==================== design 1
==> design_1/metal_stack.png <==
Only two layers are drawn.
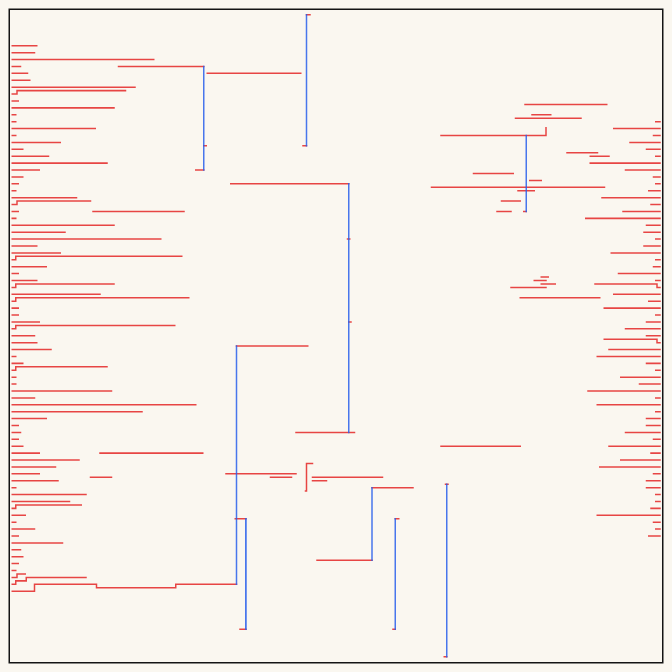
<file path="src/rtl/cmp_issuer.sv">
// Comparator initiator: registers one compare command at a time, drives the
// combinational comparator, and returns the tagged result with hit/total counts.

package comparator_pkg;
    typedef enum logic [2:0] {
        inf       = 3'd0,
        sup       = 3'd1,
        inf_or_eq = 3'd2,
        sup_or_eq = 3'd3,
        eq        = 3'd4,
        neq       = 3'd5
    } comparator_intr_e;
endpackage

// state  | meaning
// idle   | ready for a command; cmp_* hold the last issued command
// issue  | registered command on cmp_*; result sampled at the closing edge
// resp   | response valid, held stable until rsp_ready_i
module cmp_issuer
    import comparator_pkg::*;
#(
    parameter int DataWidth = 32,
    parameter int IdWidth   = 4,
    parameter int CntWidth  = 16
) (
    input  logic                 clk_i,
    input  logic                 rst_i,
    input  logic                 req_valid_i,
    output logic                 req_ready_o,
    input  comparator_intr_e     req_instr_i,
    input  logic [DataWidth-1:0] req_a_i,
    input  logic [DataWidth-1:0] req_b_i,
    input  logic [DataWidth-1:0] req_prec_i,
    input  logic [IdWidth-1:0]   req_id_i,
    output comparator_intr_e     cmp_instr_o,
    output logic [DataWidth-1:0] cmp_a_o,
    output logic [DataWidth-1:0] cmp_b_o,
    output logic [DataWidth-1:0] cmp_prec_o,
    input  logic                 cmp_result_i,
    output logic                 rsp_valid_o,
    input  logic                 rsp_ready_i,
    output logic                 rsp_result_o,
    output logic                 rsp_err_o,
    output logic                 rsp_wrap_o,
    output logic [IdWidth-1:0]   rsp_id_o,
    input  logic                 clear_i,
    output logic [CntWidth-1:0]  hit_count_o,
    output logic [CntWidth-1:0]  total_count_o
);

    typedef enum logic [1:0] {
        st_idle  = 2'd0,
        st_issue = 2'd1,
        st_resp  = 2'd2
    } state_e;

    state_e               state;
    logic [IdWidth-1:0]   id_q;
    logic                 instr_ok;
    logic                 is_window;
    logic                 window_wrap;
    logic [DataWidth:0]   lo_diff;
    logic [DataWidth:0]   hi_sum;
    logic                 rsp_fire;

    // Extra top bit catches both b-prec underflow and b+prec overflow.
    always_comb begin
        instr_ok  = 1'b0;
        is_window = 1'b0;
        case (cmp_instr_o)
            inf, sup, inf_or_eq, sup_or_eq: instr_ok = 1'b1;
            eq, neq: begin
                instr_ok  = 1'b1;
                is_window = 1'b1;
            end
            default: instr_ok = 1'b0;
        endcase
        lo_diff     = {1'b0, cmp_b_o} - {1'b0, cmp_prec_o};
        hi_sum      = {1'b0, cmp_b_o} + {1'b0, cmp_prec_o};
        window_wrap = is_window && (cmp_prec_o != '0) &&
                      (lo_diff[DataWidth] || hi_sum[DataWidth]);
    end

    always_ff @(posedge clk_i or posedge rst_i) begin
        if (rst_i) begin
            state        <= st_idle;
            req_ready_o  <= 1'b1;
            cmp_instr_o  <= inf;
            cmp_a_o      <= '0;
            cmp_b_o      <= '0;
            cmp_prec_o   <= '0;
            id_q         <= '0;
            rsp_valid_o  <= 1'b0;
            rsp_result_o <= 1'b0;
            rsp_err_o    <= 1'b0;
            rsp_wrap_o   <= 1'b0;
            rsp_id_o     <= '0;
        end else begin
            case (state)
                st_idle: begin
                    if (req_valid_i) begin
                        cmp_instr_o <= req_instr_i;
                        cmp_a_o     <= req_a_i;
                        cmp_b_o     <= req_b_i;
                        cmp_prec_o  <= req_prec_i;
                        id_q        <= req_id_i;
                        req_ready_o <= 1'b0;
                        state       <= st_issue;
                    end
                end
                st_issue: begin
                    rsp_result_o <= instr_ok & cmp_result_i;
                    rsp_err_o    <= ~instr_ok;
                    rsp_wrap_o   <= window_wrap;
                    rsp_id_o     <= id_q;
                    rsp_valid_o  <= 1'b1;
                    state        <= st_resp;
                end
                st_resp: begin
                    if (rsp_ready_i) begin
                        rsp_valid_o <= 1'b0;
                        req_ready_o <= 1'b1;
                        state       <= st_idle;
                    end
                end
                default: begin
                    rsp_valid_o <= 1'b0;
                    req_ready_o <= 1'b1;
                    state       <= st_idle;
                end
            endcase
        end
    end

    assign rsp_fire = rsp_valid_o && rsp_ready_i;

    // Clear takes priority over a coincident handshake; counts saturate.
    always_ff @(posedge clk_i or posedge rst_i) begin
        if (rst_i) begin
            hit_count_o   <= '0;
            total_count_o <= '0;
        end else if (clear_i) begin
            hit_count_o   <= '0;
            total_count_o <= '0;
        end else if (rsp_fire) begin
            if (total_count_o != '1)
                total_count_o <= total_count_o + CntWidth'(1);
            if (rsp_result_o && !rsp_err_o && (hit_count_o != '1))
                hit_count_o <= hit_count_o + CntWidth'(1);
        end
    end

endmodule
</file>
<file path="config.mk">
export PLATFORM = sky130hd
export DESIGN_NAME = cmp_issuer
export DESIGN_NICKNAME = d
export VERILOG_FILES = /design/src/rtl/cmp_issuer.sv
export SDC_FILE = /design/constraint.sdc
export NUM_CORES = 1
export LEC_CHECK = 0
export CAP_MARGIN = 20
export CORE_UTILIZATION = 46
export CTS_CLUSTER_SIZE = 40
export DETAILED_ROUTE_END_ITERATION = 8
export PLACE_DENSITY = 0.85
export SLEW_MARGIN = 20
export SYNTH_ARGS = -nofsm -noshare
export SYNTH_HDL_FRONTEND = slang
export SYNTH_SLANG_ARGS = --single-unit
</file>
<file path="constraint.sdc">
create_clock -name clk_i -period 5.12 [get_ports clk_i]
set_input_delay 0.512 -clock clk_i [delete_from_list [all_inputs] [get_ports clk_i]]
set_output_delay 0.512 -clock clk_i [all_outputs]
set_load 0.01 [all_outputs]
</file>
==> notes.md <==
Notes on the physical design

The critical path in the final layout is reported with a setup slack of 2758 ps. The type of the worst min-delay path is reg2reg. After global routing, the most crowded layer is met2. Counting every sink on the clock net gives 146. The H-tree depth is 4.

The dominant power group is combinational logic. The number of DRC violations after detailed-routing iteration 0 is 291. The xor and xnor area share after synthesis is 3.097%.

According to the finish report, the design has a final net count of 1,078. The met1 global-route usage is 28.28%. The detailed router reports a met2 wire length of 9726 microns. The met2 track demand over resource is 41.59%. The synthesized netlist contains 54 unique library cells. The startpoint identified for the worst hold timing path is id_q[3]$_DFFE_PP0P_. Per the run summary, max-cap violations total 0. On the critical path the largest part of the delay comes from simple AND/OR/NAND/NOR gates. The tapcell count is 211. The worst setup path is captured at a register.

The cell area after placement is 10,040 sq um. The run finished with clean final reports. The worst hold path cell count is 1. The combinational share of cell area is 32.29%.
About design_1/metal_stack.png:
color	layer	wire length
red	met3	1,420 microns
blue	met4	249 microns


==================== design 2
--- src/rtl/anabellek_blok_okuyucu_pkg.sv ---
// Shared memory definitions for the block reader: widths, counter sizes and FSM states.
package anabellek_blok_okuyucu_pkg;

  localparam int unsigned ADRES_BIT        = 32;
  localparam int unsigned VERI_BIT         = 32;
  localparam int unsigned BLOK_KELIME      = 4;
  localparam int unsigned BLOK_BIT         = VERI_BIT * BLOK_KELIME;
  localparam int unsigned OFSET_BIT        = $clog2(BLOK_BIT / 8);
  localparam int unsigned KELIME_OFSET_BIT = $clog2(VERI_BIT / 8);
  localparam int unsigned SAYAC_BIT        = $clog2(BLOK_KELIME) + 1;

  localparam logic [SAYAC_BIT-1:0] SAYAC_SON = SAYAC_BIT'(BLOK_KELIME);
  localparam logic [SAYAC_BIT-1:0] SAYAC_BIR = SAYAC_BIT'(1);

  typedef enum logic [1:0] {
    StBosta = 2'd0,
    StIstek = 2'd1,
    StTamam = 2'd2
  } durum_e;

  // Clears the byte offset inside a block so every beat stays within it.
  function automatic logic [ADRES_BIT-1:0] blok_hizala(input logic [ADRES_BIT-1:0] adres);
    return adres & ~ADRES_BIT'((1 << OFSET_BIT) - 1);
  endfunction

endpackage

--- src/rtl/anabellek_blok_okuyucu_if.sv ---
// Cache-port and memory-bus signals of the block reader, grouped with master/slave views.
interface anabellek_blok_okuyucu_if;
  import anabellek_blok_okuyucu_pkg::*;

  logic [ADRES_BIT-1:0] b_okuma_istek_adres_i;
  logic                 b_okuma_istek_gecerli_i;
  logic [BLOK_BIT-1:0]  b_okuma_veri_blok_o;
  logic                 b_okuma_istek_hazir_o;
  logic [ADRES_BIT-1:0] v_okuma_istek_adres_i;
  logic                 v_okuma_istek_gecerli_i;
  logic [BLOK_BIT-1:0]  v_okuma_veri_blok_o;
  logic                 v_okuma_istek_hazir_o;
  logic [ADRES_BIT-1:0] bellek_istek_adres_o;
  logic                 bellek_istek_gecerli_o;
  logic                 bellek_istek_hazir_i;
  logic [VERI_BIT-1:0]  bellek_yanit_veri_i;
  logic                 bellek_yanit_gecerli_i;
  logic                 mesgul_o;

  modport slave (
    input  b_okuma_istek_adres_i, b_okuma_istek_gecerli_i,
    output b_okuma_veri_blok_o, b_okuma_istek_hazir_o,
    input  v_okuma_istek_adres_i, v_okuma_istek_gecerli_i,
    output v_okuma_veri_blok_o, v_okuma_istek_hazir_o,
    output bellek_istek_adres_o, bellek_istek_gecerli_o,
    input  bellek_istek_hazir_i, bellek_yanit_veri_i, bellek_yanit_gecerli_i,
    output mesgul_o
  );

  modport master (
    output b_okuma_istek_adres_i, b_okuma_istek_gecerli_i,
    input  b_okuma_veri_blok_o, b_okuma_istek_hazir_o,
    output v_okuma_istek_adres_i, v_okuma_istek_gecerli_i,
    input  v_okuma_veri_blok_o, v_okuma_istek_hazir_o,
    input  bellek_istek_adres_o, bellek_istek_gecerli_o,
    output bellek_istek_hazir_i, bellek_yanit_veri_i, bellek_yanit_gecerli_i,
    input  mesgul_o
  );

endinterface

--- src/rtl/anabellek_hakem.sv ---
// Two-port round-robin arbiter: bit 0 is port B, bit 1 is port V; one-hot grant out.
module anabellek_hakem (
  input  logic       clk_i,
  input  logic       rst_i,
  input  logic       etkin_i,
  input  logic [1:0] istek_i,
  output logic [1:0] izin_o
);

  // 0: B wins the next tie, 1: V wins the next tie.
  logic oncelik_d, oncelik_q;

  always_comb begin
    izin_o    = 2'b00;
    oncelik_d = oncelik_q;
    if (etkin_i) begin
      unique case (istek_i)
        2'b01: izin_o = 2'b01;
        2'b10: izin_o = 2'b10;
        2'b11: begin
          izin_o    = oncelik_q ? 2'b10 : 2'b01;
          oncelik_d = ~oncelik_q;
        end
        default: izin_o = 2'b00;
      endcase
    end
  end

  always_ff @(posedge clk_i or posedge rst_i) begin
    if (rst_i) begin
      oncelik_q <= 1'b0;
    end else begin
      oncelik_q <= oncelik_d;
    end
  end

endmodule

--- src/rtl/anabellek_blok_okuyucu.sv ---
// Main-memory block reader: arbitrates two cache ports, issues word reads on a pipelined
// bus, assembles the in-order responses and returns the block with a one-cycle ready pulse.
module anabellek_blok_okuyucu
  import anabellek_blok_okuyucu_pkg::*;
(
  input logic                    clk_i,
  input logic                    rst_i,
  anabellek_blok_okuyucu_if.slave bus_io
);

  durum_e               durum_d, durum_q;
  logic                 sahip_d, sahip_q;  // 0: port B, 1: port V
  logic [ADRES_BIT-1:0] taban_d, taban_q;
  logic [SAYAC_BIT-1:0] verilen_d, verilen_q;
  logic [SAYAC_BIT-1:0] alinan_d, alinan_q;
  logic [BLOK_BIT-1:0]  tampon_d, tampon_q;
  logic                 gecerli_d, gecerli_q;
  logic [ADRES_BIT-1:0] adres_d, adres_q;
  logic [BLOK_BIT-1:0]  b_blok_d, b_blok_q;
  logic [BLOK_BIT-1:0]  v_blok_d, v_blok_q;
  logic                 b_hazir_d, b_hazir_q;
  logic                 v_hazir_d, v_hazir_q;

  logic [1:0] istek;
  logic [1:0] izin;

  assign istek = {bus_io.v_okuma_istek_gecerli_i, bus_io.b_okuma_istek_gecerli_i};

  anabellek_hakem u_hakem (
    .clk_i   (clk_i),
    .rst_i   (rst_i),
    .etkin_i (durum_q == StBosta),
    .istek_i (istek),
    .izin_o  (izin)
  );

  always_comb begin
    durum_d   = durum_q;
    sahip_d   = sahip_q;
    taban_d   = taban_q;
    verilen_d = verilen_q;
    alinan_d  = alinan_q;
    tampon_d  = tampon_q;
    gecerli_d = gecerli_q;
    adres_d   = adres_q;
    b_blok_d  = b_blok_q;
    v_blok_d  = v_blok_q;
    b_hazir_d = 1'b0;
    v_hazir_d = 1'b0;

    unique case (durum_q)
      StBosta: begin
        if (|izin) begin
          sahip_d   = izin[1];
          taban_d   = blok_hizala(izin[1] ? bus_io.v_okuma_istek_adres_i
                                          : bus_io.b_okuma_istek_adres_i);
          verilen_d = '0;
          alinan_d  = '0;
          tampon_d  = '0;
          gecerli_d = 1'b1;
          adres_d   = taban_d;
          durum_d   = StIstek;
        end
      end
      StIstek: begin
        if (gecerli_q && bus_io.bellek_istek_hazir_i) begin
          verilen_d = verilen_q + SAYAC_BIR;
          gecerli_d = (verilen_d < SAYAC_SON);
          adres_d   = taban_q + (ADRES_BIT'(verilen_d) << KELIME_OFSET_BIT);
        end
        if (bus_io.bellek_yanit_gecerli_i) begin
          for (int unsigned k = 0; k < BLOK_KELIME; k++) begin
            if (alinan_q == SAYAC_BIT'(k)) begin
              tampon_d[k*VERI_BIT +: VERI_BIT] = bus_io.bellek_yanit_veri_i;
            end
          end
          alinan_d = alinan_q + SAYAC_BIR;
          // The final word is taken straight from tampon_d so hazir lands one cycle later.
          if (alinan_d == SAYAC_SON) begin
            durum_d   = StTamam;
            gecerli_d = 1'b0;
            if (sahip_q) begin
              v_blok_d  = tampon_d;
              v_hazir_d = 1'b1;
            end else begin
              b_blok_d  = tampon_d;
              b_hazir_d = 1'b1;
            end
          end
        end
      end
      StTamam: durum_d = StBosta;
      default: durum_d = StBosta;
    endcase
  end

  always_ff @(posedge clk_i or posedge rst_i) begin
    if (rst_i) begin
      durum_q   <= StBosta;
      sahip_q   <= 1'b0;
      taban_q   <= '0;
      verilen_q <= '0;
      alinan_q  <= '0;
      tampon_q  <= '0;
      gecerli_q <= 1'b0;
      adres_q   <= '0;
      b_blok_q  <= '0;
      v_blok_q  <= '0;
      b_hazir_q <= 1'b0;
      v_hazir_q <= 1'b0;
    end else begin
      durum_q   <= durum_d;
      sahip_q   <= sahip_d;
      taban_q   <= taban_d;
      verilen_q <= verilen_d;
      alinan_q  <= alinan_d;
      tampon_q  <= tampon_d;
      gecerli_q <= gecerli_d;
      adres_q   <= adres_d;
      b_blok_q  <= b_blok_d;
      v_blok_q  <= v_blok_d;
      b_hazir_q <= b_hazir_d;
      v_hazir_q <= v_hazir_d;
    end
  end

  assign bus_io.b_okuma_veri_blok_o    = b_blok_q;
  assign bus_io.b_okuma_istek_hazir_o  = b_hazir_q;
  assign bus_io.v_okuma_veri_blok_o    = v_blok_q;
  assign bus_io.v_okuma_istek_hazir_o  = v_hazir_q;
  assign bus_io.bellek_istek_adres_o   = adres_q;
  assign bus_io.bellek_istek_gecerli_o = gecerli_q;
  assign bus_io.mesgul_o               = (durum_q != StBosta);

endmodule

--- src/flat_wrapper.sv ---
// flat-port wrapper written by rule: the top's interface ports become plain ports
module anabellek_blok_okuyucu_flat import anabellek_blok_okuyucu_pkg::*;
  (clk_i, rst_i, bus_io_b_okuma_istek_adres_i, bus_io_b_okuma_istek_gecerli_i, bus_io_b_okuma_veri_blok_o, bus_io_b_okuma_istek_hazir_o, bus_io_v_okuma_istek_adres_i, bus_io_v_okuma_istek_gecerli_i, bus_io_v_okuma_veri_blok_o, bus_io_v_okuma_istek_hazir_o, bus_io_bellek_istek_adres_o, bus_io_bellek_istek_gecerli_o, bus_io_bellek_istek_hazir_i, bus_io_bellek_yanit_veri_i, bus_io_bellek_yanit_gecerli_i, bus_io_mesgul_o);
  anabellek_blok_okuyucu_if bus_io_i ();
  input logic clk_i;
  input logic rst_i;
  input wire logic [$bits(bus_io_i.b_okuma_istek_adres_i)-1:0] bus_io_b_okuma_istek_adres_i;
  input wire logic [$bits(bus_io_i.b_okuma_istek_gecerli_i)-1:0] bus_io_b_okuma_istek_gecerli_i;
  output wire logic [$bits(bus_io_i.b_okuma_veri_blok_o)-1:0] bus_io_b_okuma_veri_blok_o;
  output wire logic [$bits(bus_io_i.b_okuma_istek_hazir_o)-1:0] bus_io_b_okuma_istek_hazir_o;
  input wire logic [$bits(bus_io_i.v_okuma_istek_adres_i)-1:0] bus_io_v_okuma_istek_adres_i;
  input wire logic [$bits(bus_io_i.v_okuma_istek_gecerli_i)-1:0] bus_io_v_okuma_istek_gecerli_i;
  output wire logic [$bits(bus_io_i.v_okuma_veri_blok_o)-1:0] bus_io_v_okuma_veri_blok_o;
  output wire logic [$bits(bus_io_i.v_okuma_istek_hazir_o)-1:0] bus_io_v_okuma_istek_hazir_o;
  output wire logic [$bits(bus_io_i.bellek_istek_adres_o)-1:0] bus_io_bellek_istek_adres_o;
  output wire logic [$bits(bus_io_i.bellek_istek_gecerli_o)-1:0] bus_io_bellek_istek_gecerli_o;
  input wire logic [$bits(bus_io_i.bellek_istek_hazir_i)-1:0] bus_io_bellek_istek_hazir_i;
  input wire logic [$bits(bus_io_i.bellek_yanit_veri_i)-1:0] bus_io_bellek_yanit_veri_i;
  input wire logic [$bits(bus_io_i.bellek_yanit_gecerli_i)-1:0] bus_io_bellek_yanit_gecerli_i;
  output wire logic [$bits(bus_io_i.mesgul_o)-1:0] bus_io_mesgul_o;
  assign bus_io_i.b_okuma_istek_adres_i = bus_io_b_okuma_istek_adres_i;
  assign bus_io_i.b_okuma_istek_gecerli_i = bus_io_b_okuma_istek_gecerli_i;
  assign bus_io_b_okuma_veri_blok_o = bus_io_i.b_okuma_veri_blok_o;
  assign bus_io_b_okuma_istek_hazir_o = bus_io_i.b_okuma_istek_hazir_o;
  assign bus_io_i.v_okuma_istek_adres_i = bus_io_v_okuma_istek_adres_i;
  assign bus_io_i.v_okuma_istek_gecerli_i = bus_io_v_okuma_istek_gecerli_i;
  assign bus_io_v_okuma_veri_blok_o = bus_io_i.v_okuma_veri_blok_o;
  assign bus_io_v_okuma_istek_hazir_o = bus_io_i.v_okuma_istek_hazir_o;
  assign bus_io_bellek_istek_adres_o = bus_io_i.bellek_istek_adres_o;
  assign bus_io_bellek_istek_gecerli_o = bus_io_i.bellek_istek_gecerli_o;
  assign bus_io_i.bellek_istek_hazir_i = bus_io_bellek_istek_hazir_i;
  assign bus_io_i.bellek_yanit_veri_i = bus_io_bellek_yanit_veri_i;
  assign bus_io_i.bellek_yanit_gecerli_i = bus_io_bellek_yanit_gecerli_i;
  assign bus_io_mesgul_o = bus_io_i.mesgul_o;
  anabellek_blok_okuyucu u_core (.clk_i(clk_i), .rst_i(rst_i), .bus_io(bus_io_i));
endmodule
--- config.mk ---
export PLATFORM = sky130hd
export DESIGN_NAME = anabellek_blok_okuyucu_flat
export DESIGN_NICKNAME = d
export VERILOG_FILES = /design/src/rtl/anabellek_blok_okuyucu_pkg.sv /design/src/rtl/anabellek_blok_okuyucu_if.sv /design/src/rtl/anabellek_hakem.sv /design/src/rtl/anabellek_blok_okuyucu.sv /design/src/flat_wrapper.sv
export SDC_FILE = /design/constraint.sdc
export NUM_CORES = 1
export LEC_CHECK = 0
export ABC_CLOCK_PERIOD_IN_PS = 36900
export CAP_MARGIN = 25
export CORE_MARGIN = 2
export CORE_UTILIZATION = 25
export CTS_CLUSTER_DIAMETER = 30
export CTS_CLUSTER_SIZE = 20
export DETAILED_ROUTE_END_ITERATION = 8
export SLEW_MARGIN = 20
export SYNTH_ARGS = -nofsm -noshare
export SYNTH_HDL_FRONTEND = slang
export SYNTH_SLANG_ARGS = --single-unit
--- constraint.sdc ---
create_clock -name clk_i -period 36.9 [get_ports clk_i]
set_input_delay 7.38 -clock clk_i [delete_from_list [all_inputs] [get_ports clk_i]]
set_output_delay 7.38 -clock clk_i [all_outputs]
set_load 0.1 [all_outputs]
==> design_2/met3.png <==
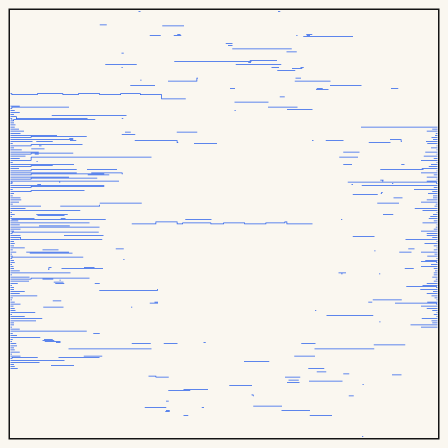
wire length on this layer	4,660 microns
share of all routed wire	7.7%
nets with wire on the layer	299
longest straight run	78.4 microns
main direction	horizontal
via count: 15,008
global routing met3 resource utilization: 4.904%
final routed wirelength across all metal layers: 60,840 microns

==> notes.md <==
Notes on the physical design

The tapcell count is 969. Counting pins that exceed their max-slew limit in the final report gives 0. The flow ran to the end, and the final reports show no timing, DRC or antenna violations. The share of synthesized area in the top cell type comes to 59.81%.

The count of cells in the finished layout, fillers not included, comes to 3,278. The final antenna diode count is 1. The capturing point of the worst reg2reg path is u_core.bus_io.v_okuma_veri_blok_o[46]$_DFFE_PP0P_.

The worst-case register-to-register setup slack is 33,820 ps. Looking at hold timing, the worst path starts from u_core.u_hakem.oncelik_q$_DFFE_PP0P_. The highest clock frequency the design can meet is 99.36 MHz.

met2 is the most crowded layer. The sink count of the clock tree is 453. The last element of the critical path is bus_io_mesgul_o. The multi-input combinational cells in the finished layout cover a total of 6887 sq um. The number of antenna violations at the first check in global routing is 2. TritonCTS created 100 clock buffers.

Sorting the synthesized cells by how often they occur yields 517 x sky130_fd_sc_hd__nand2_1, 453 x sky130_fd_sc_hd__dfrtp_1, 261 x sky130_fd_sc_hd__o21ai_0. The non-clock buffer share of cell area is 15.38%.

==================== design 3
==> design_3/metal_stack.png <==
Only two layers are drawn.
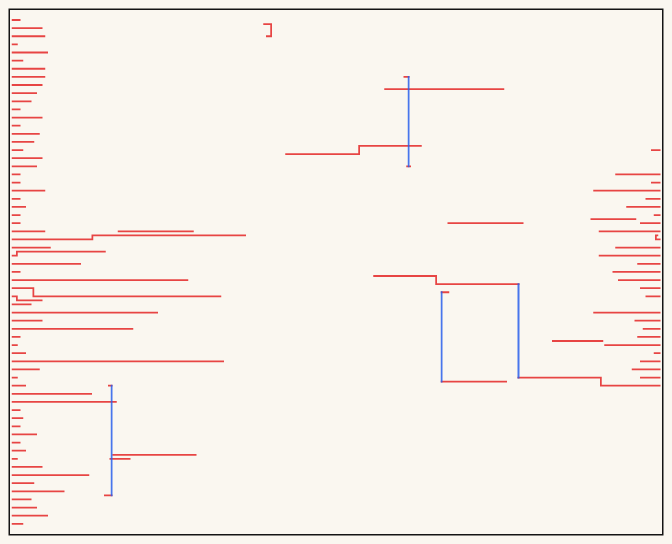
==> design_3/met3.png <==
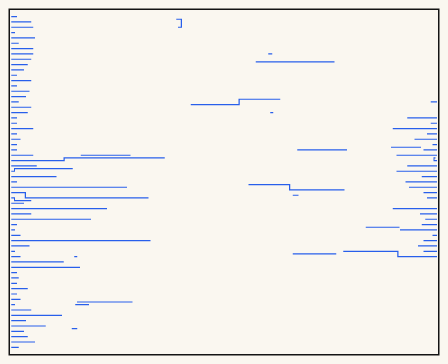
`src/rtl/io_arb_pkg.sv`:
```
// Shared types and constants for the input-side device arbiter.
// Also provides a one-hot helper that future output-side arbitration can reuse.
package io_arb_pkg;

  localparam int N_DEV  = 4;
  localparam int DATA_W = 32;
  localparam int WAIT_W = 16;

  typedef logic [1:0] dev_idx_t;

  typedef enum logic {
    IDLE    = 1'b0,
    PRESENT = 1'b1
  } state_t;

  function automatic logic [N_DEV-1:0] dev_onehot(input dev_idx_t idx);
    logic [N_DEV-1:0] v;
    v      = '0;
    v[idx] = 1'b1;
    return v;
  endfunction

endpackage

```
`src/rtl/io_arbiter_rr_picker.sv`:
```
// Combinational round-robin picker: the first set request bit after `last`, with wrap.
// `last` itself is checked at the lowest priority.
module rr_picker
  import io_arb_pkg::*;
(
  input  logic [N_DEV-1:0] req,
  input  dev_idx_t         last,
  output logic             valid,
  output dev_idx_t         winner
);

  dev_idx_t idx;

  // Scan from the farthest offset down, so the nearest requester is written last and wins.
  always_comb begin
    valid  = 1'b0;
    winner = last;
    idx    = '0;
    for (int i = N_DEV; i >= 1; i--) begin
      idx = last + dev_idx_t'(i[1:0]);
      if (req[idx]) begin
        valid  = 1'b1;
        winner = idx;
      end
    end
  end

endmodule

```
`src/rtl/io_arbiter.sv`:
```
// Input-side arbiter: grants one pending device to the processor's input port
// and holds the captured word until the processor acknowledges it.
module io_arbiter
  import io_arb_pkg::*;
(
  input  logic                    clk,
  input  logic                    rst,
  input  logic [N_DEV*DATA_W-1:0] dev_in,
  input  logic [N_DEV-1:0]        enter_in,
  output logic [N_DEV-1:0]        dev_ack,
  input  logic                    in_req,
  input  logic                    in_sel_en,
  input  dev_idx_t                in_sel,
  output logic                    in_ready,
  input  logic                    in_ack,
  output logic [DATA_W-1:0]       in_data,
  output dev_idx_t                in_dev,
  output logic                    busy,
  output logic [WAIT_W-1:0]       wait_cycles,
  output state_t                  dbg_state
);

  // Handshakes: a device holds enter_in until its one-cycle dev_ack pulse; the
  // processor's word is valid while in_ready=1 and is consumed on an edge with in_ack=1.

  state_t   state, next_state;
  dev_idx_t last;
  logic     pick_valid;
  dev_idx_t pick_idx;
  logic     eligible;
  dev_idx_t grant_idx;
  logic     grant;

  rr_picker u_rr_picker (
    .req    (enter_in),
    .last   (last),
    .valid  (pick_valid),
    .winner (pick_idx)
  );

  always_comb begin
    eligible  = 1'b0;
    grant_idx = '0;
    if (in_sel_en) begin
      eligible  = enter_in[in_sel];
      grant_idx = in_sel;
    end else begin
      eligible  = pick_valid;
      grant_idx = pick_idx;
    end
  end

  assign grant = (state == IDLE) && in_req && eligible;

  always_ff @(posedge clk) begin
    if (rst) state <= IDLE;
    else     state <= next_state;
  end

  always_comb begin
    next_state = state;
    case (state)
      IDLE:    if (grant)  next_state = PRESENT;
      PRESENT: if (in_ack) next_state = IDLE;
      default: next_state = IDLE;
    endcase
  end

  always_comb begin
    in_ready  = (state == PRESENT);
    busy      = (state == PRESENT);
    dbg_state = state;
  end

  always_ff @(posedge clk) begin
    if (rst) begin
      dev_ack     <= '0;
      in_data     <= '0;
      in_dev      <= '0;
      last        <= dev_idx_t'(N_DEV - 1);
      wait_cycles <= '0;
    end else begin
      dev_ack <= '0;
      if (grant) begin
        in_data     <= dev_in[DATA_W*int'(grant_idx) +: DATA_W];
        in_dev      <= grant_idx;
        dev_ack     <= dev_onehot(grant_idx);
        last        <= grant_idx;
        wait_cycles <= '0;
      end else if ((state == IDLE) && in_req && (wait_cycles != {WAIT_W{1'b1}})) begin
        wait_cycles <= wait_cycles + 1'b1;
      end
    end
  end

endmodule

```
`config.mk`:
```
export PLATFORM = sky130hd
export DESIGN_NAME = io_arbiter
export DESIGN_NICKNAME = d
export VERILOG_FILES = /design/src/rtl/io_arb_pkg.sv /design/src/rtl/io_arbiter_rr_picker.sv /design/src/rtl/io_arbiter.sv
export SDC_FILE = /design/constraint.sdc
export NUM_CORES = 1
export LEC_CHECK = 0
export CORE_ASPECT_RATIO = 0.8
export CORE_UTILIZATION = 33
export CTS_CLUSTER_DIAMETER = 200
export DETAILED_ROUTE_END_ITERATION = 6
export PLACE_DENSITY = 0.77
export SLEW_MARGIN = 20
export SYNTH_ARGS = -nofsm -noshare
export SYNTH_HDL_FRONTEND = slang
export SYNTH_SLANG_ARGS = --single-unit
```
`constraint.sdc`:
```
create_clock -name clk -period 2.2 [get_ports clk]
set_input_delay 0.44 -clock clk [delete_from_list [all_inputs] [get_ports clk]]
set_output_delay 0.44 -clock clk [all_outputs]
set_load 0.005 [all_outputs]
```
==> notes.md <==
Notes on the physical design

The run finished with clean final reports. Sequential cells placed in the final layout were counted as 57. The number of distinct library cells after synthesis is 44.

The placed instances occupy a cell area of 5431 sq um. The report gives the cell count of the worst hold path as 2. The most common cell in the synthesized netlist is sky130_fd_sc_hd__dfxtp_1.

After detailed routing, the met2 layer carries 5884 microns of wire. The worst reg2reg path startpoint is last[1]$_SDFFE_PP1P_. The cell count of the worst reg-to-reg path is 8. The non-clock buffer share of cell area is 42.20%.

The fill cell instance count of the final layout is 674. The share of cell area taken by muxes after synthesis is 25.94%. Per STA, the highest per-stage delay on the worst path measures 490 ps.

The post-synthesis chip area from yosys is 3029 sq um. The capturing point of the worst reg2reg path is in_data[8]$_SDFFE_PP0P_. The post-synth count of flops with an enable pin is 0. In this run the layout overhead on the synthesized area is reported as 93.31%.
Notes on design_3/metal_stack.png above:
color	layer	wire length
blue	met4	63.9 microns
red	met3	711 microns
total global routing track utilization: 21.24%
final routed wirelength across all metal layers: 10,550 microns
average detailed-routed wire length per instance: 17.43 microns

Notes on design_3/met3.png above:
wire length on this layer	711 microns
nets with wire on the layer	98
share of all routed wire	6.7%
main direction	horizontal
longest straight run	35.2 microns


==================== design 4
==> design_4/port_nets.png <==
The bar under the picture is 10 microns long.
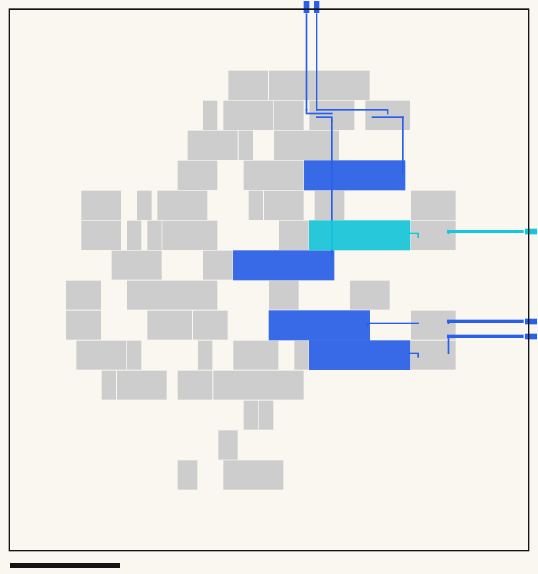
==> design_4/final_congestion.png <==
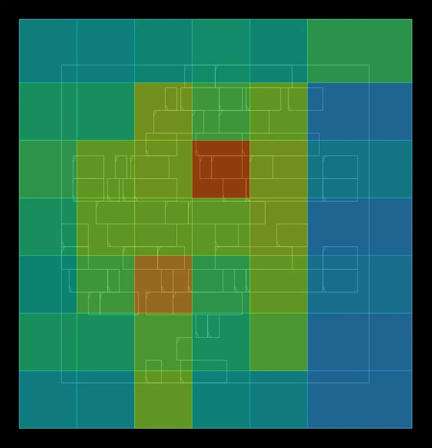
## src/rtl/carry_select_adder.sv

```systemverilog
// Carry-select adder computing A + B + Cin with registered sum, carry flag and
// signed-overflow flag. The lowest block ripples from Cin; each higher block
// precomputes both carry-in cases and the previous block's carry picks one.
module carry_select_adder #(
    parameter int DATA_WIDTH = 4,
    parameter int BLOCK_SIZE = 1
) (
    input  logic                  CLK,
    input  logic                  RST_n,
    input  logic [DATA_WIDTH-1:0] A,
    input  logic [DATA_WIDTH-1:0] B,
    input  logic                  Cin,
    output logic                  CF,
    output logic                  OF,
    output logic [DATA_WIDTH-1:0] S
);

    localparam int NUM_BLOCKS = (BLOCK_SIZE >= 1) ? (DATA_WIDTH / BLOCK_SIZE) : 1;

    // Reject block sizes that do not tile the operand width exactly.
    if (DATA_WIDTH < 1 || BLOCK_SIZE < 1 || (DATA_WIDTH % BLOCK_SIZE) != 0) begin : g_bad_params
        $error("carry_select_adder: BLOCK_SIZE must be >= 1 and divide DATA_WIDTH");
    end

    // Ripple-carry adder built from full adders. Returns
    // {carry out, carry into the block's top bit, block sum}.
    function automatic logic [BLOCK_SIZE+1:0] ripple_add(
        input logic [BLOCK_SIZE-1:0] a,
        input logic [BLOCK_SIZE-1:0] b,
        input logic                  c
    );
        logic [BLOCK_SIZE-1:0] sum_s;
        logic                  carry_s;
        logic                  msb_cin_s;
        sum_s     = {BLOCK_SIZE{1'b0}};
        carry_s   = c;
        msb_cin_s = c;
        for (int k = 0; k < BLOCK_SIZE; k++) begin
            msb_cin_s = carry_s;
            sum_s[k]  = a[k] ^ b[k] ^ carry_s;
            carry_s   = (a[k] & b[k]) | (carry_s & (a[k] ^ b[k]));
        end
        return {carry_s, msb_cin_s, sum_s};
    endfunction

    logic [DATA_WIDTH-1:0] sum_s;

    for (genvar i = 0; i < NUM_BLOCKS; i++) begin : g_blk
        logic [BLOCK_SIZE+1:0] res_s;  // selected {co, msb carry-in, sum}
        logic                  co_s;
        logic                  cm_s;

        if (i == 0) begin : g_base
            assign res_s = ripple_add(A[BLOCK_SIZE-1:0], B[BLOCK_SIZE-1:0], Cin);
        end else begin : g_sel
            logic [BLOCK_SIZE+1:0] res0_s;
            logic [BLOCK_SIZE+1:0] res1_s;
            assign res0_s = ripple_add(A[i*BLOCK_SIZE +: BLOCK_SIZE],
                                       B[i*BLOCK_SIZE +: BLOCK_SIZE], 1'b0);
            assign res1_s = ripple_add(A[i*BLOCK_SIZE +: BLOCK_SIZE],
                                       B[i*BLOCK_SIZE +: BLOCK_SIZE], 1'b1);
            assign res_s  = g_blk[i-1].co_s ? res1_s : res0_s;
        end

        assign co_s = res_s[BLOCK_SIZE+1];
        assign cm_s = res_s[BLOCK_SIZE];
        assign sum_s[i*BLOCK_SIZE +: BLOCK_SIZE] = res_s[BLOCK_SIZE-1:0];
    end

    logic                  carry_out_s;
    logic                  overflow_s;
    logic [DATA_WIDTH-1:0] s_r;
    logic                  cf_r;
    logic                  of_r;

    assign carry_out_s = g_blk[NUM_BLOCKS-1].co_s;
    assign overflow_s  = g_blk[NUM_BLOCKS-1].cm_s ^ carry_out_s;

    // Output registers: cleared asynchronously, load the adder result each edge.
    always_ff @(posedge CLK or negedge RST_n) begin
        if (!RST_n) begin
            s_r  <= {DATA_WIDTH{1'b0}};
            cf_r <= 1'b0;
            of_r <= 1'b0;
        end else begin
            s_r  <= sum_s;
            cf_r <= carry_out_s;
            of_r <= overflow_s;
        end
    end

    assign S  = s_r;
    assign CF = cf_r;
    assign OF = of_r;

endmodule

```

## config.mk

```make
export PLATFORM = sky130hd
export DESIGN_NAME = carry_select_adder
export DESIGN_NICKNAME = d
export VERILOG_FILES = /design/src/rtl/carry_select_adder.sv
export SDC_FILE = /design/constraint.sdc
export NUM_CORES = 1
export LEC_CHECK = 0
export CORE_AREA = 5 5 42 44
export CTS_CLUSTER_SIZE = 25
export DETAILED_ROUTE_END_ITERATION = 16
export DIE_AREA = 0 0 47 49
export SYNTH_ARGS = -nofsm -noshare
export SYNTH_HDL_FRONTEND = slang
export SYNTH_SLANG_ARGS = --single-unit
```

## constraint.sdc

```tcl
create_clock -name CLK -period 0.8 [get_ports CLK]
set_input_delay 0.08 -clock CLK [delete_from_list [all_inputs] [get_ports CLK]]
set_output_delay 0.08 -clock CLK [all_outputs]
set_load 0.02 [all_outputs]
```

==> notes.md <==
Notes on the physical design

The number of antenna violations at the first check in global routing was 0. The final reports fail on negative setup slack. The final report lists the setup-violating endpoint count as 10. The multi-input combinational cells in the finished layout cover a total of 192.7 sq um. Looking at the clock tree report, the root buffer type is sky130_fd_sc_hd__clkbuf_4. Yosys attributes the largest share of cell area to sky130_fd_sc_hd__dfrtp_1 40%, sky130_fd_sc_hd__ha_1 20%, sky130_fd_sc_hd__inv_1 13%. For the finished layout, the period the worst path requires is 1286 ps. Of the total synthesized cell area, the portion taken by full adders, half adders and majority gates is 25.50%. The xor and xnor area share after synthesis is 7.047%. The area of the core is 1401 sq um. The predominant post-synthesis flop cell is sky130_fd_sc_hd__dfrtp_1. The flow ran to the end, but the final reports show violations. In this run, the synthesized area fraction spent on AND-OR/OR-AND gates is recorded as 0%. The critical path in the final layout is reported with a setup slack of -486.4 ps.

The chip area is 2303 sq um. The nature of the critical path startpoint is a primary input. The buffer depth of the longest clock path is 2. The count of final hold-check violations is 0. 0 antenna diodes ended up in the layout. The placement row count is 14.
## Picture notes: design_4/port_nets.png
color	port	bits	direction	edge	end cells	buffers	wire
cyan	`CF`	1	output	east	1	1	8.10 microns
blue	`S`	4	output	2 east, 2 north	4	4	69.8 microns
I/O Buffers: 16
number of top-level pins: 17

## Picture notes: design_4/final_congestion.png
average detailed-routed wire length per instance: 8.577 microns
total global routing track utilization: 6.263%
Most Crowded Layer GR: met2


==================== design 5
## config.mk

```make
export PLATFORM = sky130hd
export DESIGN_NAME = hqm_sberep_mst_gen
export DESIGN_NICKNAME = d
export VERILOG_FILES = /design/src/rtl/hqm_sberep_pkg.sv /design/src/rtl/hqm_sberep_fifo.sv /design/src/rtl/hqm_sberep_mst_gen.sv
export SDC_FILE = /design/constraint.sdc
export NUM_CORES = 1
export LEC_CHECK = 0
export CAP_MARGIN = 20
export CORE_ASPECT_RATIO = 1.5
export CORE_UTILIZATION = 50
export DETAILED_ROUTE_END_ITERATION = 7
export HOLD_SLACK_MARGIN = 0.06
export PLACE_DENSITY = 0.77
export SYNTH_ARGS = -nofsm -noshare
export SYNTH_HDL_FRONTEND = slang
export SYNTH_SLANG_ARGS = --single-unit
```

## constraint.sdc

```tcl
create_clock -name agent_clk -period 3 [get_ports agent_clk]
set_input_delay 0.6 -clock agent_clk [delete_from_list [all_inputs] [get_ports agent_clk]]
set_output_delay 0.6 -clock agent_clk [all_outputs]
set_load 0.05 [all_outputs]
```

## src/rtl/hqm_sberep_pkg.sv

```systemverilog
// rtl/hqm_sberep_pkg.sv - shared entry type, channel indices and pointer helper for the sideband master repeater
`ifndef HQM_SBEREP_ENTRY_T
`define HQM_SBEREP_ENTRY_T(W) struct packed { logic eom; logic parity; logic [(W)-1:0] payload; }
`endif

package hqm_sberep_pkg;

    localparam int PC = 0;
    localparam int NP = 1;

    // Index width; callers add one more bit for the wrap flag.
    function automatic int ptr_w(input int depth);
        return (depth < 2) ? 1 : $clog2(depth);
    endfunction

endpackage

```

## src/rtl/hqm_sberep_fifo.sv

```systemverilog
// rtl/hqm_sberep_fifo.sv - single-clock FIFO with wrap-bit pointers, any DEPTH >= 2
module hqm_sberep_fifo
    import hqm_sberep_pkg::*;
#(
    parameter int WIDTH = 34,
    parameter int DEPTH = 2,
    localparam int PW = ptr_w(DEPTH)
) (
    input  logic             clk,
    input  logic             rst,
    input  logic             push,
    input  logic             pop,
    input  logic [WIDTH-1:0] wdata,
    output logic [WIDTH-1:0] rdata,
    output logic [PW:0]      wptr,
    output logic [PW:0]      wptr_next,
    output logic [PW:0]      rptr,
    output logic [PW:0]      occ,
    output logic             full,
    output logic             empty
);

    logic [WIDTH-1:0] mem [DEPTH];
    logic             push_ok;
    logic             pop_ok;
    logic [PW:0]      rptr_next;
    logic [PW:0]      occ_next;

    // Index wraps at DEPTH-1 rather than at a power of two; the top bit flips on each wrap.
    function automatic logic [PW:0] ptr_inc(input logic [PW:0] p);
        if (p[PW-1:0] == PW'(DEPTH - 1)) begin
            return {~p[PW], {PW{1'b0}}};
        end
        return p + (PW + 1)'(1);
    endfunction

    assign push_ok   = push & ~full;
    assign pop_ok    = pop & ~empty;
    assign wptr_next = push_ok ? ptr_inc(wptr) : wptr;
    assign rptr_next = pop_ok ? ptr_inc(rptr) : rptr;
    assign rdata     = empty ? '0 : mem[rptr[PW-1:0]];

    always_comb begin
        occ_next = occ;
        if (push_ok && !pop_ok) begin
            occ_next = occ + (PW + 1)'(1);
        end else if (pop_ok && !push_ok) begin
            occ_next = occ - (PW + 1)'(1);
        end
    end

    always_ff @(posedge clk) begin
        if (rst) begin
            wptr  <= '0;
            rptr  <= '0;
            occ   <= '0;
            full  <= 1'b0;
            empty <= 1'b1;
        end else begin
            wptr  <= wptr_next;
            rptr  <= rptr_next;
            occ   <= occ_next;
            full  <= (occ_next == (PW + 1)'(DEPTH));
            empty <= (occ_next == '0);
        end
    end

    always_ff @(posedge clk) begin
        if (push_ok) begin
            mem[wptr[PW-1:0]] <= wdata;
        end
    end

`ifndef SYNTHESIS
    a_pop_empty: assert property (@(posedge clk) disable iff (rst) !(pop && empty));
    a_occ_range: assert property (@(posedge clk) disable iff (rst) occ <= (PW + 1)'(DEPTH));
`endif

endmodule

```

## src/rtl/hqm_sberep_mst_gen.sv

```systemverilog
// rtl/hqm_sberep_mst_gen.sv - master-side sideband repeater: PC/NP FIFOs, NP-behind-PC fence, parity check
module hqm_sberep_mst_gen
    import hqm_sberep_pkg::*;
#(
    parameter int PLD_W    = 32,
    parameter int DEPTH    = 2,
    parameter bit FENCE_EN = 1'b1,
    parameter bit PAR_CHK  = 1'b1,
    localparam int PW = ptr_w(DEPTH)
) (
    input  logic             agent_clk,
    input  logic             agent_rst,
    input  logic             ip_pc_irdy,
    input  logic             ip_np_irdy,
    input  logic             ip_pc_eom,
    input  logic             ip_np_eom,
    input  logic             ip_pc_parity,
    input  logic             ip_np_parity,
    input  logic [PLD_W-1:0] ip_pc_payload,
    input  logic [PLD_W-1:0] ip_np_payload,
    output logic             ip_pc_trdy,
    output logic             ip_np_trdy,
    output logic             ep_pc_irdy,
    output logic             ep_np_irdy,
    output logic             ep_pc_eom,
    output logic             ep_np_eom,
    output logic             ep_pc_parity,
    output logic             ep_np_parity,
    output logic [PLD_W-1:0] ep_pc_payload,
    output logic [PLD_W-1:0] ep_np_payload,
    input  logic             ep_pc_trdy,
    input  logic             ep_np_trdy,
    input  logic             ep_pc_sel,
    input  logic             ep_np_sel,
    output logic [PW:0]      occ_pc,
    output logic [PW:0]      occ_np,
    output logic [1:0]       full,
    output logic [1:0]       empty,
    output logic [1:0]       par_err
);

    typedef `HQM_SBEREP_ENTRY_T(PLD_W) entry_t;

    localparam int EW  = $bits(entry_t);
    localparam int PCW = EW + PW + 1;

    entry_t          pc_in;
    entry_t          np_in;
    entry_t          pc_head;
    entry_t          np_head;
    logic [PCW-1:0]  pc_rdata;
    logic [PW:0]     pc_tag;
    logic [PW:0]     pc_wptr;
    logic [PW:0]     pc_wptr_next;
    logic [PW:0]     pc_rptr;
    logic [PW:0]     np_wptr;
    logic [PW:0]     np_wptr_next;
    logic [PW:0]     np_rptr;
    logic            pc_push;
    logic            np_push;
    logic            pc_pop;
    logic            np_pop;

    assign pc_in      = '{eom: ip_pc_eom, parity: ip_pc_parity, payload: ip_pc_payload};
    assign np_in      = '{eom: ip_np_eom, parity: ip_np_parity, payload: ip_np_payload};
    assign ip_pc_trdy = ~full[PC];
    assign ip_np_trdy = ~full[NP];
    assign pc_push    = ip_pc_irdy & ip_pc_trdy;
    assign np_push    = ip_np_irdy & ip_np_trdy;
    assign pc_pop     = ep_pc_trdy & ep_pc_sel & ep_pc_irdy;
    assign np_pop     = ep_np_trdy & ep_np_sel & ep_np_irdy;

    // Tag is the NP write pointer after this cycle's NP push, so a same-cycle NP flit counts as older.
    hqm_sberep_fifo #(.WIDTH(PCW), .DEPTH(DEPTH)) u_pc_fifo (
        .clk       (agent_clk),
        .rst       (agent_rst),
        .push      (pc_push),
        .pop       (pc_pop),
        .wdata     ({np_wptr_next, pc_in}),
        .rdata     (pc_rdata),
        .wptr      (pc_wptr),
        .wptr_next (pc_wptr_next),
        .rptr      (pc_rptr),
        .occ       (occ_pc),
        .full      (full[PC]),
        .empty     (empty[PC])
    );

    hqm_sberep_fifo #(.WIDTH(EW), .DEPTH(DEPTH)) u_np_fifo (
        .clk       (agent_clk),
        .rst       (agent_rst),
        .push      (np_push),
        .pop       (np_pop),
        .wdata     (np_in),
        .rdata     (np_head),
        .wptr      (np_wptr),
        .wptr_next (np_wptr_next),
        .rptr      (np_rptr),
        .occ       (occ_np),
        .full      (full[NP]),
        .empty     (empty[NP])
    );

    assign pc_tag  = pc_rdata[EW +: PW + 1];
    assign pc_head = pc_rdata[EW-1:0];

    assign ep_pc_irdy    = ~empty[PC];
    assign ep_pc_eom     = pc_head.eom;
    assign ep_pc_parity  = pc_head.parity;
    assign ep_pc_payload = pc_head.payload;
    assign ep_np_eom     = np_head.eom;
    assign ep_np_parity  = np_head.parity;
    assign ep_np_payload = np_head.payload;

    // NP head is blocked when the oldest PC flit was pushed before it, i.e. its tag equals the NP read pointer.
    if (FENCE_EN) begin : g_fence
        assign ep_np_irdy = ~empty[NP] & (empty[PC] | (pc_tag != np_rptr));
`ifndef SYNTHESIS
        a_np_fence: assert property (@(posedge agent_clk) disable iff (agent_rst)
            !(ep_np_irdy && !empty[PC] && (pc_tag == np_rptr)));
`endif
    end else begin : g_no_fence
        assign ep_np_irdy = ~empty[NP];
    end

    always_ff @(posedge agent_clk) begin
        if (agent_rst) begin
            par_err <= 2'b00;
        end else begin
            if (PAR_CHK && pc_push && (^pc_in)) begin
                par_err[PC] <= 1'b1;
            end
            if (PAR_CHK && np_push && (^np_in)) begin
                par_err[NP] <= 1'b1;
            end
        end
    end

`ifndef SYNTHESIS
    a_pc_idle: assert property (@(posedge agent_clk) disable iff (agent_rst)
        !pc_push |-> (pc_wptr_next == pc_wptr));
    a_pc_empty_ptr: assert property (@(posedge agent_clk) disable iff (agent_rst)
        empty[PC] |-> (pc_wptr == pc_rptr));
    a_np_empty_ptr: assert property (@(posedge agent_clk) disable iff (agent_rst)
        empty[NP] |-> (np_wptr == np_rptr));
`endif

endmodule

```

==> design_5/met3.png <==
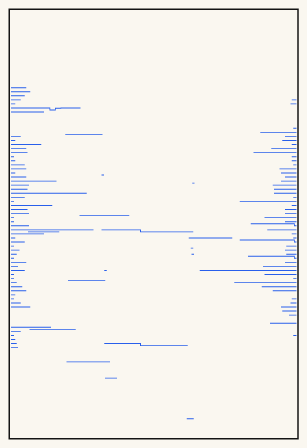
nets with wire on the layer	111
main direction	horizontal
wire length on this layer	778 microns
longest straight run	32.1 microns
share of all routed wire	6.0%

==> notes.md <==
Notes on the physical design

The run finished with clean final reports. The kind of critical path is reg2out. In the per-layer breakdown of the detailed-route log, met1 shows 4987 microns. The die is 143.3 microns tall. The master cell of the clock root buffer is sky130_fd_sc_hd__clkbuf_16. The power density relative to cell area is 813.9 nW/um^2. The largest contributor to cell area by class is registers.

Based on the critical path, the design can be clocked at up to 346.0 MHz. Once detail routing completed, the nets flagged for antenna violations numbered 0. Per the GRT log, the top usage layer is met2.

Looking at the max-slew report, the worst-margin pin has a slew of 554.4 ps. The first global-routing pass estimated 20,400 microns of wire. Per the TritonCTS log, the buffer count is 17. Detailed routing placed a total of 7059 microns of wire on met2. Input and output buffers added on the ports amount to 157. The count of instantiated cells in the yosys netlist is 456. The net switching power in the latest report is 2.600 mW.

Routing resource usage on met3 recorded by global route was 4.603%. The number of warnings reported in the yosys synthesis log is 0. The data arrival time at the worst-slack endpoint is 2290 ps.

The nature of the critical path startpoint is a register. The static power due to leakage is 3.028 nW. The final layout report lists a non-clock buffer count of 167.

The sequential share of power is 37.9%. The effective utilization at floorplan is 51.39%. By instance count after routing, the leading logic cell type is sky130_fd_sc_hd__clkdlybuf4s50_1. For the final routed database, the setup TNS stands at 0 ps. The fraction of final layout cells sized beyond drive strength 1 is 9.048%. The remaining design rule violation count is 0.

==================== design 6
`src/rtl/id_control_unit_pkg.sv`:
```
// Shared definitions for the ID-stage control unit of the 16-bit pipeline:
// opcode encodings, ALUOp encodings, instruction field positions, the
// ID/EX control bundle and a small helper that classifies rt usage.
package id_control_unit_pkg;

    localparam int CPU_INSTR_W = 16;
    localparam int CPU_REG_AW  = 3;

    // Instruction field positions: [15:12] op, [11:9] rs, [8:6] rt, [5:3] rd, [2:0] funct
    localparam int OPC_MSB   = 15;
    localparam int RS_MSB    = 11;
    localparam int RT_MSB    = 8;
    localparam int RD_MSB    = 5;
    localparam int FUNCT_MSB = 2;

    // Opcodes; everything from 4'h6 upward is illegal
    localparam logic [3:0] OP_RTYPE = 4'h0;
    localparam logic [3:0] OP_ADDI  = 4'h1;
    localparam logic [3:0] OP_LW    = 4'h2;
    localparam logic [3:0] OP_SW    = 4'h3;
    localparam logic [3:0] OP_BEQ   = 4'h4;
    localparam logic [3:0] OP_J     = 4'h5;

    // ALUOp encodings consumed by the EX-stage ALU control
    localparam logic [1:0] ALUOP_ADD   = 2'b00;
    localparam logic [1:0] ALUOP_SUB   = 2'b01;
    localparam logic [1:0] ALUOP_FUNCT = 2'b10;
    localparam logic [1:0] ALUOP_RSVD  = 2'b11;

    // Control bundle held in the ID/EX register
    typedef struct packed {
        logic                  valid;
        logic [1:0]            aluop;
        logic [2:0]            funct;
        logic                  alusrc;
        logic                  mem_read;
        logic                  mem_write;
        logic                  reg_write;
        logic                  mem2reg;
        logic                  branch;
        logic                  jump;
        logic [CPU_REG_AW-1:0] wreg;
    } ctrl_t;

    localparam ctrl_t CTRL_BUBBLE = ctrl_t'(16'h0000);

    // Opcodes that read rt as a source operand (R-type, sw, beq)
    function automatic logic op_uses_rt(input logic [3:0] op);
        logic uses;
        case (op)
            OP_RTYPE: uses = 1'b1;
            OP_SW:    uses = 1'b1;
            OP_BEQ:   uses = 1'b1;
            default:  uses = 1'b0;
        endcase
        return uses;
    endfunction

endpackage

```
`src/rtl/id_control_unit_control_decode.sv`:
```
// Purely combinational opcode -> control bundle decoder. Illegal opcodes
// produce a bubble bundle and raise illegal_o; the caller decides what to
// do with the flag.
module id_control_unit_control_decode
    import id_control_unit_pkg::*;
(
    input  logic [CPU_INSTR_W-1:0] instr_i,
    output ctrl_t                  ctrl_o,
    output logic                   illegal_o
);

    logic [3:0]            op_s;
    logic [CPU_REG_AW-1:0] rt_s;
    logic [CPU_REG_AW-1:0] rd_s;
    logic [2:0]            funct_s;

    assign op_s    = instr_i[OPC_MSB -: 4];
    assign rt_s    = instr_i[RT_MSB -: CPU_REG_AW];
    assign rd_s    = instr_i[RD_MSB -: CPU_REG_AW];
    assign funct_s = instr_i[FUNCT_MSB -: 3];

    // Opcode table; non-writing instructions leave wreg at zero
    always_comb begin
        ctrl_o    = CTRL_BUBBLE;
        illegal_o = 1'b0;
        case (op_s)
            OP_RTYPE: begin
                ctrl_o.valid     = 1'b1;
                ctrl_o.aluop     = ALUOP_FUNCT;
                ctrl_o.funct     = funct_s;
                ctrl_o.reg_write = 1'b1;
                ctrl_o.wreg      = rd_s;
            end
            OP_ADDI: begin
                ctrl_o.valid     = 1'b1;
                ctrl_o.aluop     = ALUOP_ADD;
                ctrl_o.funct     = funct_s;
                ctrl_o.alusrc    = 1'b1;
                ctrl_o.reg_write = 1'b1;
                ctrl_o.wreg      = rt_s;
            end
            OP_LW: begin
                ctrl_o.valid     = 1'b1;
                ctrl_o.aluop     = ALUOP_ADD;
                ctrl_o.funct     = funct_s;
                ctrl_o.alusrc    = 1'b1;
                ctrl_o.mem_read  = 1'b1;
                ctrl_o.reg_write = 1'b1;
                ctrl_o.mem2reg   = 1'b1;
                ctrl_o.wreg      = rt_s;
            end
            OP_SW: begin
                ctrl_o.valid     = 1'b1;
                ctrl_o.aluop     = ALUOP_ADD;
                ctrl_o.funct     = funct_s;
                ctrl_o.alusrc    = 1'b1;
                ctrl_o.mem_write = 1'b1;
            end
            OP_BEQ: begin
                ctrl_o.valid     = 1'b1;
                ctrl_o.aluop     = ALUOP_SUB;
                ctrl_o.funct     = funct_s;
                ctrl_o.branch    = 1'b1;
            end
            OP_J: begin
                ctrl_o.valid     = 1'b1;
                ctrl_o.aluop     = ALUOP_ADD;
                ctrl_o.funct     = funct_s;
                ctrl_o.jump      = 1'b1;
            end
            default: begin
                ctrl_o    = CTRL_BUBBLE;
                illegal_o = 1'b1;
            end
        endcase
    end

endmodule

```
`src/rtl/id_control_unit.sv`:
```
// ID-stage main control: decodes the IF/ID instruction, detects load-use
// hazards against the instruction in ID/EX, applies flush > hazard > normal
// priority and registers the result into the ID/EX control register.
// Optional feature macro: ILLEGAL_TRAP_EN (sticky illegal-opcode flag).
module id_control_unit
    import id_control_unit_pkg::*;
#(
    parameter int INSTR_W = 16,
    parameter int REG_AW  = 3
) (
    input  logic               clock,
    input  logic               reset,
    input  logic [INSTR_W-1:0] instr,
    input  logic               in_valid,
    input  logic               flush,
    output logic               hazard_stall,
    output logic               ex_valid,
    output logic [1:0]         ex_aluop,
    output logic [2:0]         ex_funct,
    output logic               ex_alusrc,
    output logic               ex_mem_read,
    output logic               ex_mem_write,
    output logic               ex_reg_write,
    output logic               ex_mem2reg,
    output logic               ex_branch,
    output logic               ex_jump,
    output logic [REG_AW-1:0]  ex_wreg,
    output logic               illegal_flag
);

    ctrl_t             dec_s;
    logic              dec_illegal_s;
    ctrl_t             ex_q;
    ctrl_t             ex_d;
    logic              raw_s;
    logic [3:0]        op_s;
    logic [REG_AW-1:0] rs_s;
    logic [REG_AW-1:0] rt_s;

    assign op_s = instr[OPC_MSB -: 4];
    assign rs_s = instr[RS_MSB -: REG_AW];
    assign rt_s = instr[RT_MSB -: REG_AW];

    id_control_unit_control_decode u_decode (
        .instr_i   (instr),
        .ctrl_o    (dec_s),
        .illegal_o (dec_illegal_s)
    );

    // Load-use hazard: the load in EX writes a register this instruction reads
    always_comb begin
        raw_s = 1'b0;
        if (ex_q.valid && ex_q.mem_read && in_valid) begin
            raw_s = (ex_q.wreg == rs_s) || ((ex_q.wreg == rt_s) && op_uses_rt(op_s));
        end else begin
            raw_s = 1'b0;
        end
    end

    // A flush squashes the instruction, so there is nothing left to hold
    assign hazard_stall = raw_s & ~flush;

    // Next ID/EX contents: flush > load-use bubble > idle/illegal bubble > decode
    always_comb begin
        ex_d = CTRL_BUBBLE;
        if (flush) begin
            ex_d = CTRL_BUBBLE;
        end else if (raw_s) begin
            ex_d = CTRL_BUBBLE;
        end else if (!in_valid || dec_illegal_s) begin
            ex_d = CTRL_BUBBLE;
        end else begin
            ex_d = dec_s;
        end
    end

    // ID/EX control register; reset clears it immediately
    always_ff @(posedge clock or posedge reset) begin
        if (reset) begin
            ex_q <= CTRL_BUBBLE;
        end else begin
            ex_q <= ex_d;
        end
    end

`ifdef ILLEGAL_TRAP_EN
    logic illegal_q;
    logic illegal_d;

    // Sticky flag: set by an illegal opcode that would otherwise have issued
    always_comb begin
        illegal_d = illegal_q;
        if (in_valid && !flush && !raw_s && dec_illegal_s) begin
            illegal_d = 1'b1;
        end else begin
            illegal_d = illegal_q;
        end
    end

    // Illegal flag register, cleared only by reset
    always_ff @(posedge clock or posedge reset) begin
        if (reset) begin
            illegal_q <= 1'b0;
        end else begin
            illegal_q <= illegal_d;
        end
    end

    assign illegal_flag = illegal_q;
`else
    assign illegal_flag = 1'b0;
`endif

    assign ex_valid     = ex_q.valid;
    assign ex_aluop     = ex_q.aluop;
    assign ex_funct     = ex_q.funct;
    assign ex_alusrc    = ex_q.alusrc;
    assign ex_mem_read  = ex_q.mem_read;
    assign ex_mem_write = ex_q.mem_write;
    assign ex_reg_write = ex_q.reg_write;
    assign ex_mem2reg   = ex_q.mem2reg;
    assign ex_branch    = ex_q.branch;
    assign ex_jump      = ex_q.jump;
    assign ex_wreg      = ex_q.wreg;

endmodule

```
`config.mk`:
```
export PLATFORM = sky130hd
export DESIGN_NAME = id_control_unit
export DESIGN_NICKNAME = d
export VERILOG_FILES = /design/src/rtl/id_control_unit_pkg.sv /design/src/rtl/id_control_unit_control_decode.sv /design/src/rtl/id_control_unit.sv
export SDC_FILE = /design/constraint.sdc
export NUM_CORES = 1
export LEC_CHECK = 0
export CAP_MARGIN = 40
export CORE_MARGIN = 2
export CORE_UTILIZATION = 40
export CTS_BUF_LIST = sky130_fd_sc_hd__clkbuf_4 sky130_fd_sc_hd__clkbuf_8
export CTS_CLUSTER_DIAMETER = 80
export DETAILED_ROUTE_END_ITERATION = 10
export GPL_ROUTABILITY_DRIVEN = 0
export MAX_ROUTING_LAYER = met4
export PLACE_DENSITY = 0.79
export SKIP_LAST_GASP = 1
export SYNTH_ARGS = -nofsm -noshare
export SYNTH_HDL_FRONTEND = slang
export SYNTH_SLANG_ARGS = --single-unit
```
`constraint.sdc`:
```
create_clock -name clock -period 2.2 [get_ports clock]
set_input_delay 0.44 -clock clock [delete_from_list [all_inputs] [get_ports clock]]
set_output_delay 0.44 -clock clock [all_outputs]
set_load 0.01 [all_outputs]
```
==> design_6/pins.png <==
Pins as bars across the die edge, other pins in gray.
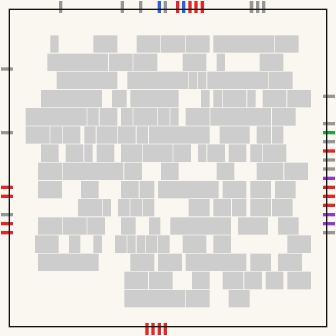
color	port	pins	direction	edge
green	`flush`	1	input	east
red	`instr`	16	input	4 north, 4 east, 4 west, 4 south
blue	`ex_aluop`	2	output	north
purple	`ex_wreg`	3	output	east
all pins by edge	14 east, 13 north, 7 west, 4 south
vertical die dimension: 47.25 microns
I/O Buffers: 36
width of the die: 47.25 microns

==> notes.md <==
Notes on the physical design

The flow ran to the end, and the final reports show no timing, DRC or antenna violations. The met3 global-route usage is 2.692%. The final number of max-transition violations is 0. The largest contributor to cell area by class is buffers. Global routing consumed, on the met2 layer, 30.54% of the routing resources. The cell area after placement is 1215 sq um. The data arrival time at the worst-slack endpoint is 1680 ps. The region available for standard cell placement spans 1745 sq um. For this run, the number of Yosys warnings is 0. The fraction of final layout cells sized beyond drive strength 1 is 21.49%. The layout clock buffer count is 3. The post-synthesis chip area from yosys is 748.2 sq um. The dominant power group is sequential cells.

The number of buffers created by CTS is 3. At floorplan, the net count of the design was reported as 92. The met1 global-route usage is 20.77%. The sequential share of power is 51.8%. The detailed-route wire length per cell is 12.21 microns. Leaving out fill and tap cells, the most frequent cells in the layout are 31 x sky130_fd_sc_hd__clkdlybuf4s50_1, 15 x sky130_fd_sc_hd__dfrtp_1, 14 x sky130_fd_sc_hd__buf_4. Non-clock inverters in the final layout number 1. After synthesis, the mean cell area works out to 10.39 sq um. The final-layout clock-cell area share is 2.227%. The buffer depth of the longest clock path is 2. The reported net switching power is 0.1339 mW.

Per STA, the highest per-stage delay on the worst path measures 460 ps. The cell-mix breakdown from Yosys lists the adder-cell area share as 0%. The flip-flop and latch count is 15. The H-tree depth is 1.

==================== design 7
File: src/rtl/phase_meas_sequencer_pkg.sv
// Shared types and widths for the phase measurement sequencer.
package phase_meas_sequencer_pkg;

  localparam int DIFF_W = 32;
  localparam int RES_W  = 33;

  typedef enum logic [2:0] {
    ST_IDLE,
    ST_NEXT,
    ST_SELECT,
    ST_SETTLE,
    ST_ACCUM,
    ST_OUTPUT
  } state_t;

  // Converts the counter's magnitude/sign pair into a 33-bit two's complement sample.
  function automatic logic signed [RES_W-1:0] signed_sample(input logic [DIFF_W-1:0] diff,
                                                            input logic              sign);
    logic signed [RES_W-1:0] mag;
    mag = $signed({1'b0, diff});
    return sign ? -mag : mag;
  endfunction

endpackage

File: src/rtl/phase_meas_sequencer_ref_edge_sync.sv
// Two-flop synchronizer for an asynchronous reference signal plus a
// single-cycle rising-edge pulse on the synchronized copy.
module ref_edge_sync (
  input  logic clock,
  input  logic reset,
  input  logic async_in,
  output logic edge_pulse
);

  logic sync1;
  logic sync2;
  logic sync_prev;

  // Bring the asynchronous input into the clock domain and keep its last value.
  always_ff @(posedge clock) begin
    if (reset) begin
      sync1     <= 1'b0;
      sync2     <= 1'b0;
      sync_prev <= 1'b0;
    end else begin
      sync1     <= async_in;
      sync2     <= sync1;
      sync_prev <= sync2;
    end
  end

  assign edge_pulse = sync2 & ~sync_prev;

endmodule

File: src/rtl/phase_meas_sequencer.sv
// Sweeps the enabled MES channels through one shared signals_counter,
// discards settling periods, averages signed phase samples and reports
// one result per channel, with a REF watchdog that skips dead channels.
module phase_meas_sequencer
  import phase_meas_sequencer_pkg::*;
#(
  parameter int NCH        = 4,
  parameter int CH_W       = 2,
  parameter int LOG2_AVG   = 3,
  parameter int SETTLE     = 2,
  parameter int SAMPLE_DLY = 4,
  parameter int TIMEOUT    = 1000000
) (
  input  logic              clock,
  input  logic              reset,
  input  logic              start,
  input  logic              continuous,
  input  logic [NCH-1:0]    ch_mask,
  input  logic              ref_in,
  input  logic [DIFF_W-1:0] diff_in,
  input  logic              sign_in,
  output logic [CH_W-1:0]   mes_sel,
  output logic              meas_rst,
  output logic              busy,
  output logic              done,
  output logic              res_valid,
  output logic [CH_W-1:0]   res_ch,
  output logic [RES_W-1:0]  res_value,
  output logic              timeout_err
);

  localparam int ACC_W  = RES_W + LOG2_AVG;
  localparam int NAVG   = 1 << LOG2_AVG;
  localparam int SCNT_W = (SETTLE > 1) ? $clog2(SETTLE) : 1;
  localparam int DLY_W  = (SAMPLE_DLY > 0) ? $clog2(SAMPLE_DLY + 1) : 1;
  localparam int WD_W   = (TIMEOUT > 1) ? $clog2(TIMEOUT) : 1;
  localparam int SMP_W  = (LOG2_AVG > 0) ? LOG2_AVG : 1;

  state_t state;
  state_t state_next;

  logic                    ref_edge;
  logic [NCH-1:0]          mask_q;
  logic [CH_W-1:0]         cur_ch;
  logic                    have_cur;
  logic                    found_above;
  logic                    found_any;
  logic [CH_W-1:0]         ch_above;
  logic [CH_W-1:0]         ch_any;
  logic [CH_W-1:0]         nxt_ch;
  logic                    sel_cnt;
  logic [SCNT_W-1:0]       settle_cnt;
  logic                    settle_done;
  logic                    dly_active;
  logic [DLY_W-1:0]        dly_cnt;
  logic [SMP_W-1:0]        smp_cnt;
  logic                    sample_now;
  logic                    last_sample;
  logic [WD_W-1:0]         wd_cnt;
  logic                    timeout_hit;
  logic signed [ACC_W-1:0] acc;
  logic signed [RES_W-1:0] sample_val;
  logic signed [ACC_W-1:0] sample_ext;
  logic [RES_W-1:0]        avg;

  logic [CH_W-1:0]         mes_sel_nxt;
  logic                    meas_rst_nxt;
  logic                    done_nxt;
  logic                    res_valid_nxt;
  logic [CH_W-1:0]         res_ch_nxt;
  logic [RES_W-1:0]        res_value_nxt;

  ref_edge_sync u_ref_sync (
    .clock      (clock),
    .reset      (reset),
    .async_in   (ref_in),
    .edge_pulse (ref_edge)
  );

  assign sample_val = signed_sample(diff_in, sign_in);
  assign sample_ext = ACC_W'(sample_val);
  assign avg        = RES_W'(acc >>> LOG2_AVG);
  assign nxt_ch     = found_above ? ch_above : ch_any;
  assign busy       = (state != ST_IDLE);

  assign settle_done = ref_edge && (settle_cnt == SCNT_W'(SETTLE - 1));
  assign last_sample = sample_now && (smp_cnt == SMP_W'(NAVG - 1));
  assign timeout_hit = ((state == ST_SETTLE) || (state == ST_ACCUM)) && !ref_edge &&
                       (wd_cnt == WD_W'(TIMEOUT - 1));

  // Decide whether this cycle is the end of a post-edge sampling delay.
  always_comb begin
    sample_now = 1'b0;
    if (state == ST_ACCUM) begin
      if (SAMPLE_DLY == 0) sample_now = ref_edge;
      else                 sample_now = dly_active && (dly_cnt == DLY_W'(1));
    end
  end

  // Find the lowest enabled channel above the current one, and the lowest overall for wrapping.
  always_comb begin
    found_above = 1'b0;
    found_any   = 1'b0;
    ch_above    = '0;
    ch_any      = '0;
    for (int i = NCH - 1; i >= 0; i--) begin
      if (mask_q[i]) begin
        found_any = 1'b1;
        ch_any    = CH_W'(i);
        if (!have_cur || (CH_W'(i) > cur_ch)) begin
          found_above = 1'b1;
          ch_above    = CH_W'(i);
        end
      end
    end
  end

  // State register.
  always_ff @(posedge clock) begin
    if (reset) state <= ST_IDLE;
    else       state <= state_next;
  end

  // Next-state logic for the sweep sequence.
  always_comb begin
    state_next = state;
    case (state)
      ST_IDLE:   if (start) state_next = ST_NEXT;
      ST_NEXT: begin
        if (found_above || (continuous && found_any)) state_next = ST_SELECT;
        else                                          state_next = ST_IDLE;
      end
      ST_SELECT: if (sel_cnt) state_next = (SETTLE == 0) ? ST_ACCUM : ST_SETTLE;
      ST_SETTLE: begin
        if (timeout_hit)      state_next = ST_NEXT;
        else if (settle_done) state_next = ST_ACCUM;
      end
      ST_ACCUM: begin
        if (timeout_hit)      state_next = ST_NEXT;
        else if (last_sample) state_next = ST_OUTPUT;
      end
      ST_OUTPUT: state_next = ST_NEXT;
      default:   state_next = ST_IDLE;
    endcase
  end

  // Next values of the registered outputs, derived from the upcoming state.
  always_comb begin
    mes_sel_nxt   = mes_sel;
    res_ch_nxt    = res_ch;
    res_value_nxt = res_value;
    if ((state == ST_NEXT) && (state_next == ST_SELECT)) mes_sel_nxt = nxt_ch;
    meas_rst_nxt  = (state_next == ST_SELECT);
    done_nxt      = (state == ST_NEXT) && (state_next == ST_IDLE);
    res_valid_nxt = (state == ST_OUTPUT);
    if (state == ST_OUTPUT) begin
      res_ch_nxt    = cur_ch;
      res_value_nxt = avg;
    end
  end

  // Output registers; the counter is held in reset while the block itself is in reset.
  always_ff @(posedge clock) begin
    if (reset) begin
      mes_sel   <= '0;
      meas_rst  <= 1'b1;
      done      <= 1'b0;
      res_valid <= 1'b0;
      res_ch    <= '0;
      res_value <= '0;
    end else begin
      mes_sel   <= mes_sel_nxt;
      meas_rst  <= meas_rst_nxt;
      done      <= done_nxt;
      res_valid <= res_valid_nxt;
      res_ch    <= res_ch_nxt;
      res_value <= res_value_nxt;
    end
  end

  // Channel bookkeeping, settle/sample counters, watchdog and accumulator.
  always_ff @(posedge clock) begin
    if (reset) begin
      mask_q      <= '0;
      cur_ch      <= '0;
      have_cur    <= 1'b0;
      sel_cnt     <= 1'b0;
      settle_cnt  <= '0;
      dly_active  <= 1'b0;
      dly_cnt     <= '0;
      smp_cnt     <= '0;
      acc         <= '0;
      wd_cnt      <= '0;
      timeout_err <= 1'b0;
    end else begin
      if ((state == ST_IDLE) && start) begin
        mask_q      <= ch_mask;
        have_cur    <= 1'b0;
        timeout_err <= 1'b0;
      end

      if ((state == ST_NEXT) && (state_next == ST_SELECT)) begin
        cur_ch   <= nxt_ch;
        have_cur <= 1'b1;
      end

      sel_cnt <= (state == ST_SELECT) ? ~sel_cnt : 1'b0;

      if (state == ST_SELECT) begin
        settle_cnt <= '0;
        smp_cnt    <= '0;
        acc        <= '0;
        wd_cnt     <= '0;
      end

      if ((state == ST_SETTLE) || (state == ST_ACCUM)) begin
        if (ref_edge) wd_cnt <= '0;
        else          wd_cnt <= wd_cnt + 1'b1;
      end

      if ((state == ST_SETTLE) && ref_edge) settle_cnt <= settle_cnt + 1'b1;

      if ((state == ST_ACCUM) && (SAMPLE_DLY != 0)) begin
        if (dly_active) begin
          dly_cnt <= dly_cnt - 1'b1;
          if (dly_cnt == DLY_W'(1)) dly_active <= 1'b0;
        end else if (ref_edge) begin
          dly_active <= 1'b1;
          dly_cnt    <= DLY_W'(SAMPLE_DLY);
        end
      end else begin
        dly_active <= 1'b0;
      end

      if (sample_now) begin
        acc     <= acc + sample_ext;
        smp_cnt <= smp_cnt + 1'b1;
      end

      if (timeout_hit) timeout_err <= 1'b1;

      if (state == ST_OUTPUT) begin
        acc     <= '0;
        smp_cnt <= '0;
      end
    end
  end

endmodule
File: config.mk
export PLATFORM = sky130hd
export DESIGN_NAME = phase_meas_sequencer
export DESIGN_NICKNAME = d
export VERILOG_FILES = /design/src/rtl/phase_meas_sequencer_pkg.sv /design/src/rtl/phase_meas_sequencer_ref_edge_sync.sv /design/src/rtl/phase_meas_sequencer.sv
export SDC_FILE = /design/constraint.sdc
export NUM_CORES = 1
export LEC_CHECK = 0
export ABC_AREA = 1
export CAP_MARGIN = 30
export CELL_PAD_IN_SITES_DETAIL_PLACEMENT = 0
export CELL_PAD_IN_SITES_GLOBAL_PLACEMENT = 2
export CORE_UTILIZATION = 32
export DETAILED_ROUTE_END_ITERATION = 8
export HOLD_SLACK_MARGIN = 0.15
export PLACE_DENSITY = 0.79
export SLEW_MARGIN = 20
export SYNTH_ARGS = -nofsm -noshare
export SYNTH_HDL_FRONTEND = slang
export SYNTH_SLANG_ARGS = --single-unit
File: constraint.sdc
create_clock -name clock -period 4.3 [get_ports clock]
set_input_delay 0.86 -clock clock [delete_from_list [all_inputs] [get_ports clock]]
set_output_delay 0.86 -clock clock [all_outputs]
set_load 0.02 [all_outputs]
==> design_7/met3.png <==
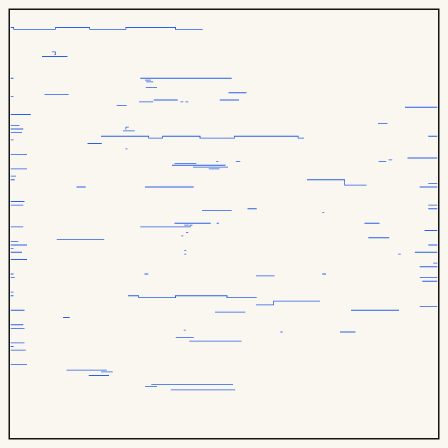
wire length on this layer	854 microns
share of all routed wire	3.1%
longest straight run	34.0 microns
main direction	horizontal
nets with wire on the layer	90

==> notes.md <==
Notes on the physical design

STA lists the startpoint of the worst register-to-register path as acc[0]$_SDFFE_PP0P_. The internal portion of the total power is 2.154 mW. The timing report gives the worst reg2reg path a setup slack of 1740 ps.

Counting every instance in the synthesized netlist gives 1,245. The final number of max-transition violations is 0. The setup slack of the critical path after layout is 325.2 ps. Setup total negative slack on the finished layout was measured at 0 ps.

The largest registers in the layout are acc: 36 flops, res_value: 33 flops, wd_cnt: 20 flops. The flow ran to the end, and the final reports show no timing, DRC or antenna violations. The first TritonRoute pass finished after 6 iterations. The die covers 25,790 sq um. Hold-check failures listed in the final report amount to 0. The power consumed by combinational cells is 0.504 mW. The xor and xnor area share after synthesis is 2.938%.

According to the floorplan log, the row count is 57. The number of max-capacitance violations reported is 0. The routed metal-1 wire length is 12,960 microns. Signal nets in the final route climb as high as met4. The slowest library cell on the worst path is sky130_fd_sc_hd__clkdlybuf4s50_1. The count of instantiated cells in the yosys netlist is 1,245. The synthesis run shows the most used standard cells to be 348 x sky130_fd_sc_hd__nand2_1, 137 x sky130_fd_sc_hd__inv_1, 117 x sky130_fd_sc_hd__dfxtp_1. The report shows a maximum critical-path fanout of 3. The worst hold path cell count is 2. The clock-pin transition on the worst setup and hold timing paths is 70 ps. The register with the most flip-flops in the layout has 36 of them. The detailed-route wire length per cell is 15.92 microns. For this run, the final setup violation count is recorded as 0.
==> design_7/metal_stack.png <==
Only two layers are drawn.
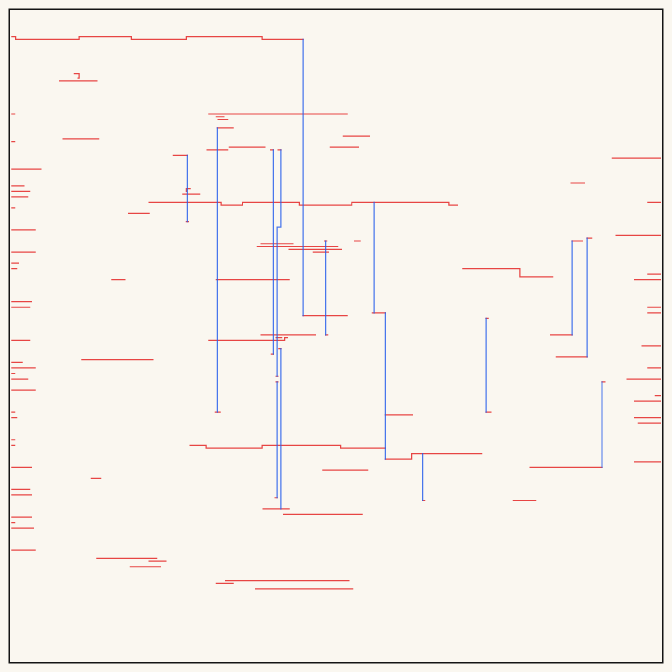
color	layer	wire length
red	met3	854 microns
blue	met4	524 microns


==================== design 8
`config.mk`:
```
export PLATFORM = sky130hd
export DESIGN_NAME = ifid_skid_reg
export DESIGN_NICKNAME = d
export VERILOG_FILES = /design/src/rtl/ifid_skid_reg.sv
export SDC_FILE = /design/constraint.sdc
export NUM_CORES = 1
export LEC_CHECK = 0
export CAP_MARGIN = 20
export CORE_UTILIZATION = 50
export DETAILED_ROUTE_END_ITERATION = 16
export GPL_ROUTABILITY_DRIVEN = 0
export PLACE_DENSITY = 0.79
export SETUP_SLACK_MARGIN = 0.15
export SLEW_MARGIN = 30
export SYNTH_ARGS = -nofsm -noshare
export SYNTH_HDL_FRONTEND = slang
export SYNTH_SLANG_ARGS = --single-unit
```
`constraint.sdc`:
```
create_clock -name clk -period 2.5 [get_ports clk]
set_input_delay 0.25 -clock clk [delete_from_list [all_inputs] [get_ports clk]]
set_output_delay 0.25 -clock clk [all_outputs]
set_load 0.01 [all_outputs]
```
`src/rtl/ifid_skid_reg.sv`:
```
// IF/ID boundary register with a 2-entry skid buffer; one-cycle latency from accept to out_valid.
// in_ready is a flop (low only when both entries are full); flush squashes everything to NOP.
module ifid_skid_reg #(
    parameter int                 INSTR_W   = 8,
    parameter int                 PC_W      = 8,
    parameter logic [INSTR_W-1:0] NOP_INSTR = '0,
    parameter int                 CNT_W     = 4
) (
    input  logic               clk,
    input  logic               reset,
    input  logic               in_valid,
    output logic               in_ready,
    input  logic [INSTR_W-1:0] in_instr,
    input  logic [PC_W-1:0]    in_pc,
    input  logic               flush,
    output logic               out_valid,
    input  logic               out_ready,
    output logic [INSTR_W-1:0] out_instr,
    output logic [PC_W-1:0]    out_pc,
    output logic [CNT_W-1:0]   squash_cnt
);

    typedef enum logic [1:0] {EMPTY, ONE, TWO} state_t;

    state_t             state_q, state_d;
    logic [INSTR_W-1:0] main_instr_q, main_instr_d;
    logic [PC_W-1:0]    main_pc_q, main_pc_d;
    logic [INSTR_W-1:0] skid_instr_q, skid_instr_d;
    logic [PC_W-1:0]    skid_pc_q, skid_pc_d;
    logic               in_ready_q, in_ready_d;
    logic [CNT_W-1:0]   cnt_q, cnt_d;

    logic in_fire, out_fire, discard;

    assign in_fire  = in_valid & in_ready_q;
    assign out_fire = (state_q != EMPTY) & out_ready;
    // A main beat taken by decode this cycle is not lost, so it does not count.
    assign discard  = ((state_q != EMPTY) & ~out_fire) | (state_q == TWO) | in_fire;

    always_comb begin
        state_d      = state_q;
        main_instr_d = main_instr_q;
        main_pc_d    = main_pc_q;
        skid_instr_d = skid_instr_q;
        skid_pc_d    = skid_pc_q;
        cnt_d        = cnt_q;
        if (flush) begin
            state_d      = EMPTY;
            main_instr_d = NOP_INSTR;
            main_pc_d    = '0;
            skid_instr_d = NOP_INSTR;
            skid_pc_d    = '0;
            if (discard && (cnt_q != {CNT_W{1'b1}})) cnt_d = cnt_q + CNT_W'(1);
        end else begin
            unique case (state_q)
                EMPTY: begin
                    if (in_fire) begin
                        state_d      = ONE;
                        main_instr_d = in_instr;
                        main_pc_d    = in_pc;
                    end
                end
                ONE: begin
                    if (in_fire && out_fire) begin
                        main_instr_d = in_instr;
                        main_pc_d    = in_pc;
                    end else if (in_fire) begin
                        state_d      = TWO;
                        skid_instr_d = in_instr;
                        skid_pc_d    = in_pc;
                    end else if (out_fire) begin
                        state_d      = EMPTY;
                        main_instr_d = NOP_INSTR;
                        main_pc_d    = '0;
                    end
                end
                TWO: begin
                    if (out_fire) begin
                        state_d      = ONE;
                        main_instr_d = skid_instr_q;
                        main_pc_d    = skid_pc_q;
                        skid_instr_d = NOP_INSTR;
                        skid_pc_d    = '0;
                    end
                end
                default: state_d = EMPTY;
            endcase
        end
        in_ready_d = (state_d != TWO);
    end

    always_ff @(posedge clk or negedge reset) begin
        if (!reset) begin
            state_q      <= EMPTY;
            main_instr_q <= NOP_INSTR;
            main_pc_q    <= '0;
            skid_instr_q <= NOP_INSTR;
            skid_pc_q    <= '0;
            in_ready_q   <= 1'b1;
            cnt_q        <= '0;
        end else begin
            state_q      <= state_d;
            main_instr_q <= main_instr_d;
            main_pc_q    <= main_pc_d;
            skid_instr_q <= skid_instr_d;
            skid_pc_q    <= skid_pc_d;
            in_ready_q   <= in_ready_d;
            cnt_q        <= cnt_d;
        end
    end

    assign in_ready   = in_ready_q;
    assign out_valid  = (state_q != EMPTY);
    assign out_instr  = main_instr_q;
    assign out_pc     = main_pc_q;
    assign squash_cnt = cnt_q;

endmodule

```
==> design_8/met3.png <==
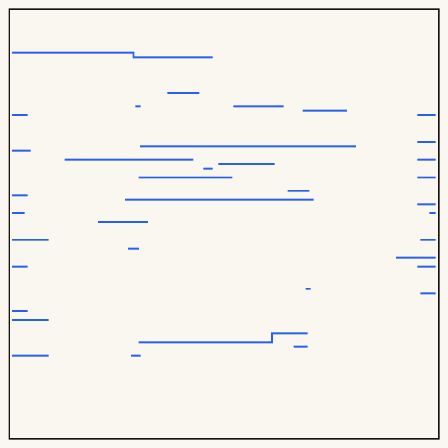
main direction	horizontal
nets with wire on the layer	29
final routed wirelength across all metal layers: 4363 microns
global routing met3 resource utilization: 4.167%
via count: 1,612

==> design_8/metal_stack.png <==
Only two layers are drawn.
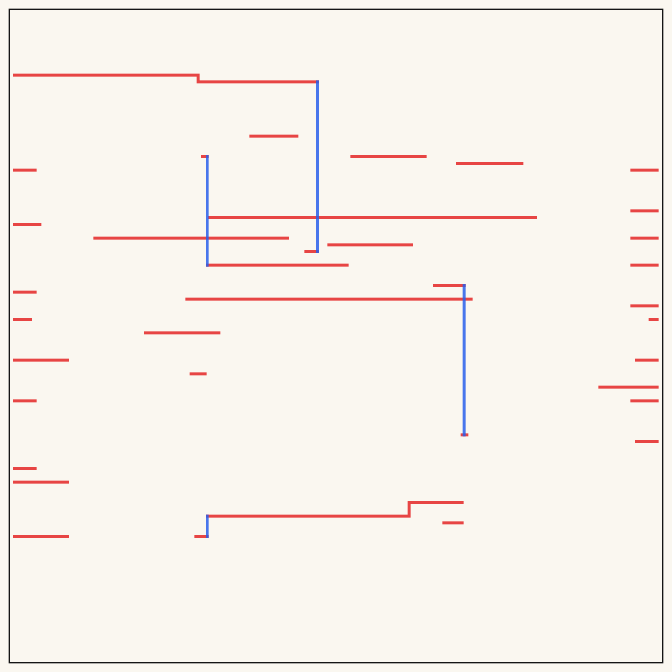
color	layer	wire length
red	met3	250 microns
blue	met4	44.9 microns

==> design_8/final_congestion.png <==
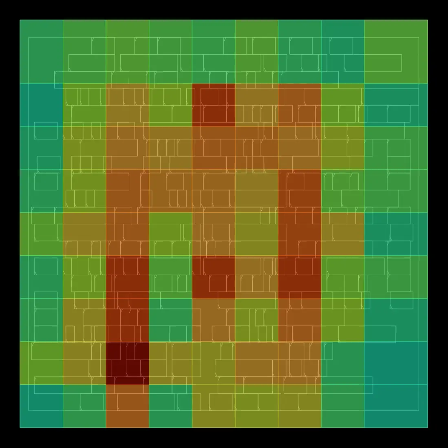
total global routing track utilization: 23.10%
average detailed-routed wire length per instance: 15.10 microns

==> notes.md <==
Notes on the physical design

For reference, the top cells by count after synthesis are 38 x sky130_fd_sc_hd__dfrtp_1, 35 x sky130_fd_sc_hd__nand2_1, 19 x sky130_fd_sc_hd__nor2_1. The met2 track demand over resource is 34.54%. The utilization after layout is 67.61%. The design draws 2.049 mW. For the worst-skew pair, the clock arrives at the later sink with an insertion delay of 290 ps. The fraction of registers with async set/reset is 100.0%. The number of primary I/O pins is 43.

The number of max-capacitance violations reported is 0. The routed layout reports a DRC error count of 0. In the log, the iteration count for the first detailed-route pass is 4. The xor and xnor area share after synthesis is 0.4364%. Including well taps, the total number of placed cells is 279.

The top cell type by total area after synthesis is sky130_fd_sc_hd__dfrtp_1. The most common logic cells in the final layout are 41 x sky130_fd_sc_hd__clkdlybuf4s50_1, 38 x sky130_fd_sc_hd__dfrtp_1, 35 x sky130_fd_sc_hd__nand2_1. In the placement report, post-DP HPWL is listed as 2921 microns.

The count of input and output buffers is 42. The largest vdd supply drop is 0.4728 mV. The worst register-to-register path begins at state_q[0]$_DFF_PN0_. Global routing used 32.77% of the available met1 tracks.

The run finished with clean final reports. Per the finish-stage timing summary, setup violations number 0.

==================== design 9
===== src/rtl/btn_cond.sv =====
// Push-button conditioner: synchronizes four raw buttons, debounces a press,
// and reports a single accepted button code or a multi-button event per press.
module btn_cond #(
    parameter int DEB_CYC = 4,
    parameter int REL_CYC = 4
) (
    input  logic       clk,
    input  logic       reset,
    input  logic [3:0] b,
    input  logic       en,
    output logic       press,
    output logic [1:0] ans,
    output logic       multi,
    output logic       busy
);

    typedef enum logic [1:0] {
        IDLE = 2'd0,
        DEB  = 2'd1,
        HELD = 2'd2,
        REL  = 2'd3
    } state_t;

    localparam logic [15:0] DEB_LAST = 16'(DEB_CYC - 1);
    localparam logic [15:0] REL_LAST = 16'(REL_CYC - 1);

    state_t      state, state_nx;
    logic [3:0]  sync1, sb;
    logic [3:0]  snap, snap_nx;
    logic [15:0] cnt, cnt_nx;
    logic        press_nx, multi_nx;
    logic [1:0]  ans_nx;

    function automatic logic is_onehot(input logic [3:0] v);
        return (v != 4'b0000) && ((v & (v - 4'b0001)) == 4'b0000);
    endfunction

    function automatic logic [1:0] encode(input logic [3:0] v);
        logic [1:0] code;
        code = 2'd0;
        case (v)
            4'b0010: code = 2'd1;
            4'b0100: code = 2'd2;
            4'b1000: code = 2'd3;
            default: code = 2'd0;
        endcase
        return code;
    endfunction

    // NOTE: every register, synchronizer included, clears asynchronously so a
    // press in flight when reset hits can never surface as a pulse afterwards.
    always_ff @(posedge clk or negedge reset) begin
        if (!reset) begin
            sync1 <= 4'b0000;
            sb    <= 4'b0000;
        end else begin
            sync1 <= b;
            sb    <= sync1;
        end
    end

    // NOTE: state registers use <= so every flop samples the pre-edge values
    // computed by the combinational block; = here would create ordering races.
    always_ff @(posedge clk or negedge reset) begin
        if (!reset) begin
            state <= IDLE;
            snap  <= 4'b0000;
            cnt   <= 16'd0;
            press <= 1'b0;
            multi <= 1'b0;
            ans   <= 2'b00;
            busy  <= 1'b0;
        end else begin
            state <= state_nx;
            snap  <= snap_nx;
            cnt   <= cnt_nx;
            press <= press_nx;
            multi <= multi_nx;
            ans   <= ans_nx;
            busy  <= (state_nx != IDLE);
        end
    end

    // NOTE: every output of this block is given a default first, so no path
    // through the case statement can leave one unassigned and infer a latch.
    always_comb begin
        state_nx = state;
        snap_nx  = snap;
        cnt_nx   = cnt;
        press_nx = 1'b0;
        multi_nx = 1'b0;
        ans_nx   = ans;

        case (state)
            IDLE: begin
                if (sb != 4'b0000 && en) begin
                    state_nx = DEB;
                    snap_nx  = sb;
                    cnt_nx   = 16'd0;
                end
            end
            DEB: begin
                if (!en || sb != snap) begin
                    state_nx = IDLE;
                    cnt_nx   = 16'd0;
                end else if (cnt == DEB_LAST) begin
                    state_nx = HELD;
                    cnt_nx   = 16'd0;
                    if (is_onehot(snap)) begin
                        press_nx = 1'b1;
                        ans_nx   = encode(snap);
                    end else begin
                        multi_nx = 1'b1;
                    end
                end else begin
                    cnt_nx = cnt + 16'd1;
                end
            end
            HELD: begin
                // en is deliberately ignored: a held button must finish releasing.
                if (sb == 4'b0000) begin
                    state_nx = REL;
                    cnt_nx   = 16'd0;
                end
            end
            REL: begin
                if (sb != 4'b0000) begin
                    state_nx = HELD;
                    cnt_nx   = 16'd0;
                end else if (cnt == REL_LAST) begin
                    state_nx = IDLE;
                    cnt_nx   = 16'd0;
                end else begin
                    cnt_nx = cnt + 16'd1;
                end
            end
            default: begin
                state_nx = IDLE;
                cnt_nx   = 16'd0;
            end
        endcase
    end

endmodule

===== config.mk =====
export PLATFORM = sky130hd
export DESIGN_NAME = btn_cond
export DESIGN_NICKNAME = d
export VERILOG_FILES = /design/src/rtl/btn_cond.sv
export SDC_FILE = /design/constraint.sdc
export NUM_CORES = 1
export LEC_CHECK = 0
export ABC_AREA = 1
export CAP_MARGIN = 20
export CORE_ASPECT_RATIO = 0.5
export CORE_MARGIN = 10
export CORE_UTILIZATION = 30
export DETAILED_ROUTE_END_ITERATION = 8
export GPL_ROUTABILITY_DRIVEN = 0
export SYNTH_ARGS = -nofsm -noshare
export SYNTH_HDL_FRONTEND = slang
export SYNTH_SLANG_ARGS = --single-unit

===== constraint.sdc =====
create_clock -name clk -period 1.39 [get_ports clk]
set_input_delay 0.3475 -clock clk [delete_from_list [all_inputs] [get_ports clk]]
set_output_delay 0.3475 -clock clk [all_outputs]
set_load 0.02 [all_outputs]

==> notes.md <==
Notes on the physical design

The post-cts resize count is 39. The met1 global-route usage is 10.93%. Detailed placement ended at an HPWL of 3732 microns.

The highest clock frequency the design can meet is 699.0 MHz. Per report_power, the top consumer among the power groups is sequential cells. The flow ran to the end, but the final reports show violations.

The predominant post-synthesis flop cell is sky130_fd_sc_hd__dfrtp_1. In the final layout, clock buffers and inverters account for 4.797% of the cell area. The last element of the critical path is cnt[8]$_DFFE_PN0P_. The floorplan has 21 rows.

The number of synthesized register bits is 35. Setup slack on the critical path of the routed design comes to -40.68 ps. The dominant delay contributor by cell family on the critical path is simple AND/OR/NAND/NOR gates. The post-route netlist has 35.67% of its cells at a drive strength greater than 1. The checks that failed: negative setup slack. Per the breakdown, switching nets consume 26.87% of all power. According to the cell report, flip-flops and latches in the layout number 35. The final-report setup violation count is 8.

For this floorplan the total number of well-tap instances is 92. By instance count after routing, the leading logic cell types are 70 x sky130_fd_sc_hd__nand2_1, 32 x sky130_fd_sc_hd__dfrtp_1, 31 x sky130_fd_sc_hd__inv_1. Looking at the gate-level netlist, the highest instance count belongs to sky130_fd_sc_hd__nand2_1.
==> design_9/registers.png <==
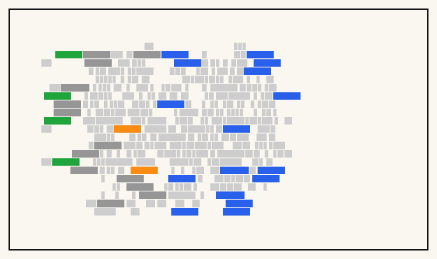
color	name in the netlist	flops
blue	`cnt`	16
orange	`state`	2
green	`sync1`	4
not colored	13

==> design_9/met3.png <==
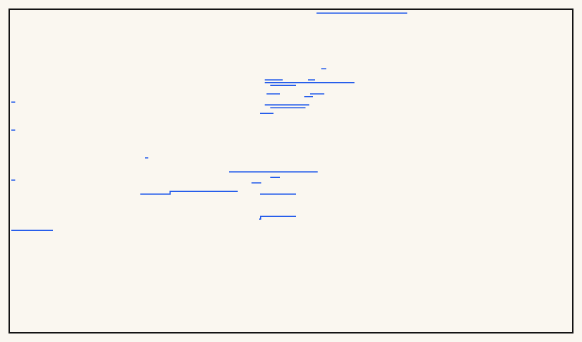
share of all routed wire	3.3%
nets with wire on the layer	15
main direction	horizontal
wire length on this layer	166 microns
final routed wirelength across all metal layers: 5059 microns
via count: 1,917


==================== design 10
==> design_10/pins.png <==
Pins as bars across the die edge, other pins in gray.
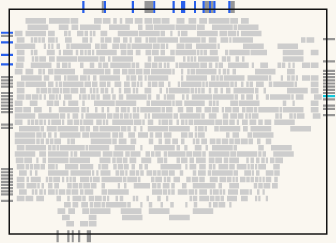
==> design_10/metal_stack.png <==
Only two layers are drawn.
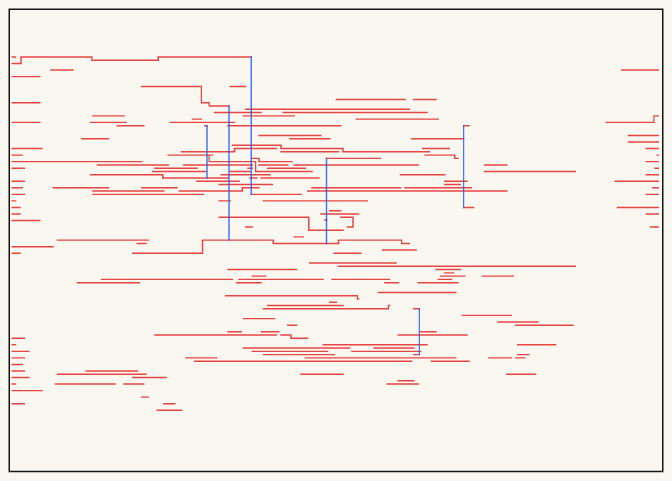
===== src/rtl/signed_div.sv =====
// Sequential 16-bit signed divider: restoring unsigned core on magnitudes,
// sign correction in a final cycle, truncation toward zero.
module signed_div (
  input  logic        clk,
  input  logic        rst,
  input  logic        start,
  input  logic [15:0] in0,
  input  logic [15:0] in1,
  output logic [15:0] quotient,
  output logic [15:0] remainder,
  output logic        busy,
  output logic        done,
  output logic        div_by_zero,
  output logic        overflow
);

  localparam int unsigned W  = 16;
  localparam int unsigned CW = 5;

  typedef enum logic [1:0] {S_IDLE, S_CALC, S_FIX} state_t;

  state_t         r_state, w_state_nxt;
  logic           r_sign_q, w_sign_q_nxt;
  logic           r_sign_r, w_sign_r_nxt;
  logic [W-1:0]   r_dvd, w_dvd_nxt;
  logic [W-1:0]   r_dvs, w_dvs_nxt;
  logic [W-1:0]   r_rem, w_rem_nxt;
  logic [CW-1:0]  r_cnt, w_cnt_nxt;
  logic [W-1:0]   r_in0, w_in0_nxt;
  logic           r_dbz_pend, w_dbz_pend_nxt;
  logic           r_ovf_pend, w_ovf_pend_nxt;
  logic [W-1:0]   r_quot, w_quot_nxt;
  logic [W-1:0]   r_remo, w_remo_nxt;
  logic           r_busy, w_busy_nxt;
  logic           r_done, w_done_nxt;
  logic           r_dbz, w_dbz_nxt;
  logic           r_ovf, w_ovf_nxt;

  // Shifted partial remainder and trial subtraction for one restoring step
  logic [W:0]     w_shift;
  logic           w_fits;
  logic [W-1:0]   w_sub;

  assign w_shift = {r_rem, r_dvd[W-1]};
  assign w_fits  = (w_shift >= {1'b0, r_dvs});
  assign w_sub   = w_shift[W-1:0] - r_dvs;

  assign quotient    = r_quot;
  assign remainder   = r_remo;
  assign busy        = r_busy;
  assign done        = r_done;
  assign div_by_zero = r_dbz;
  assign overflow    = r_ovf;

  always_ff @(posedge clk or posedge rst) begin
    if (rst) begin
      r_state    <= S_IDLE;
      r_sign_q   <= 1'b0;
      r_sign_r   <= 1'b0;
      r_dvd      <= '0;
      r_dvs      <= '0;
      r_rem      <= '0;
      r_cnt      <= '0;
      r_in0      <= '0;
      r_dbz_pend <= 1'b0;
      r_ovf_pend <= 1'b0;
      r_quot     <= '0;
      r_remo     <= '0;
      r_busy     <= 1'b0;
      r_done     <= 1'b0;
      r_dbz      <= 1'b0;
      r_ovf      <= 1'b0;
    end else begin
      r_state    <= w_state_nxt;
      r_sign_q   <= w_sign_q_nxt;
      r_sign_r   <= w_sign_r_nxt;
      r_dvd      <= w_dvd_nxt;
      r_dvs      <= w_dvs_nxt;
      r_rem      <= w_rem_nxt;
      r_cnt      <= w_cnt_nxt;
      r_in0      <= w_in0_nxt;
      r_dbz_pend <= w_dbz_pend_nxt;
      r_ovf_pend <= w_ovf_pend_nxt;
      r_quot     <= w_quot_nxt;
      r_remo     <= w_remo_nxt;
      r_busy     <= w_busy_nxt;
      r_done     <= w_done_nxt;
      r_dbz      <= w_dbz_nxt;
      r_ovf      <= w_ovf_nxt;
    end
  end

  always_comb begin
    w_state_nxt    = r_state;
    w_sign_q_nxt   = r_sign_q;
    w_sign_r_nxt   = r_sign_r;
    w_dvd_nxt      = r_dvd;
    w_dvs_nxt      = r_dvs;
    w_rem_nxt      = r_rem;
    w_cnt_nxt      = r_cnt;
    w_in0_nxt      = r_in0;
    w_dbz_pend_nxt = r_dbz_pend;
    w_ovf_pend_nxt = r_ovf_pend;
    w_quot_nxt     = r_quot;
    w_remo_nxt     = r_remo;
    w_busy_nxt     = r_busy;
    w_done_nxt     = 1'b0;
    w_dbz_nxt      = r_dbz;
    w_ovf_nxt      = r_ovf;

    case (r_state)
      S_IDLE: begin
        if (start) begin
          w_sign_q_nxt   = in0[W-1] ^ in1[W-1];
          w_sign_r_nxt   = in0[W-1];
          // 0x8000 negates to itself, which is the correct unsigned magnitude
          w_dvd_nxt      = in0[W-1] ? (~in0 + W'(1)) : in0;
          w_dvs_nxt      = in1[W-1] ? (~in1 + W'(1)) : in1;
          w_rem_nxt      = '0;
          w_cnt_nxt      = CW'(W);
          w_in0_nxt      = in0;
          w_dbz_pend_nxt = (in1 == '0);
          w_ovf_pend_nxt = (in0 == 16'h8000) && (in1 == 16'hFFFF);
          w_busy_nxt     = 1'b1;
          w_state_nxt    = (in1 == '0) ? S_FIX : S_CALC;
        end
      end
      S_CALC: begin
        w_rem_nxt = w_fits ? w_sub : w_shift[W-1:0];
        w_dvd_nxt = {r_dvd[W-2:0], w_fits};
        w_cnt_nxt = r_cnt - CW'(1);
        if (r_cnt == CW'(1)) begin
          w_state_nxt = S_FIX;
        end
      end
      S_FIX: begin
        if (r_dbz_pend) begin
          w_quot_nxt = 16'hFFFF;
          w_remo_nxt = r_in0;
          w_dbz_nxt  = 1'b1;
          w_ovf_nxt  = 1'b0;
        end else begin
          w_quot_nxt = r_sign_q ? (~r_dvd + W'(1)) : r_dvd;
          w_remo_nxt = r_sign_r ? (~r_rem + W'(1)) : r_rem;
          w_dbz_nxt  = 1'b0;
          w_ovf_nxt  = r_ovf_pend;
        end
        w_done_nxt  = 1'b1;
        w_busy_nxt  = 1'b0;
        w_state_nxt = S_IDLE;
      end
      default: begin
        w_state_nxt = S_IDLE;
      end
    endcase
  end

endmodule

===== config.mk =====
export PLATFORM = sky130hd
export DESIGN_NAME = signed_div
export DESIGN_NICKNAME = d
export VERILOG_FILES = /design/src/rtl/signed_div.sv
export SDC_FILE = /design/constraint.sdc
export NUM_CORES = 1
export LEC_CHECK = 0
export CAP_MARGIN = 20
export CORE_ASPECT_RATIO = 0.7
export CORE_MARGIN = 1.5
export CORE_UTILIZATION = 55
export DETAILED_ROUTE_END_ITERATION = 10
export PLACE_DENSITY = 0.87
export SETUP_SLACK_MARGIN = 0.2
export SLEW_MARGIN = 20
export SYNTH_ARGS = -nofsm -noshare
export SYNTH_HDL_FRONTEND = slang
export SYNTH_SLANG_ARGS = --single-unit

===== constraint.sdc =====
create_clock -name clk -period 3.55 [get_ports clk]
set_input_delay 0.355 -clock clk [delete_from_list [all_inputs] [get_ports clk]]
set_output_delay 0.355 -clock clk [all_outputs]
set_load 0.02 [all_outputs]

==> notes.md <==
Notes on the physical design

The setup slack of the critical path after layout is 755.3 ps. The final-layout clock-cell area share is 3.933%. The number of warnings reported in the yosys synthesis log is 0. The worst-case register-to-register setup slack is 760 ps.

The flow ran to the end, and the final reports show no timing, DRC or antenna violations. Looking at the power breakdown, sequential logic takes 30.2% of the total. Yosys mapped a number of flops with a built-in enable equal to 0. The fill cell instance count of the final layout is 911. Among the non-sequential cells, AND-OR/OR-AND gates take the most area. By instance count, the cell type seen most on the critical path is sky130_fd_sc_hd__a211oi_1. The post-route minimum period is 2795 ps. The flip-flop and latch power is 2.40 mW.

After routing the design area is 7890 sq um. The worst clock skew is 8.112 ps. Entering global routing, the biggest net connects 57 pins.
## Picture notes: design_10/pins.png
color	port	pins	direction	edge
cyan	`overflow`	1	output	east
blue	`quotient`	16	output	12 north, 4 west
all pins by edge	28 west, 22 north, 15 east, 6 south

## Picture notes: design_10/metal_stack.png
color	layer	wire length
red	met3	1,810 microns
blue	met4	112 microns
average detailed-routed wire length per instance: 18.35 microns
final routed wirelength across all metal layers: 18,110 microns


==================== design 11
==> design_11/final_congestion.png <==
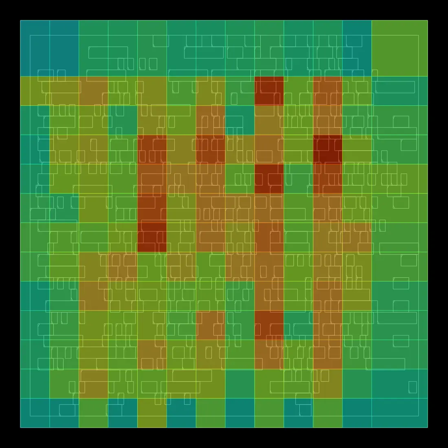
==> design_11/met3.png <==
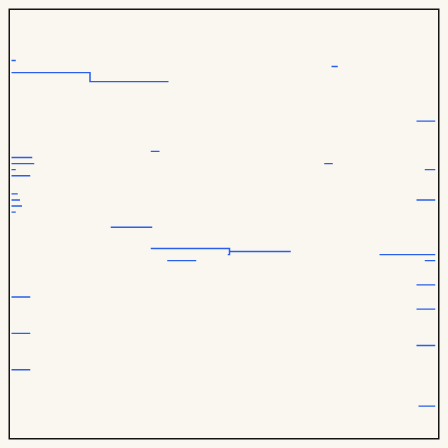
==> design_11/pins.png <==
Pins as bars across the die edge, other pins in gray.
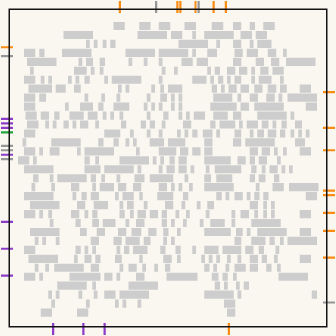
File: config.mk
export PLATFORM = sky130hd
export DESIGN_NAME = bin2bcd_seq
export DESIGN_NICKNAME = d
export VERILOG_FILES = /design/src/rtl/bin2bcd_pkg.sv /design/src/rtl/bcd_weight_add.sv /design/src/rtl/bin2bcd_seq.sv
export SDC_FILE = /design/constraint.sdc
export NUM_CORES = 1
export LEC_CHECK = 0
export ABC_AREA = 1
export CAP_MARGIN = 20
export CELL_PAD_IN_SITES_DETAIL_PLACEMENT = 1
export CELL_PAD_IN_SITES_GLOBAL_PLACEMENT = 1
export CORE_MARGIN = 2
export CORE_UTILIZATION = 29
export CTS_CLUSTER_SIZE = 30
export DETAILED_ROUTE_END_ITERATION = 8
export PLACE_DENSITY_LB_ADDON = 0.08
export SYNTH_ARGS = -nofsm -noshare
export SYNTH_HDL_FRONTEND = slang
export SYNTH_SLANG_ARGS = --single-unit
File: constraint.sdc
create_clock -name clk -period 6.2 [get_ports clk]
set_input_delay 1.24 -clock clk [delete_from_list [all_inputs] [get_ports clk]]
set_output_delay 1.24 -clock clk [all_outputs]
set_load 0.01 [all_outputs]
File: src/rtl/bin2bcd_pkg.sv
// Shared types, widths and BCD weight constants for the sequential
// binary-to-BCD converter.
package bin2bcd_pkg;

    localparam int BIN_W = 10;
    localparam int BCD_W = 16;

    typedef logic [1:0] state_t;
    localparam state_t ST_IDLE = 2'd0;
    localparam state_t ST_ACC  = 2'd1;
    localparam state_t ST_DONE = 2'd2;

    localparam logic [3:0] IDX_FIRST = 4'd4;
    localparam logic [3:0] IDX_LAST  = 4'd9;

    localparam logic [11:0] W_B4 = 12'h016;
    localparam logic [11:0] W_B5 = 12'h032;
    localparam logic [11:0] W_B6 = 12'h064;
    localparam logic [11:0] W_B7 = 12'h128;
    localparam logic [11:0] W_B8 = 12'h256;
    localparam logic [11:0] W_B9 = 12'h512;

    function automatic logic [BCD_W-1:0] weight_bcd(input logic [3:0] idx);
        logic [11:0] w;
        case (idx)
            4'd4:    w = W_B4;
            4'd5:    w = W_B5;
            4'd6:    w = W_B6;
            4'd7:    w = W_B7;
            4'd8:    w = W_B8;
            4'd9:    w = W_B9;
            default: w = '0;
        endcase
        return {4'h0, w};
    endfunction

    // Low nibble 0..15 as BCD: 10..15 become 16'h0010..16'h0015.
    function automatic logic [BCD_W-1:0] bcd_low(input logic [3:0] v);
        if (v > 4'd9) return {12'h001, v - 4'd10};
        return {12'h000, v};
    endfunction

endpackage

File: src/rtl/bcd_weight_add.sv
// Combinational BCD accumulate: adds the weight of binary bit idx_i to sum_i
// when bit_i is set, using per-digit decimal-adjusted addition.
module bcd_weight_add
    import bin2bcd_pkg::*;
(
    input  logic [3:0]       idx_i,
    input  logic             bit_i,
    input  logic [BCD_W-1:0] sum_i,
    output logic [BCD_W-1:0] sum_o
);

    logic [BCD_W-1:0] w;
    logic [4:0]       digit;
    logic             carry;

    always_comb begin
        w     = bit_i ? weight_bcd(idx_i) : '0;
        carry = 1'b0;
        digit = '0;
        sum_o = '0;
        for (int unsigned d = 0; d < 4; d++) begin
            digit = {1'b0, sum_i[4*d +: 4]} + {1'b0, w[4*d +: 4]} + {4'b0, carry};
            if (digit > 5'd9) begin
                digit = digit + 5'd6;
                carry = 1'b1;
            end else begin
                carry = 1'b0;
            end
            sum_o[4*d +: 4] = digit[3:0];
        end
    end

endmodule

File: src/rtl/bin2bcd_seq.sv
// Multi-cycle 10-bit binary to 4-digit BCD converter with valid/ready on both
// sides; one shared weight adder is stepped over binary bits 4..9.
module bin2bcd_seq
    import bin2bcd_pkg::*;
#(
    parameter int unsigned EARLY_DONE = 0
) (
    input  logic             clk,
    input  logic             rst_n,
    input  logic             in_valid,
    output logic             in_ready,
    input  logic [BIN_W-1:0] bin_i,
    input  logic             abort,
    output logic             out_valid,
    input  logic             out_ready,
    output logic [BCD_W-1:0] bcd_o,
    output logic             busy
);

    state_t           state_q, state_d;
    logic [3:0]       idx_q, idx_d;
    logic [BIN_W-1:0] opnd_q, opnd_d;
    logic [BCD_W-1:0] sum_q, sum_d;
    logic             out_valid_q, out_valid_d;

    logic [BCD_W-1:0] sum_add;
    logic             upper_zero;
    logic             early;

    assign early      = (EARLY_DONE != 0);
    assign upper_zero = ((opnd_q >> (idx_q + 4'd1)) == '0);

    assign in_ready  = (state_q == ST_IDLE) & ~abort;
    assign busy      = (state_q != ST_IDLE);
    assign out_valid = out_valid_q;
    assign bcd_o     = sum_q;

    bcd_weight_add u_add (
        .idx_i (idx_q),
        .bit_i (opnd_q[idx_q]),
        .sum_i (sum_q),
        .sum_o (sum_add)
    );

    always_comb begin
        state_d     = state_q;
        idx_d       = idx_q;
        opnd_d      = opnd_q;
        sum_d       = sum_q;
        out_valid_d = out_valid_q;
        if (abort) begin
            state_d     = ST_IDLE;
            out_valid_d = 1'b0;
            sum_d       = '0;
        end else begin
            case (state_q)
                ST_IDLE: begin
                    if (in_valid) begin
                        opnd_d = bin_i;
                        sum_d  = bcd_low(bin_i[3:0]);
                        idx_d  = IDX_FIRST;
                        if (early && (bin_i[9:4] == '0)) begin
                            state_d     = ST_DONE;
                            out_valid_d = 1'b1;
                        end else begin
                            state_d = ST_ACC;
                        end
                    end
                end
                ST_ACC: begin
                    sum_d = sum_add;
                    idx_d = idx_q + 4'd1;
                    if ((idx_q == IDX_LAST) || (early && upper_zero)) begin
                        state_d     = ST_DONE;
                        out_valid_d = 1'b1;
                    end
                end
                ST_DONE: begin
                    if (out_ready) begin
                        state_d     = ST_IDLE;
                        out_valid_d = 1'b0;
                    end
                end
                default: begin
                    state_d     = ST_IDLE;
                    out_valid_d = 1'b0;
                end
            endcase
        end
    end

    always_ff @(posedge clk or negedge rst_n) begin
        if (!rst_n) begin
            state_q     <= ST_IDLE;
            idx_q       <= IDX_FIRST;
            opnd_q      <= '0;
            sum_q       <= '0;
            out_valid_q <= 1'b0;
        end else begin
            state_q     <= state_d;
            idx_q       <= idx_d;
            opnd_q      <= opnd_d;
            sum_q       <= sum_d;
            out_valid_q <= out_valid_d;
        end
    end

endmodule
==> notes.md <==
Notes on the physical design

The script reports the combined buffer and inverter count of the critical path as 10. The max-slew check reports its worst relative slack as 47.28%. The area growth from synthesis to layout is 45.64%. In this run the static leakage power is 1.896 nW. The largest vdd supply drop is 0.1188 mV. As logged by OpenROAD, the buffers inserted on ports number 33. The share of cell area taken by muxes after synthesis is 0%. The run finished with clean final reports.

STA shows the worst min-delay path finishing at opnd_q[9]$_DFFE_PN0P_. The reported net switching power is 0.3774 mW. The HPWL after detailed placement is 5632 microns. The dominant power group is combinational logic. The longest clock path from root to sink contains 2 buffers. TritonCTS built the clock tree.

The sink count of the clock tree is 33. Per the detail_route log, met3 wirelength is 160 microns. The fraction of power spent switching nets is 39.38%. On the critical path, the stage with the largest delay is an instance of sky130_fd_sc_hd__fa_2.

The number of antenna violations at the first check in global routing is 0. Summed over all failing endpoints, the final setup total negative slack is 0 ps. The longest incremental delay of any stage on the critical path is reported as 550 ps. In this run the worst path has a maximum fanout of 8.

The worst hold path cell count is 2. For this run, the script counts the antenna cells in the layout as 0. The synthesized netlist contains 32 unique library cells. The setup slack of the critical path after layout is 73.72 ps.
Notes on design_11/final_congestion.png above:
met1 Track Usage GR: 21.06%
fraction of met2 tracks used by global routing: 32.41%

Notes on design_11/met3.png above:
longest straight run	17.5 microns
wire length on this layer	160 microns
main direction	horizontal
share of all routed wire	2.2%

Notes on design_11/pins.png above:
color	port	pins	direction	edge
green	`abort`	1	input	west
purple	`bin_i`	10	input	7 west, 3 south
orange	`bcd_o`	16	output	8 east, 6 north, 1 west, 1 south


==================== design 12
==> design_12/final_congestion.png <==
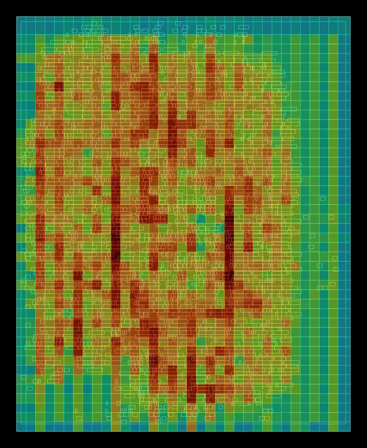
==> design_12/registers.png <==
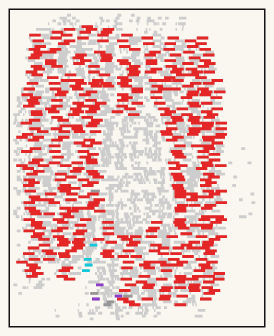
### config.mk
export PLATFORM = sky130hd
export DESIGN_NAME = bullet_pool
export DESIGN_NICKNAME = d
export VERILOG_FILES = /design/src/rtl/bullet_pkg.sv /design/src/rtl/bullet_alloc.sv /design/src/rtl/bullet_pool.sv
export SDC_FILE = /design/constraint.sdc
export NUM_CORES = 1
export LEC_CHECK = 0
export CAP_MARGIN = 20
export CORE_ASPECT_RATIO = 1.25
export CORE_MARGIN = 3
export CORE_UTILIZATION = 40
export DETAILED_ROUTE_END_ITERATION = 6
export MAX_ROUTING_LAYER = met4
export PLACE_DENSITY = 0.66
export SYNTH_ARGS = -nofsm -noshare
export SYNTH_HDL_FRONTEND = slang
export SYNTH_SLANG_ARGS = --single-unit
### constraint.sdc
create_clock -name clk -period 13.8 [get_ports clk]
set_input_delay 2.07 -clock clk [delete_from_list [all_inputs] [get_ports clk]]
set_output_delay 2.07 -clock clk [all_outputs]
set_load 0.02 [all_outputs]
### src/rtl/bullet_pkg.sv
// Shared types for the bullet pool: slot record, colour codes and sweep FSM states.
package bullet_pkg;

    // Slot geometry is stored at this fixed width; the pool zero-extends narrower COORD_W values.
    localparam int BULLET_MAX_W = 16;

    localparam logic [2:0] COLOR_WHITE = 3'b000;
    localparam logic [2:0] COLOR_GREEN = 3'b001;
    localparam logic [2:0] COLOR_BLUE  = 3'b010;

    typedef enum logic {
        IDLE  = 1'b0,
        SWEEP = 1'b1
    } pool_state_e;

    typedef struct packed {
        logic                    active;
        logic [2:0]              color;
        logic signed [3:0]       vx;
        logic signed [3:0]       vy;
        logic [BULLET_MAX_W-1:0] x;
        logic [BULLET_MAX_W-1:0] y;
        logic [BULLET_MAX_W-1:0] w;
        logic [BULLET_MAX_W-1:0] h;
    } bullet_t;

endpackage

### src/rtl/bullet_alloc.sv
// Lowest-free-slot priority encoder used to place newly spawned bullets.
module bullet_alloc #(
    parameter int NUM_BULLETS = 8
) (
    input  logic [NUM_BULLETS-1:0]         active,
    output logic [$clog2(NUM_BULLETS)-1:0] free_idx,
    output logic                           any_free
);

    localparam int IW = $clog2(NUM_BULLETS);

    logic [NUM_BULLETS-1:0] free_vec;

    genvar gi;
    for (gi = 0; gi < NUM_BULLETS; gi++) begin : g_free
        assign free_vec[gi] = ~active[gi];
    end

    // Scan from the top so the lowest free slot is the last assignment to win.
    always_comb begin
        free_idx = '0;
        for (int i = NUM_BULLETS - 1; i >= 0; i--) begin
            if (free_vec[i]) begin
                free_idx = IW'(i);
            end
        end
    end

    assign any_free = |free_vec;

endmodule

### src/rtl/bullet_pool.sv
// Pool of moving bullets: spawn into the lowest free slot, sweep one slot per cycle per frame.
// Build macro BULLET_POOL_COLLIDE_EN adds the player box inputs and the one-cycle hit output.
module bullet_pool
    import bullet_pkg::*;
#(
    parameter int NUM_BULLETS = 8,
    parameter int COORD_W     = 8,
    parameter int SCREEN_W    = 160,
    parameter int SCREEN_H    = 120
) (
    input  logic                            clk,
    input  logic                            reset,
    input  logic                            spawn_valid,
    output logic                            spawn_ready,
    input  logic [COORD_W-1:0]              spawn_x,
    input  logic [COORD_W-1:0]              spawn_y,
    input  logic [COORD_W-1:0]              spawn_w,
    input  logic [COORD_W-1:0]              spawn_h,
    input  logic [3:0]                      spawn_vx,
    input  logic [3:0]                      spawn_vy,
    input  logic [2:0]                      spawn_color,
    input  logic                            frame_tick,
    output logic                            busy,
    input  logic [$clog2(NUM_BULLETS)-1:0]  index1,
    input  logic [$clog2(NUM_BULLETS)-1:0]  index2,
    output logic [2*COORD_W-1:0]            position1,
    output logic [2*COORD_W-1:0]            position2,
    output logic [2*COORD_W-1:0]            size1,
    output logic [2*COORD_W-1:0]            size2,
    output logic [2:0]                      color1,
    output logic [2:0]                      color2,
    output logic                            isRender1,
    output logic                            isRender2,
    output logic [$clog2(NUM_BULLETS):0]    active_count
`ifdef BULLET_POOL_COLLIDE_EN
    ,
    input  logic [COORD_W-1:0]              player_x,
    input  logic [COORD_W-1:0]              player_y,
    input  logic [COORD_W-1:0]              player_w,
    input  logic [COORD_W-1:0]              player_h,
    output logic                            hit
`endif
);

    localparam int IW    = $clog2(NUM_BULLETS);
    localparam int CNT_W = IW + 1;
    // Wide enough that x+v+w never wraps, so bounds tests are exact signed compares.
    localparam int SW    = BULLET_MAX_W + 3;
    localparam logic signed [SW-1:0] SCR_W_S  = SW'(SCREEN_W);
    localparam logic signed [SW-1:0] SCR_H_S  = SW'(SCREEN_H);
    localparam logic [IW-1:0]        LAST_IDX = IW'(NUM_BULLETS - 1);

    bullet_t             slot_reg [NUM_BULLETS];
    pool_state_e         state_reg;
    logic [IW-1:0]       sweep_idx_reg;
    logic                pending_reg;
    logic [CNT_W-1:0]    count_reg;

    logic [NUM_BULLETS-1:0] active_vec;
    logic [IW-1:0]          free_idx;
    logic                   any_free;
    logic                   spawn_fire;
    bullet_t                spawn_rec;

    genvar gi;
    for (gi = 0; gi < NUM_BULLETS; gi++) begin : g_active
        assign active_vec[gi] = slot_reg[gi].active;
    end

    bullet_alloc #(
        .NUM_BULLETS (NUM_BULLETS)
    ) u_alloc (
        .active   (active_vec),
        .free_idx (free_idx),
        .any_free (any_free)
    );

    assign spawn_ready = !reset && (state_reg == IDLE) && any_free;
    assign spawn_fire  = spawn_valid && spawn_ready;

    always_comb begin
        spawn_rec        = '0;
        spawn_rec.active = 1'b1;
        spawn_rec.color  = spawn_color;
        spawn_rec.vx     = $signed(spawn_vx);
        spawn_rec.vy     = $signed(spawn_vy);
        spawn_rec.x      = BULLET_MAX_W'(spawn_x);
        spawn_rec.y      = BULLET_MAX_W'(spawn_y);
        spawn_rec.w      = BULLET_MAX_W'(spawn_w);
        spawn_rec.h      = BULLET_MAX_W'(spawn_h);
    end

    // Motion datapath for the slot currently addressed by the sweep.
    logic signed [SW-1:0] cur_x, cur_y, cur_w, cur_h, cur_vx, cur_vy;
    logic signed [SW-1:0] nx, ny, nx_end, ny_end;
    logic                 cur_active;
    logic                 out_of_bounds;
    logic                 collide;
    logic                 despawn;

    assign cur_active = slot_reg[sweep_idx_reg].active;
    assign cur_x      = SW'(slot_reg[sweep_idx_reg].x);
    assign cur_y      = SW'(slot_reg[sweep_idx_reg].y);
    assign cur_w      = SW'(slot_reg[sweep_idx_reg].w);
    assign cur_h      = SW'(slot_reg[sweep_idx_reg].h);
    assign cur_vx     = {{(SW-4){slot_reg[sweep_idx_reg].vx[3]}}, slot_reg[sweep_idx_reg].vx};
    assign cur_vy     = {{(SW-4){slot_reg[sweep_idx_reg].vy[3]}}, slot_reg[sweep_idx_reg].vy};

    assign nx     = cur_x + cur_vx;
    assign ny     = cur_y + cur_vy;
    assign nx_end = nx + cur_w;
    assign ny_end = ny + cur_h;

    assign out_of_bounds = nx[SW-1] || ny[SW-1] || (nx_end > SCR_W_S) || (ny_end > SCR_H_S);

`ifdef BULLET_POOL_COLLIDE_EN
    logic signed [SW-1:0] px, py, pw, ph;
    logic                 hit_reg;

    assign px = SW'(player_x);
    assign py = SW'(player_y);
    assign pw = SW'(player_w);
    assign ph = SW'(player_h);

    // Strict overlap: boxes that merely touch along an edge do not collide.
    assign collide = (nx < px + pw) && (nx_end > px) && (ny < py + ph) && (ny_end > py);

    always_ff @(posedge clk) begin
        if (reset) begin
            hit_reg <= 1'b0;
        end else begin
            hit_reg <= (state_reg == SWEEP) && cur_active && !out_of_bounds && collide;
        end
    end

    assign hit = hit_reg && !reset;
`else
    assign collide = 1'b0;
`endif

    assign despawn = (state_reg == SWEEP) && cur_active && (out_of_bounds || collide);

    always_ff @(posedge clk) begin
        if (reset) begin
            state_reg     <= IDLE;
            sweep_idx_reg <= '0;
            pending_reg   <= 1'b0;
            count_reg     <= '0;
            for (int i = 0; i < NUM_BULLETS; i++) begin
                slot_reg[i] <= '0;
            end
        end else begin
            case (state_reg)
                IDLE: begin
                    if (spawn_fire) begin
                        slot_reg[free_idx] <= spawn_rec;
                    end
                    // A frame queued during the previous sweep starts here.
                    if (frame_tick || pending_reg) begin
                        state_reg     <= SWEEP;
                        sweep_idx_reg <= '0;
                        pending_reg   <= 1'b0;
                    end
                end
                SWEEP: begin
                    if (frame_tick) begin
                        pending_reg <= 1'b1;
                    end
                    if (cur_active) begin
                        if (out_of_bounds) begin
                            slot_reg[sweep_idx_reg].active <= 1'b0;
                        end else begin
                            slot_reg[sweep_idx_reg].x <= nx[BULLET_MAX_W-1:0];
                            slot_reg[sweep_idx_reg].y <= ny[BULLET_MAX_W-1:0];
                            if (collide) begin
                                slot_reg[sweep_idx_reg].active <= 1'b0;
                            end
                        end
                    end
                    if (sweep_idx_reg == LAST_IDX) begin
                        state_reg     <= IDLE;
                        sweep_idx_reg <= '0;
                    end else begin
                        sweep_idx_reg <= sweep_idx_reg + 1'b1;
                    end
                end
                default: begin
                    state_reg <= IDLE;
                end
            endcase
            count_reg <= count_reg + CNT_W'(spawn_fire) - CNT_W'(despawn);
        end
    end

    assign busy         = (state_reg == SWEEP) && !reset;
    assign active_count = reset ? '0 : count_reg;

    // Two identical combinational read ports.
    logic [IW-1:0]          rd_idx    [2];
    logic [2*COORD_W-1:0]   rd_pos    [2];
    logic [2*COORD_W-1:0]   rd_size   [2];
    logic [2:0]             rd_color  [2];
    logic                   rd_render [2];

    assign rd_idx[0] = index1;
    assign rd_idx[1] = index2;

    for (gi = 0; gi < 2; gi++) begin : g_read
        logic rd_ok;
        if ((1 << IW) > NUM_BULLETS) begin : g_range
            assign rd_ok = !reset && (CNT_W'(rd_idx[gi]) < CNT_W'(NUM_BULLETS));
        end else begin : g_full
            assign rd_ok = !reset;
        end
        assign rd_pos[gi]    = rd_ok ? {slot_reg[rd_idx[gi]].x[COORD_W-1:0],
                                        slot_reg[rd_idx[gi]].y[COORD_W-1:0]} : '0;
        assign rd_size[gi]   = rd_ok ? {slot_reg[rd_idx[gi]].w[COORD_W-1:0],
                                        slot_reg[rd_idx[gi]].h[COORD_W-1:0]} : '0;
        assign rd_color[gi]  = rd_ok ? slot_reg[rd_idx[gi]].color : '0;
        assign rd_render[gi] = rd_ok && slot_reg[rd_idx[gi]].active;
    end

    assign position1 = rd_pos[0];
    assign position2 = rd_pos[1];
    assign size1     = rd_size[0];
    assign size2     = rd_size[1];
    assign color1    = rd_color[0];
    assign color2    = rd_color[1];
    assign isRender1 = rd_render[0];
    assign isRender2 = rd_render[1];

endmodule

==> notes.md <==
Notes on the physical design

The flow ran to the end, and the final reports show no timing, DRC or antenna violations. The top cell type by total area after synthesis is sky130_fd_sc_hd__edfxtp_1. The worst-case IR drop observed on VDD is 0.08272 mV. The worst-case register-to-register setup slack is 5200 ps. Once the clock tree was built, the resizer swapped 0 gates to a different size. The run reported a max-capacitance violation count of 0.

The number of synthesized register bits is 492. The worst clock skew is 25.00 ps. The register area share after synthesis is 51.96%. The power report attributes to the clock group a share of 35.9%. The final weighted congestion in routability-driven placement is 0.8855.

The number of flops mapped to enable cells by yosys is 480. The timing report gives the clock slew at the launch and capture registers of the worst setup and hold paths as 70 ps. The initial utilization of the core area, before any placement, comes to 40.53%. Detailed routing placed a total of 5063 microns of wire on met3. 1,411 cells are multi-input combinational gates. The xor and xnor area share after synthesis is 1.304%.

The remaining design rule violation count is 0. The register with the most flip-flops in the layout has 480 of them. The number of instances in the synthesized netlist is 1,942. There are 492 flip-flops and latches. The final cycle utilization of the critical path is 62.33%. The number of buffers created by CTS is 49. The post-route minimum period is 8602 ps.

According to the dpl log, the detail-placed design has an HPWL of 49,490 microns. The width of the die is 243.5 microns.
Notes on design_12/final_congestion.png above:
average detailed-routed wire length per instance: 25.74 microns
global routing met3 resource utilization: 3.253%
total global routing track utilization: 22.38%
post-layout util: 47.12%

Notes on design_12/registers.png above:
color	name in the netlist	flops
cyan	`count_reg`	4
red	`slot_reg`	480
purple	`sweep_idx_reg`	3
not colored	5
total area of sequential cells: 14,660 sq um
sequential share of cell area: 44.72%
sequential-cell power consumption: 1.76 mW



==> gallery <==
Routing congestion map.
(a)
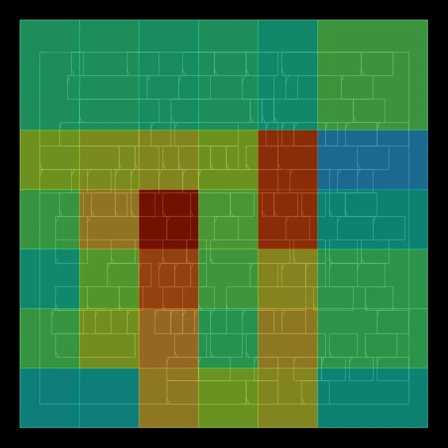
(b)
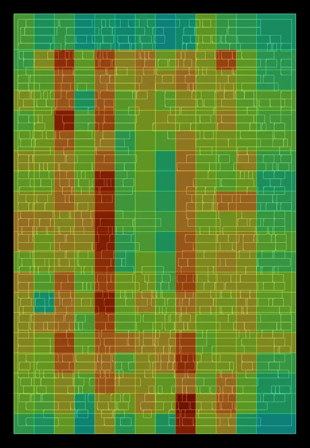
(c)
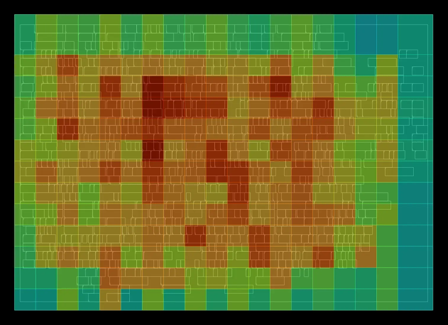
(d)
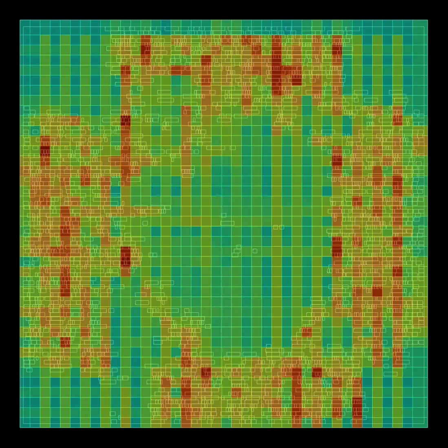
(e)
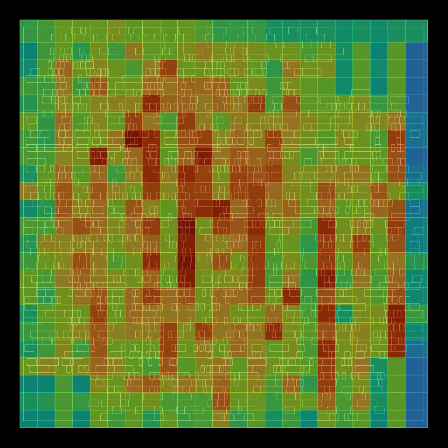
(f)
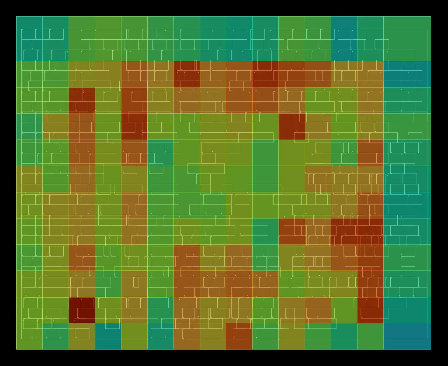
The one with the lowest utilization is (d).
- design 10 = (c)
- design 2 = (d)
- design 3 = (f)
- design 6 = (a)
- design 5 = (b)
- design 7 = (e)


## Gallery

Sequential cells grouped by signal name.
image #1
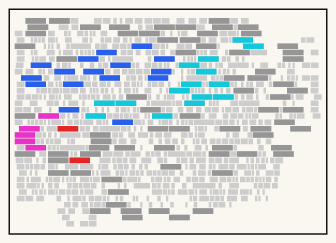
image #2
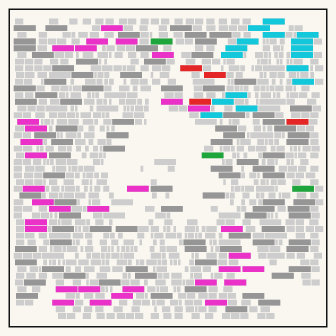
image #3
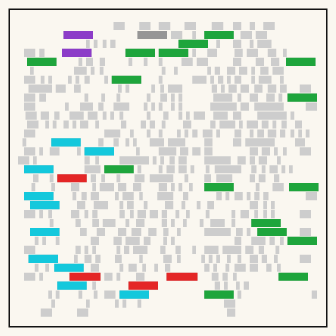
image #4
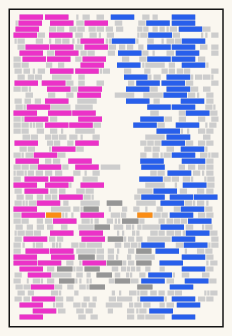
image #5
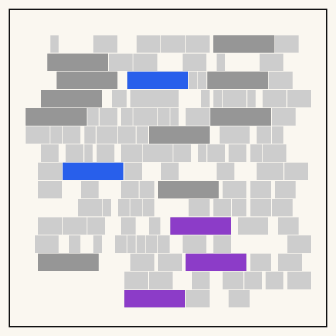
image #6
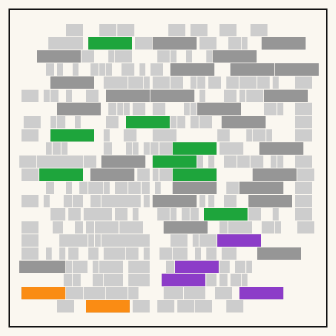
- design 11 = image #3
- design 8 = image #6
- design 5 = image #4
- design 6 = image #5
- design 10 = image #1
- design 1 = image #2
- fewest sequential cells: image #5

No activity file was given, so power comes from the tool's default toggle rates.
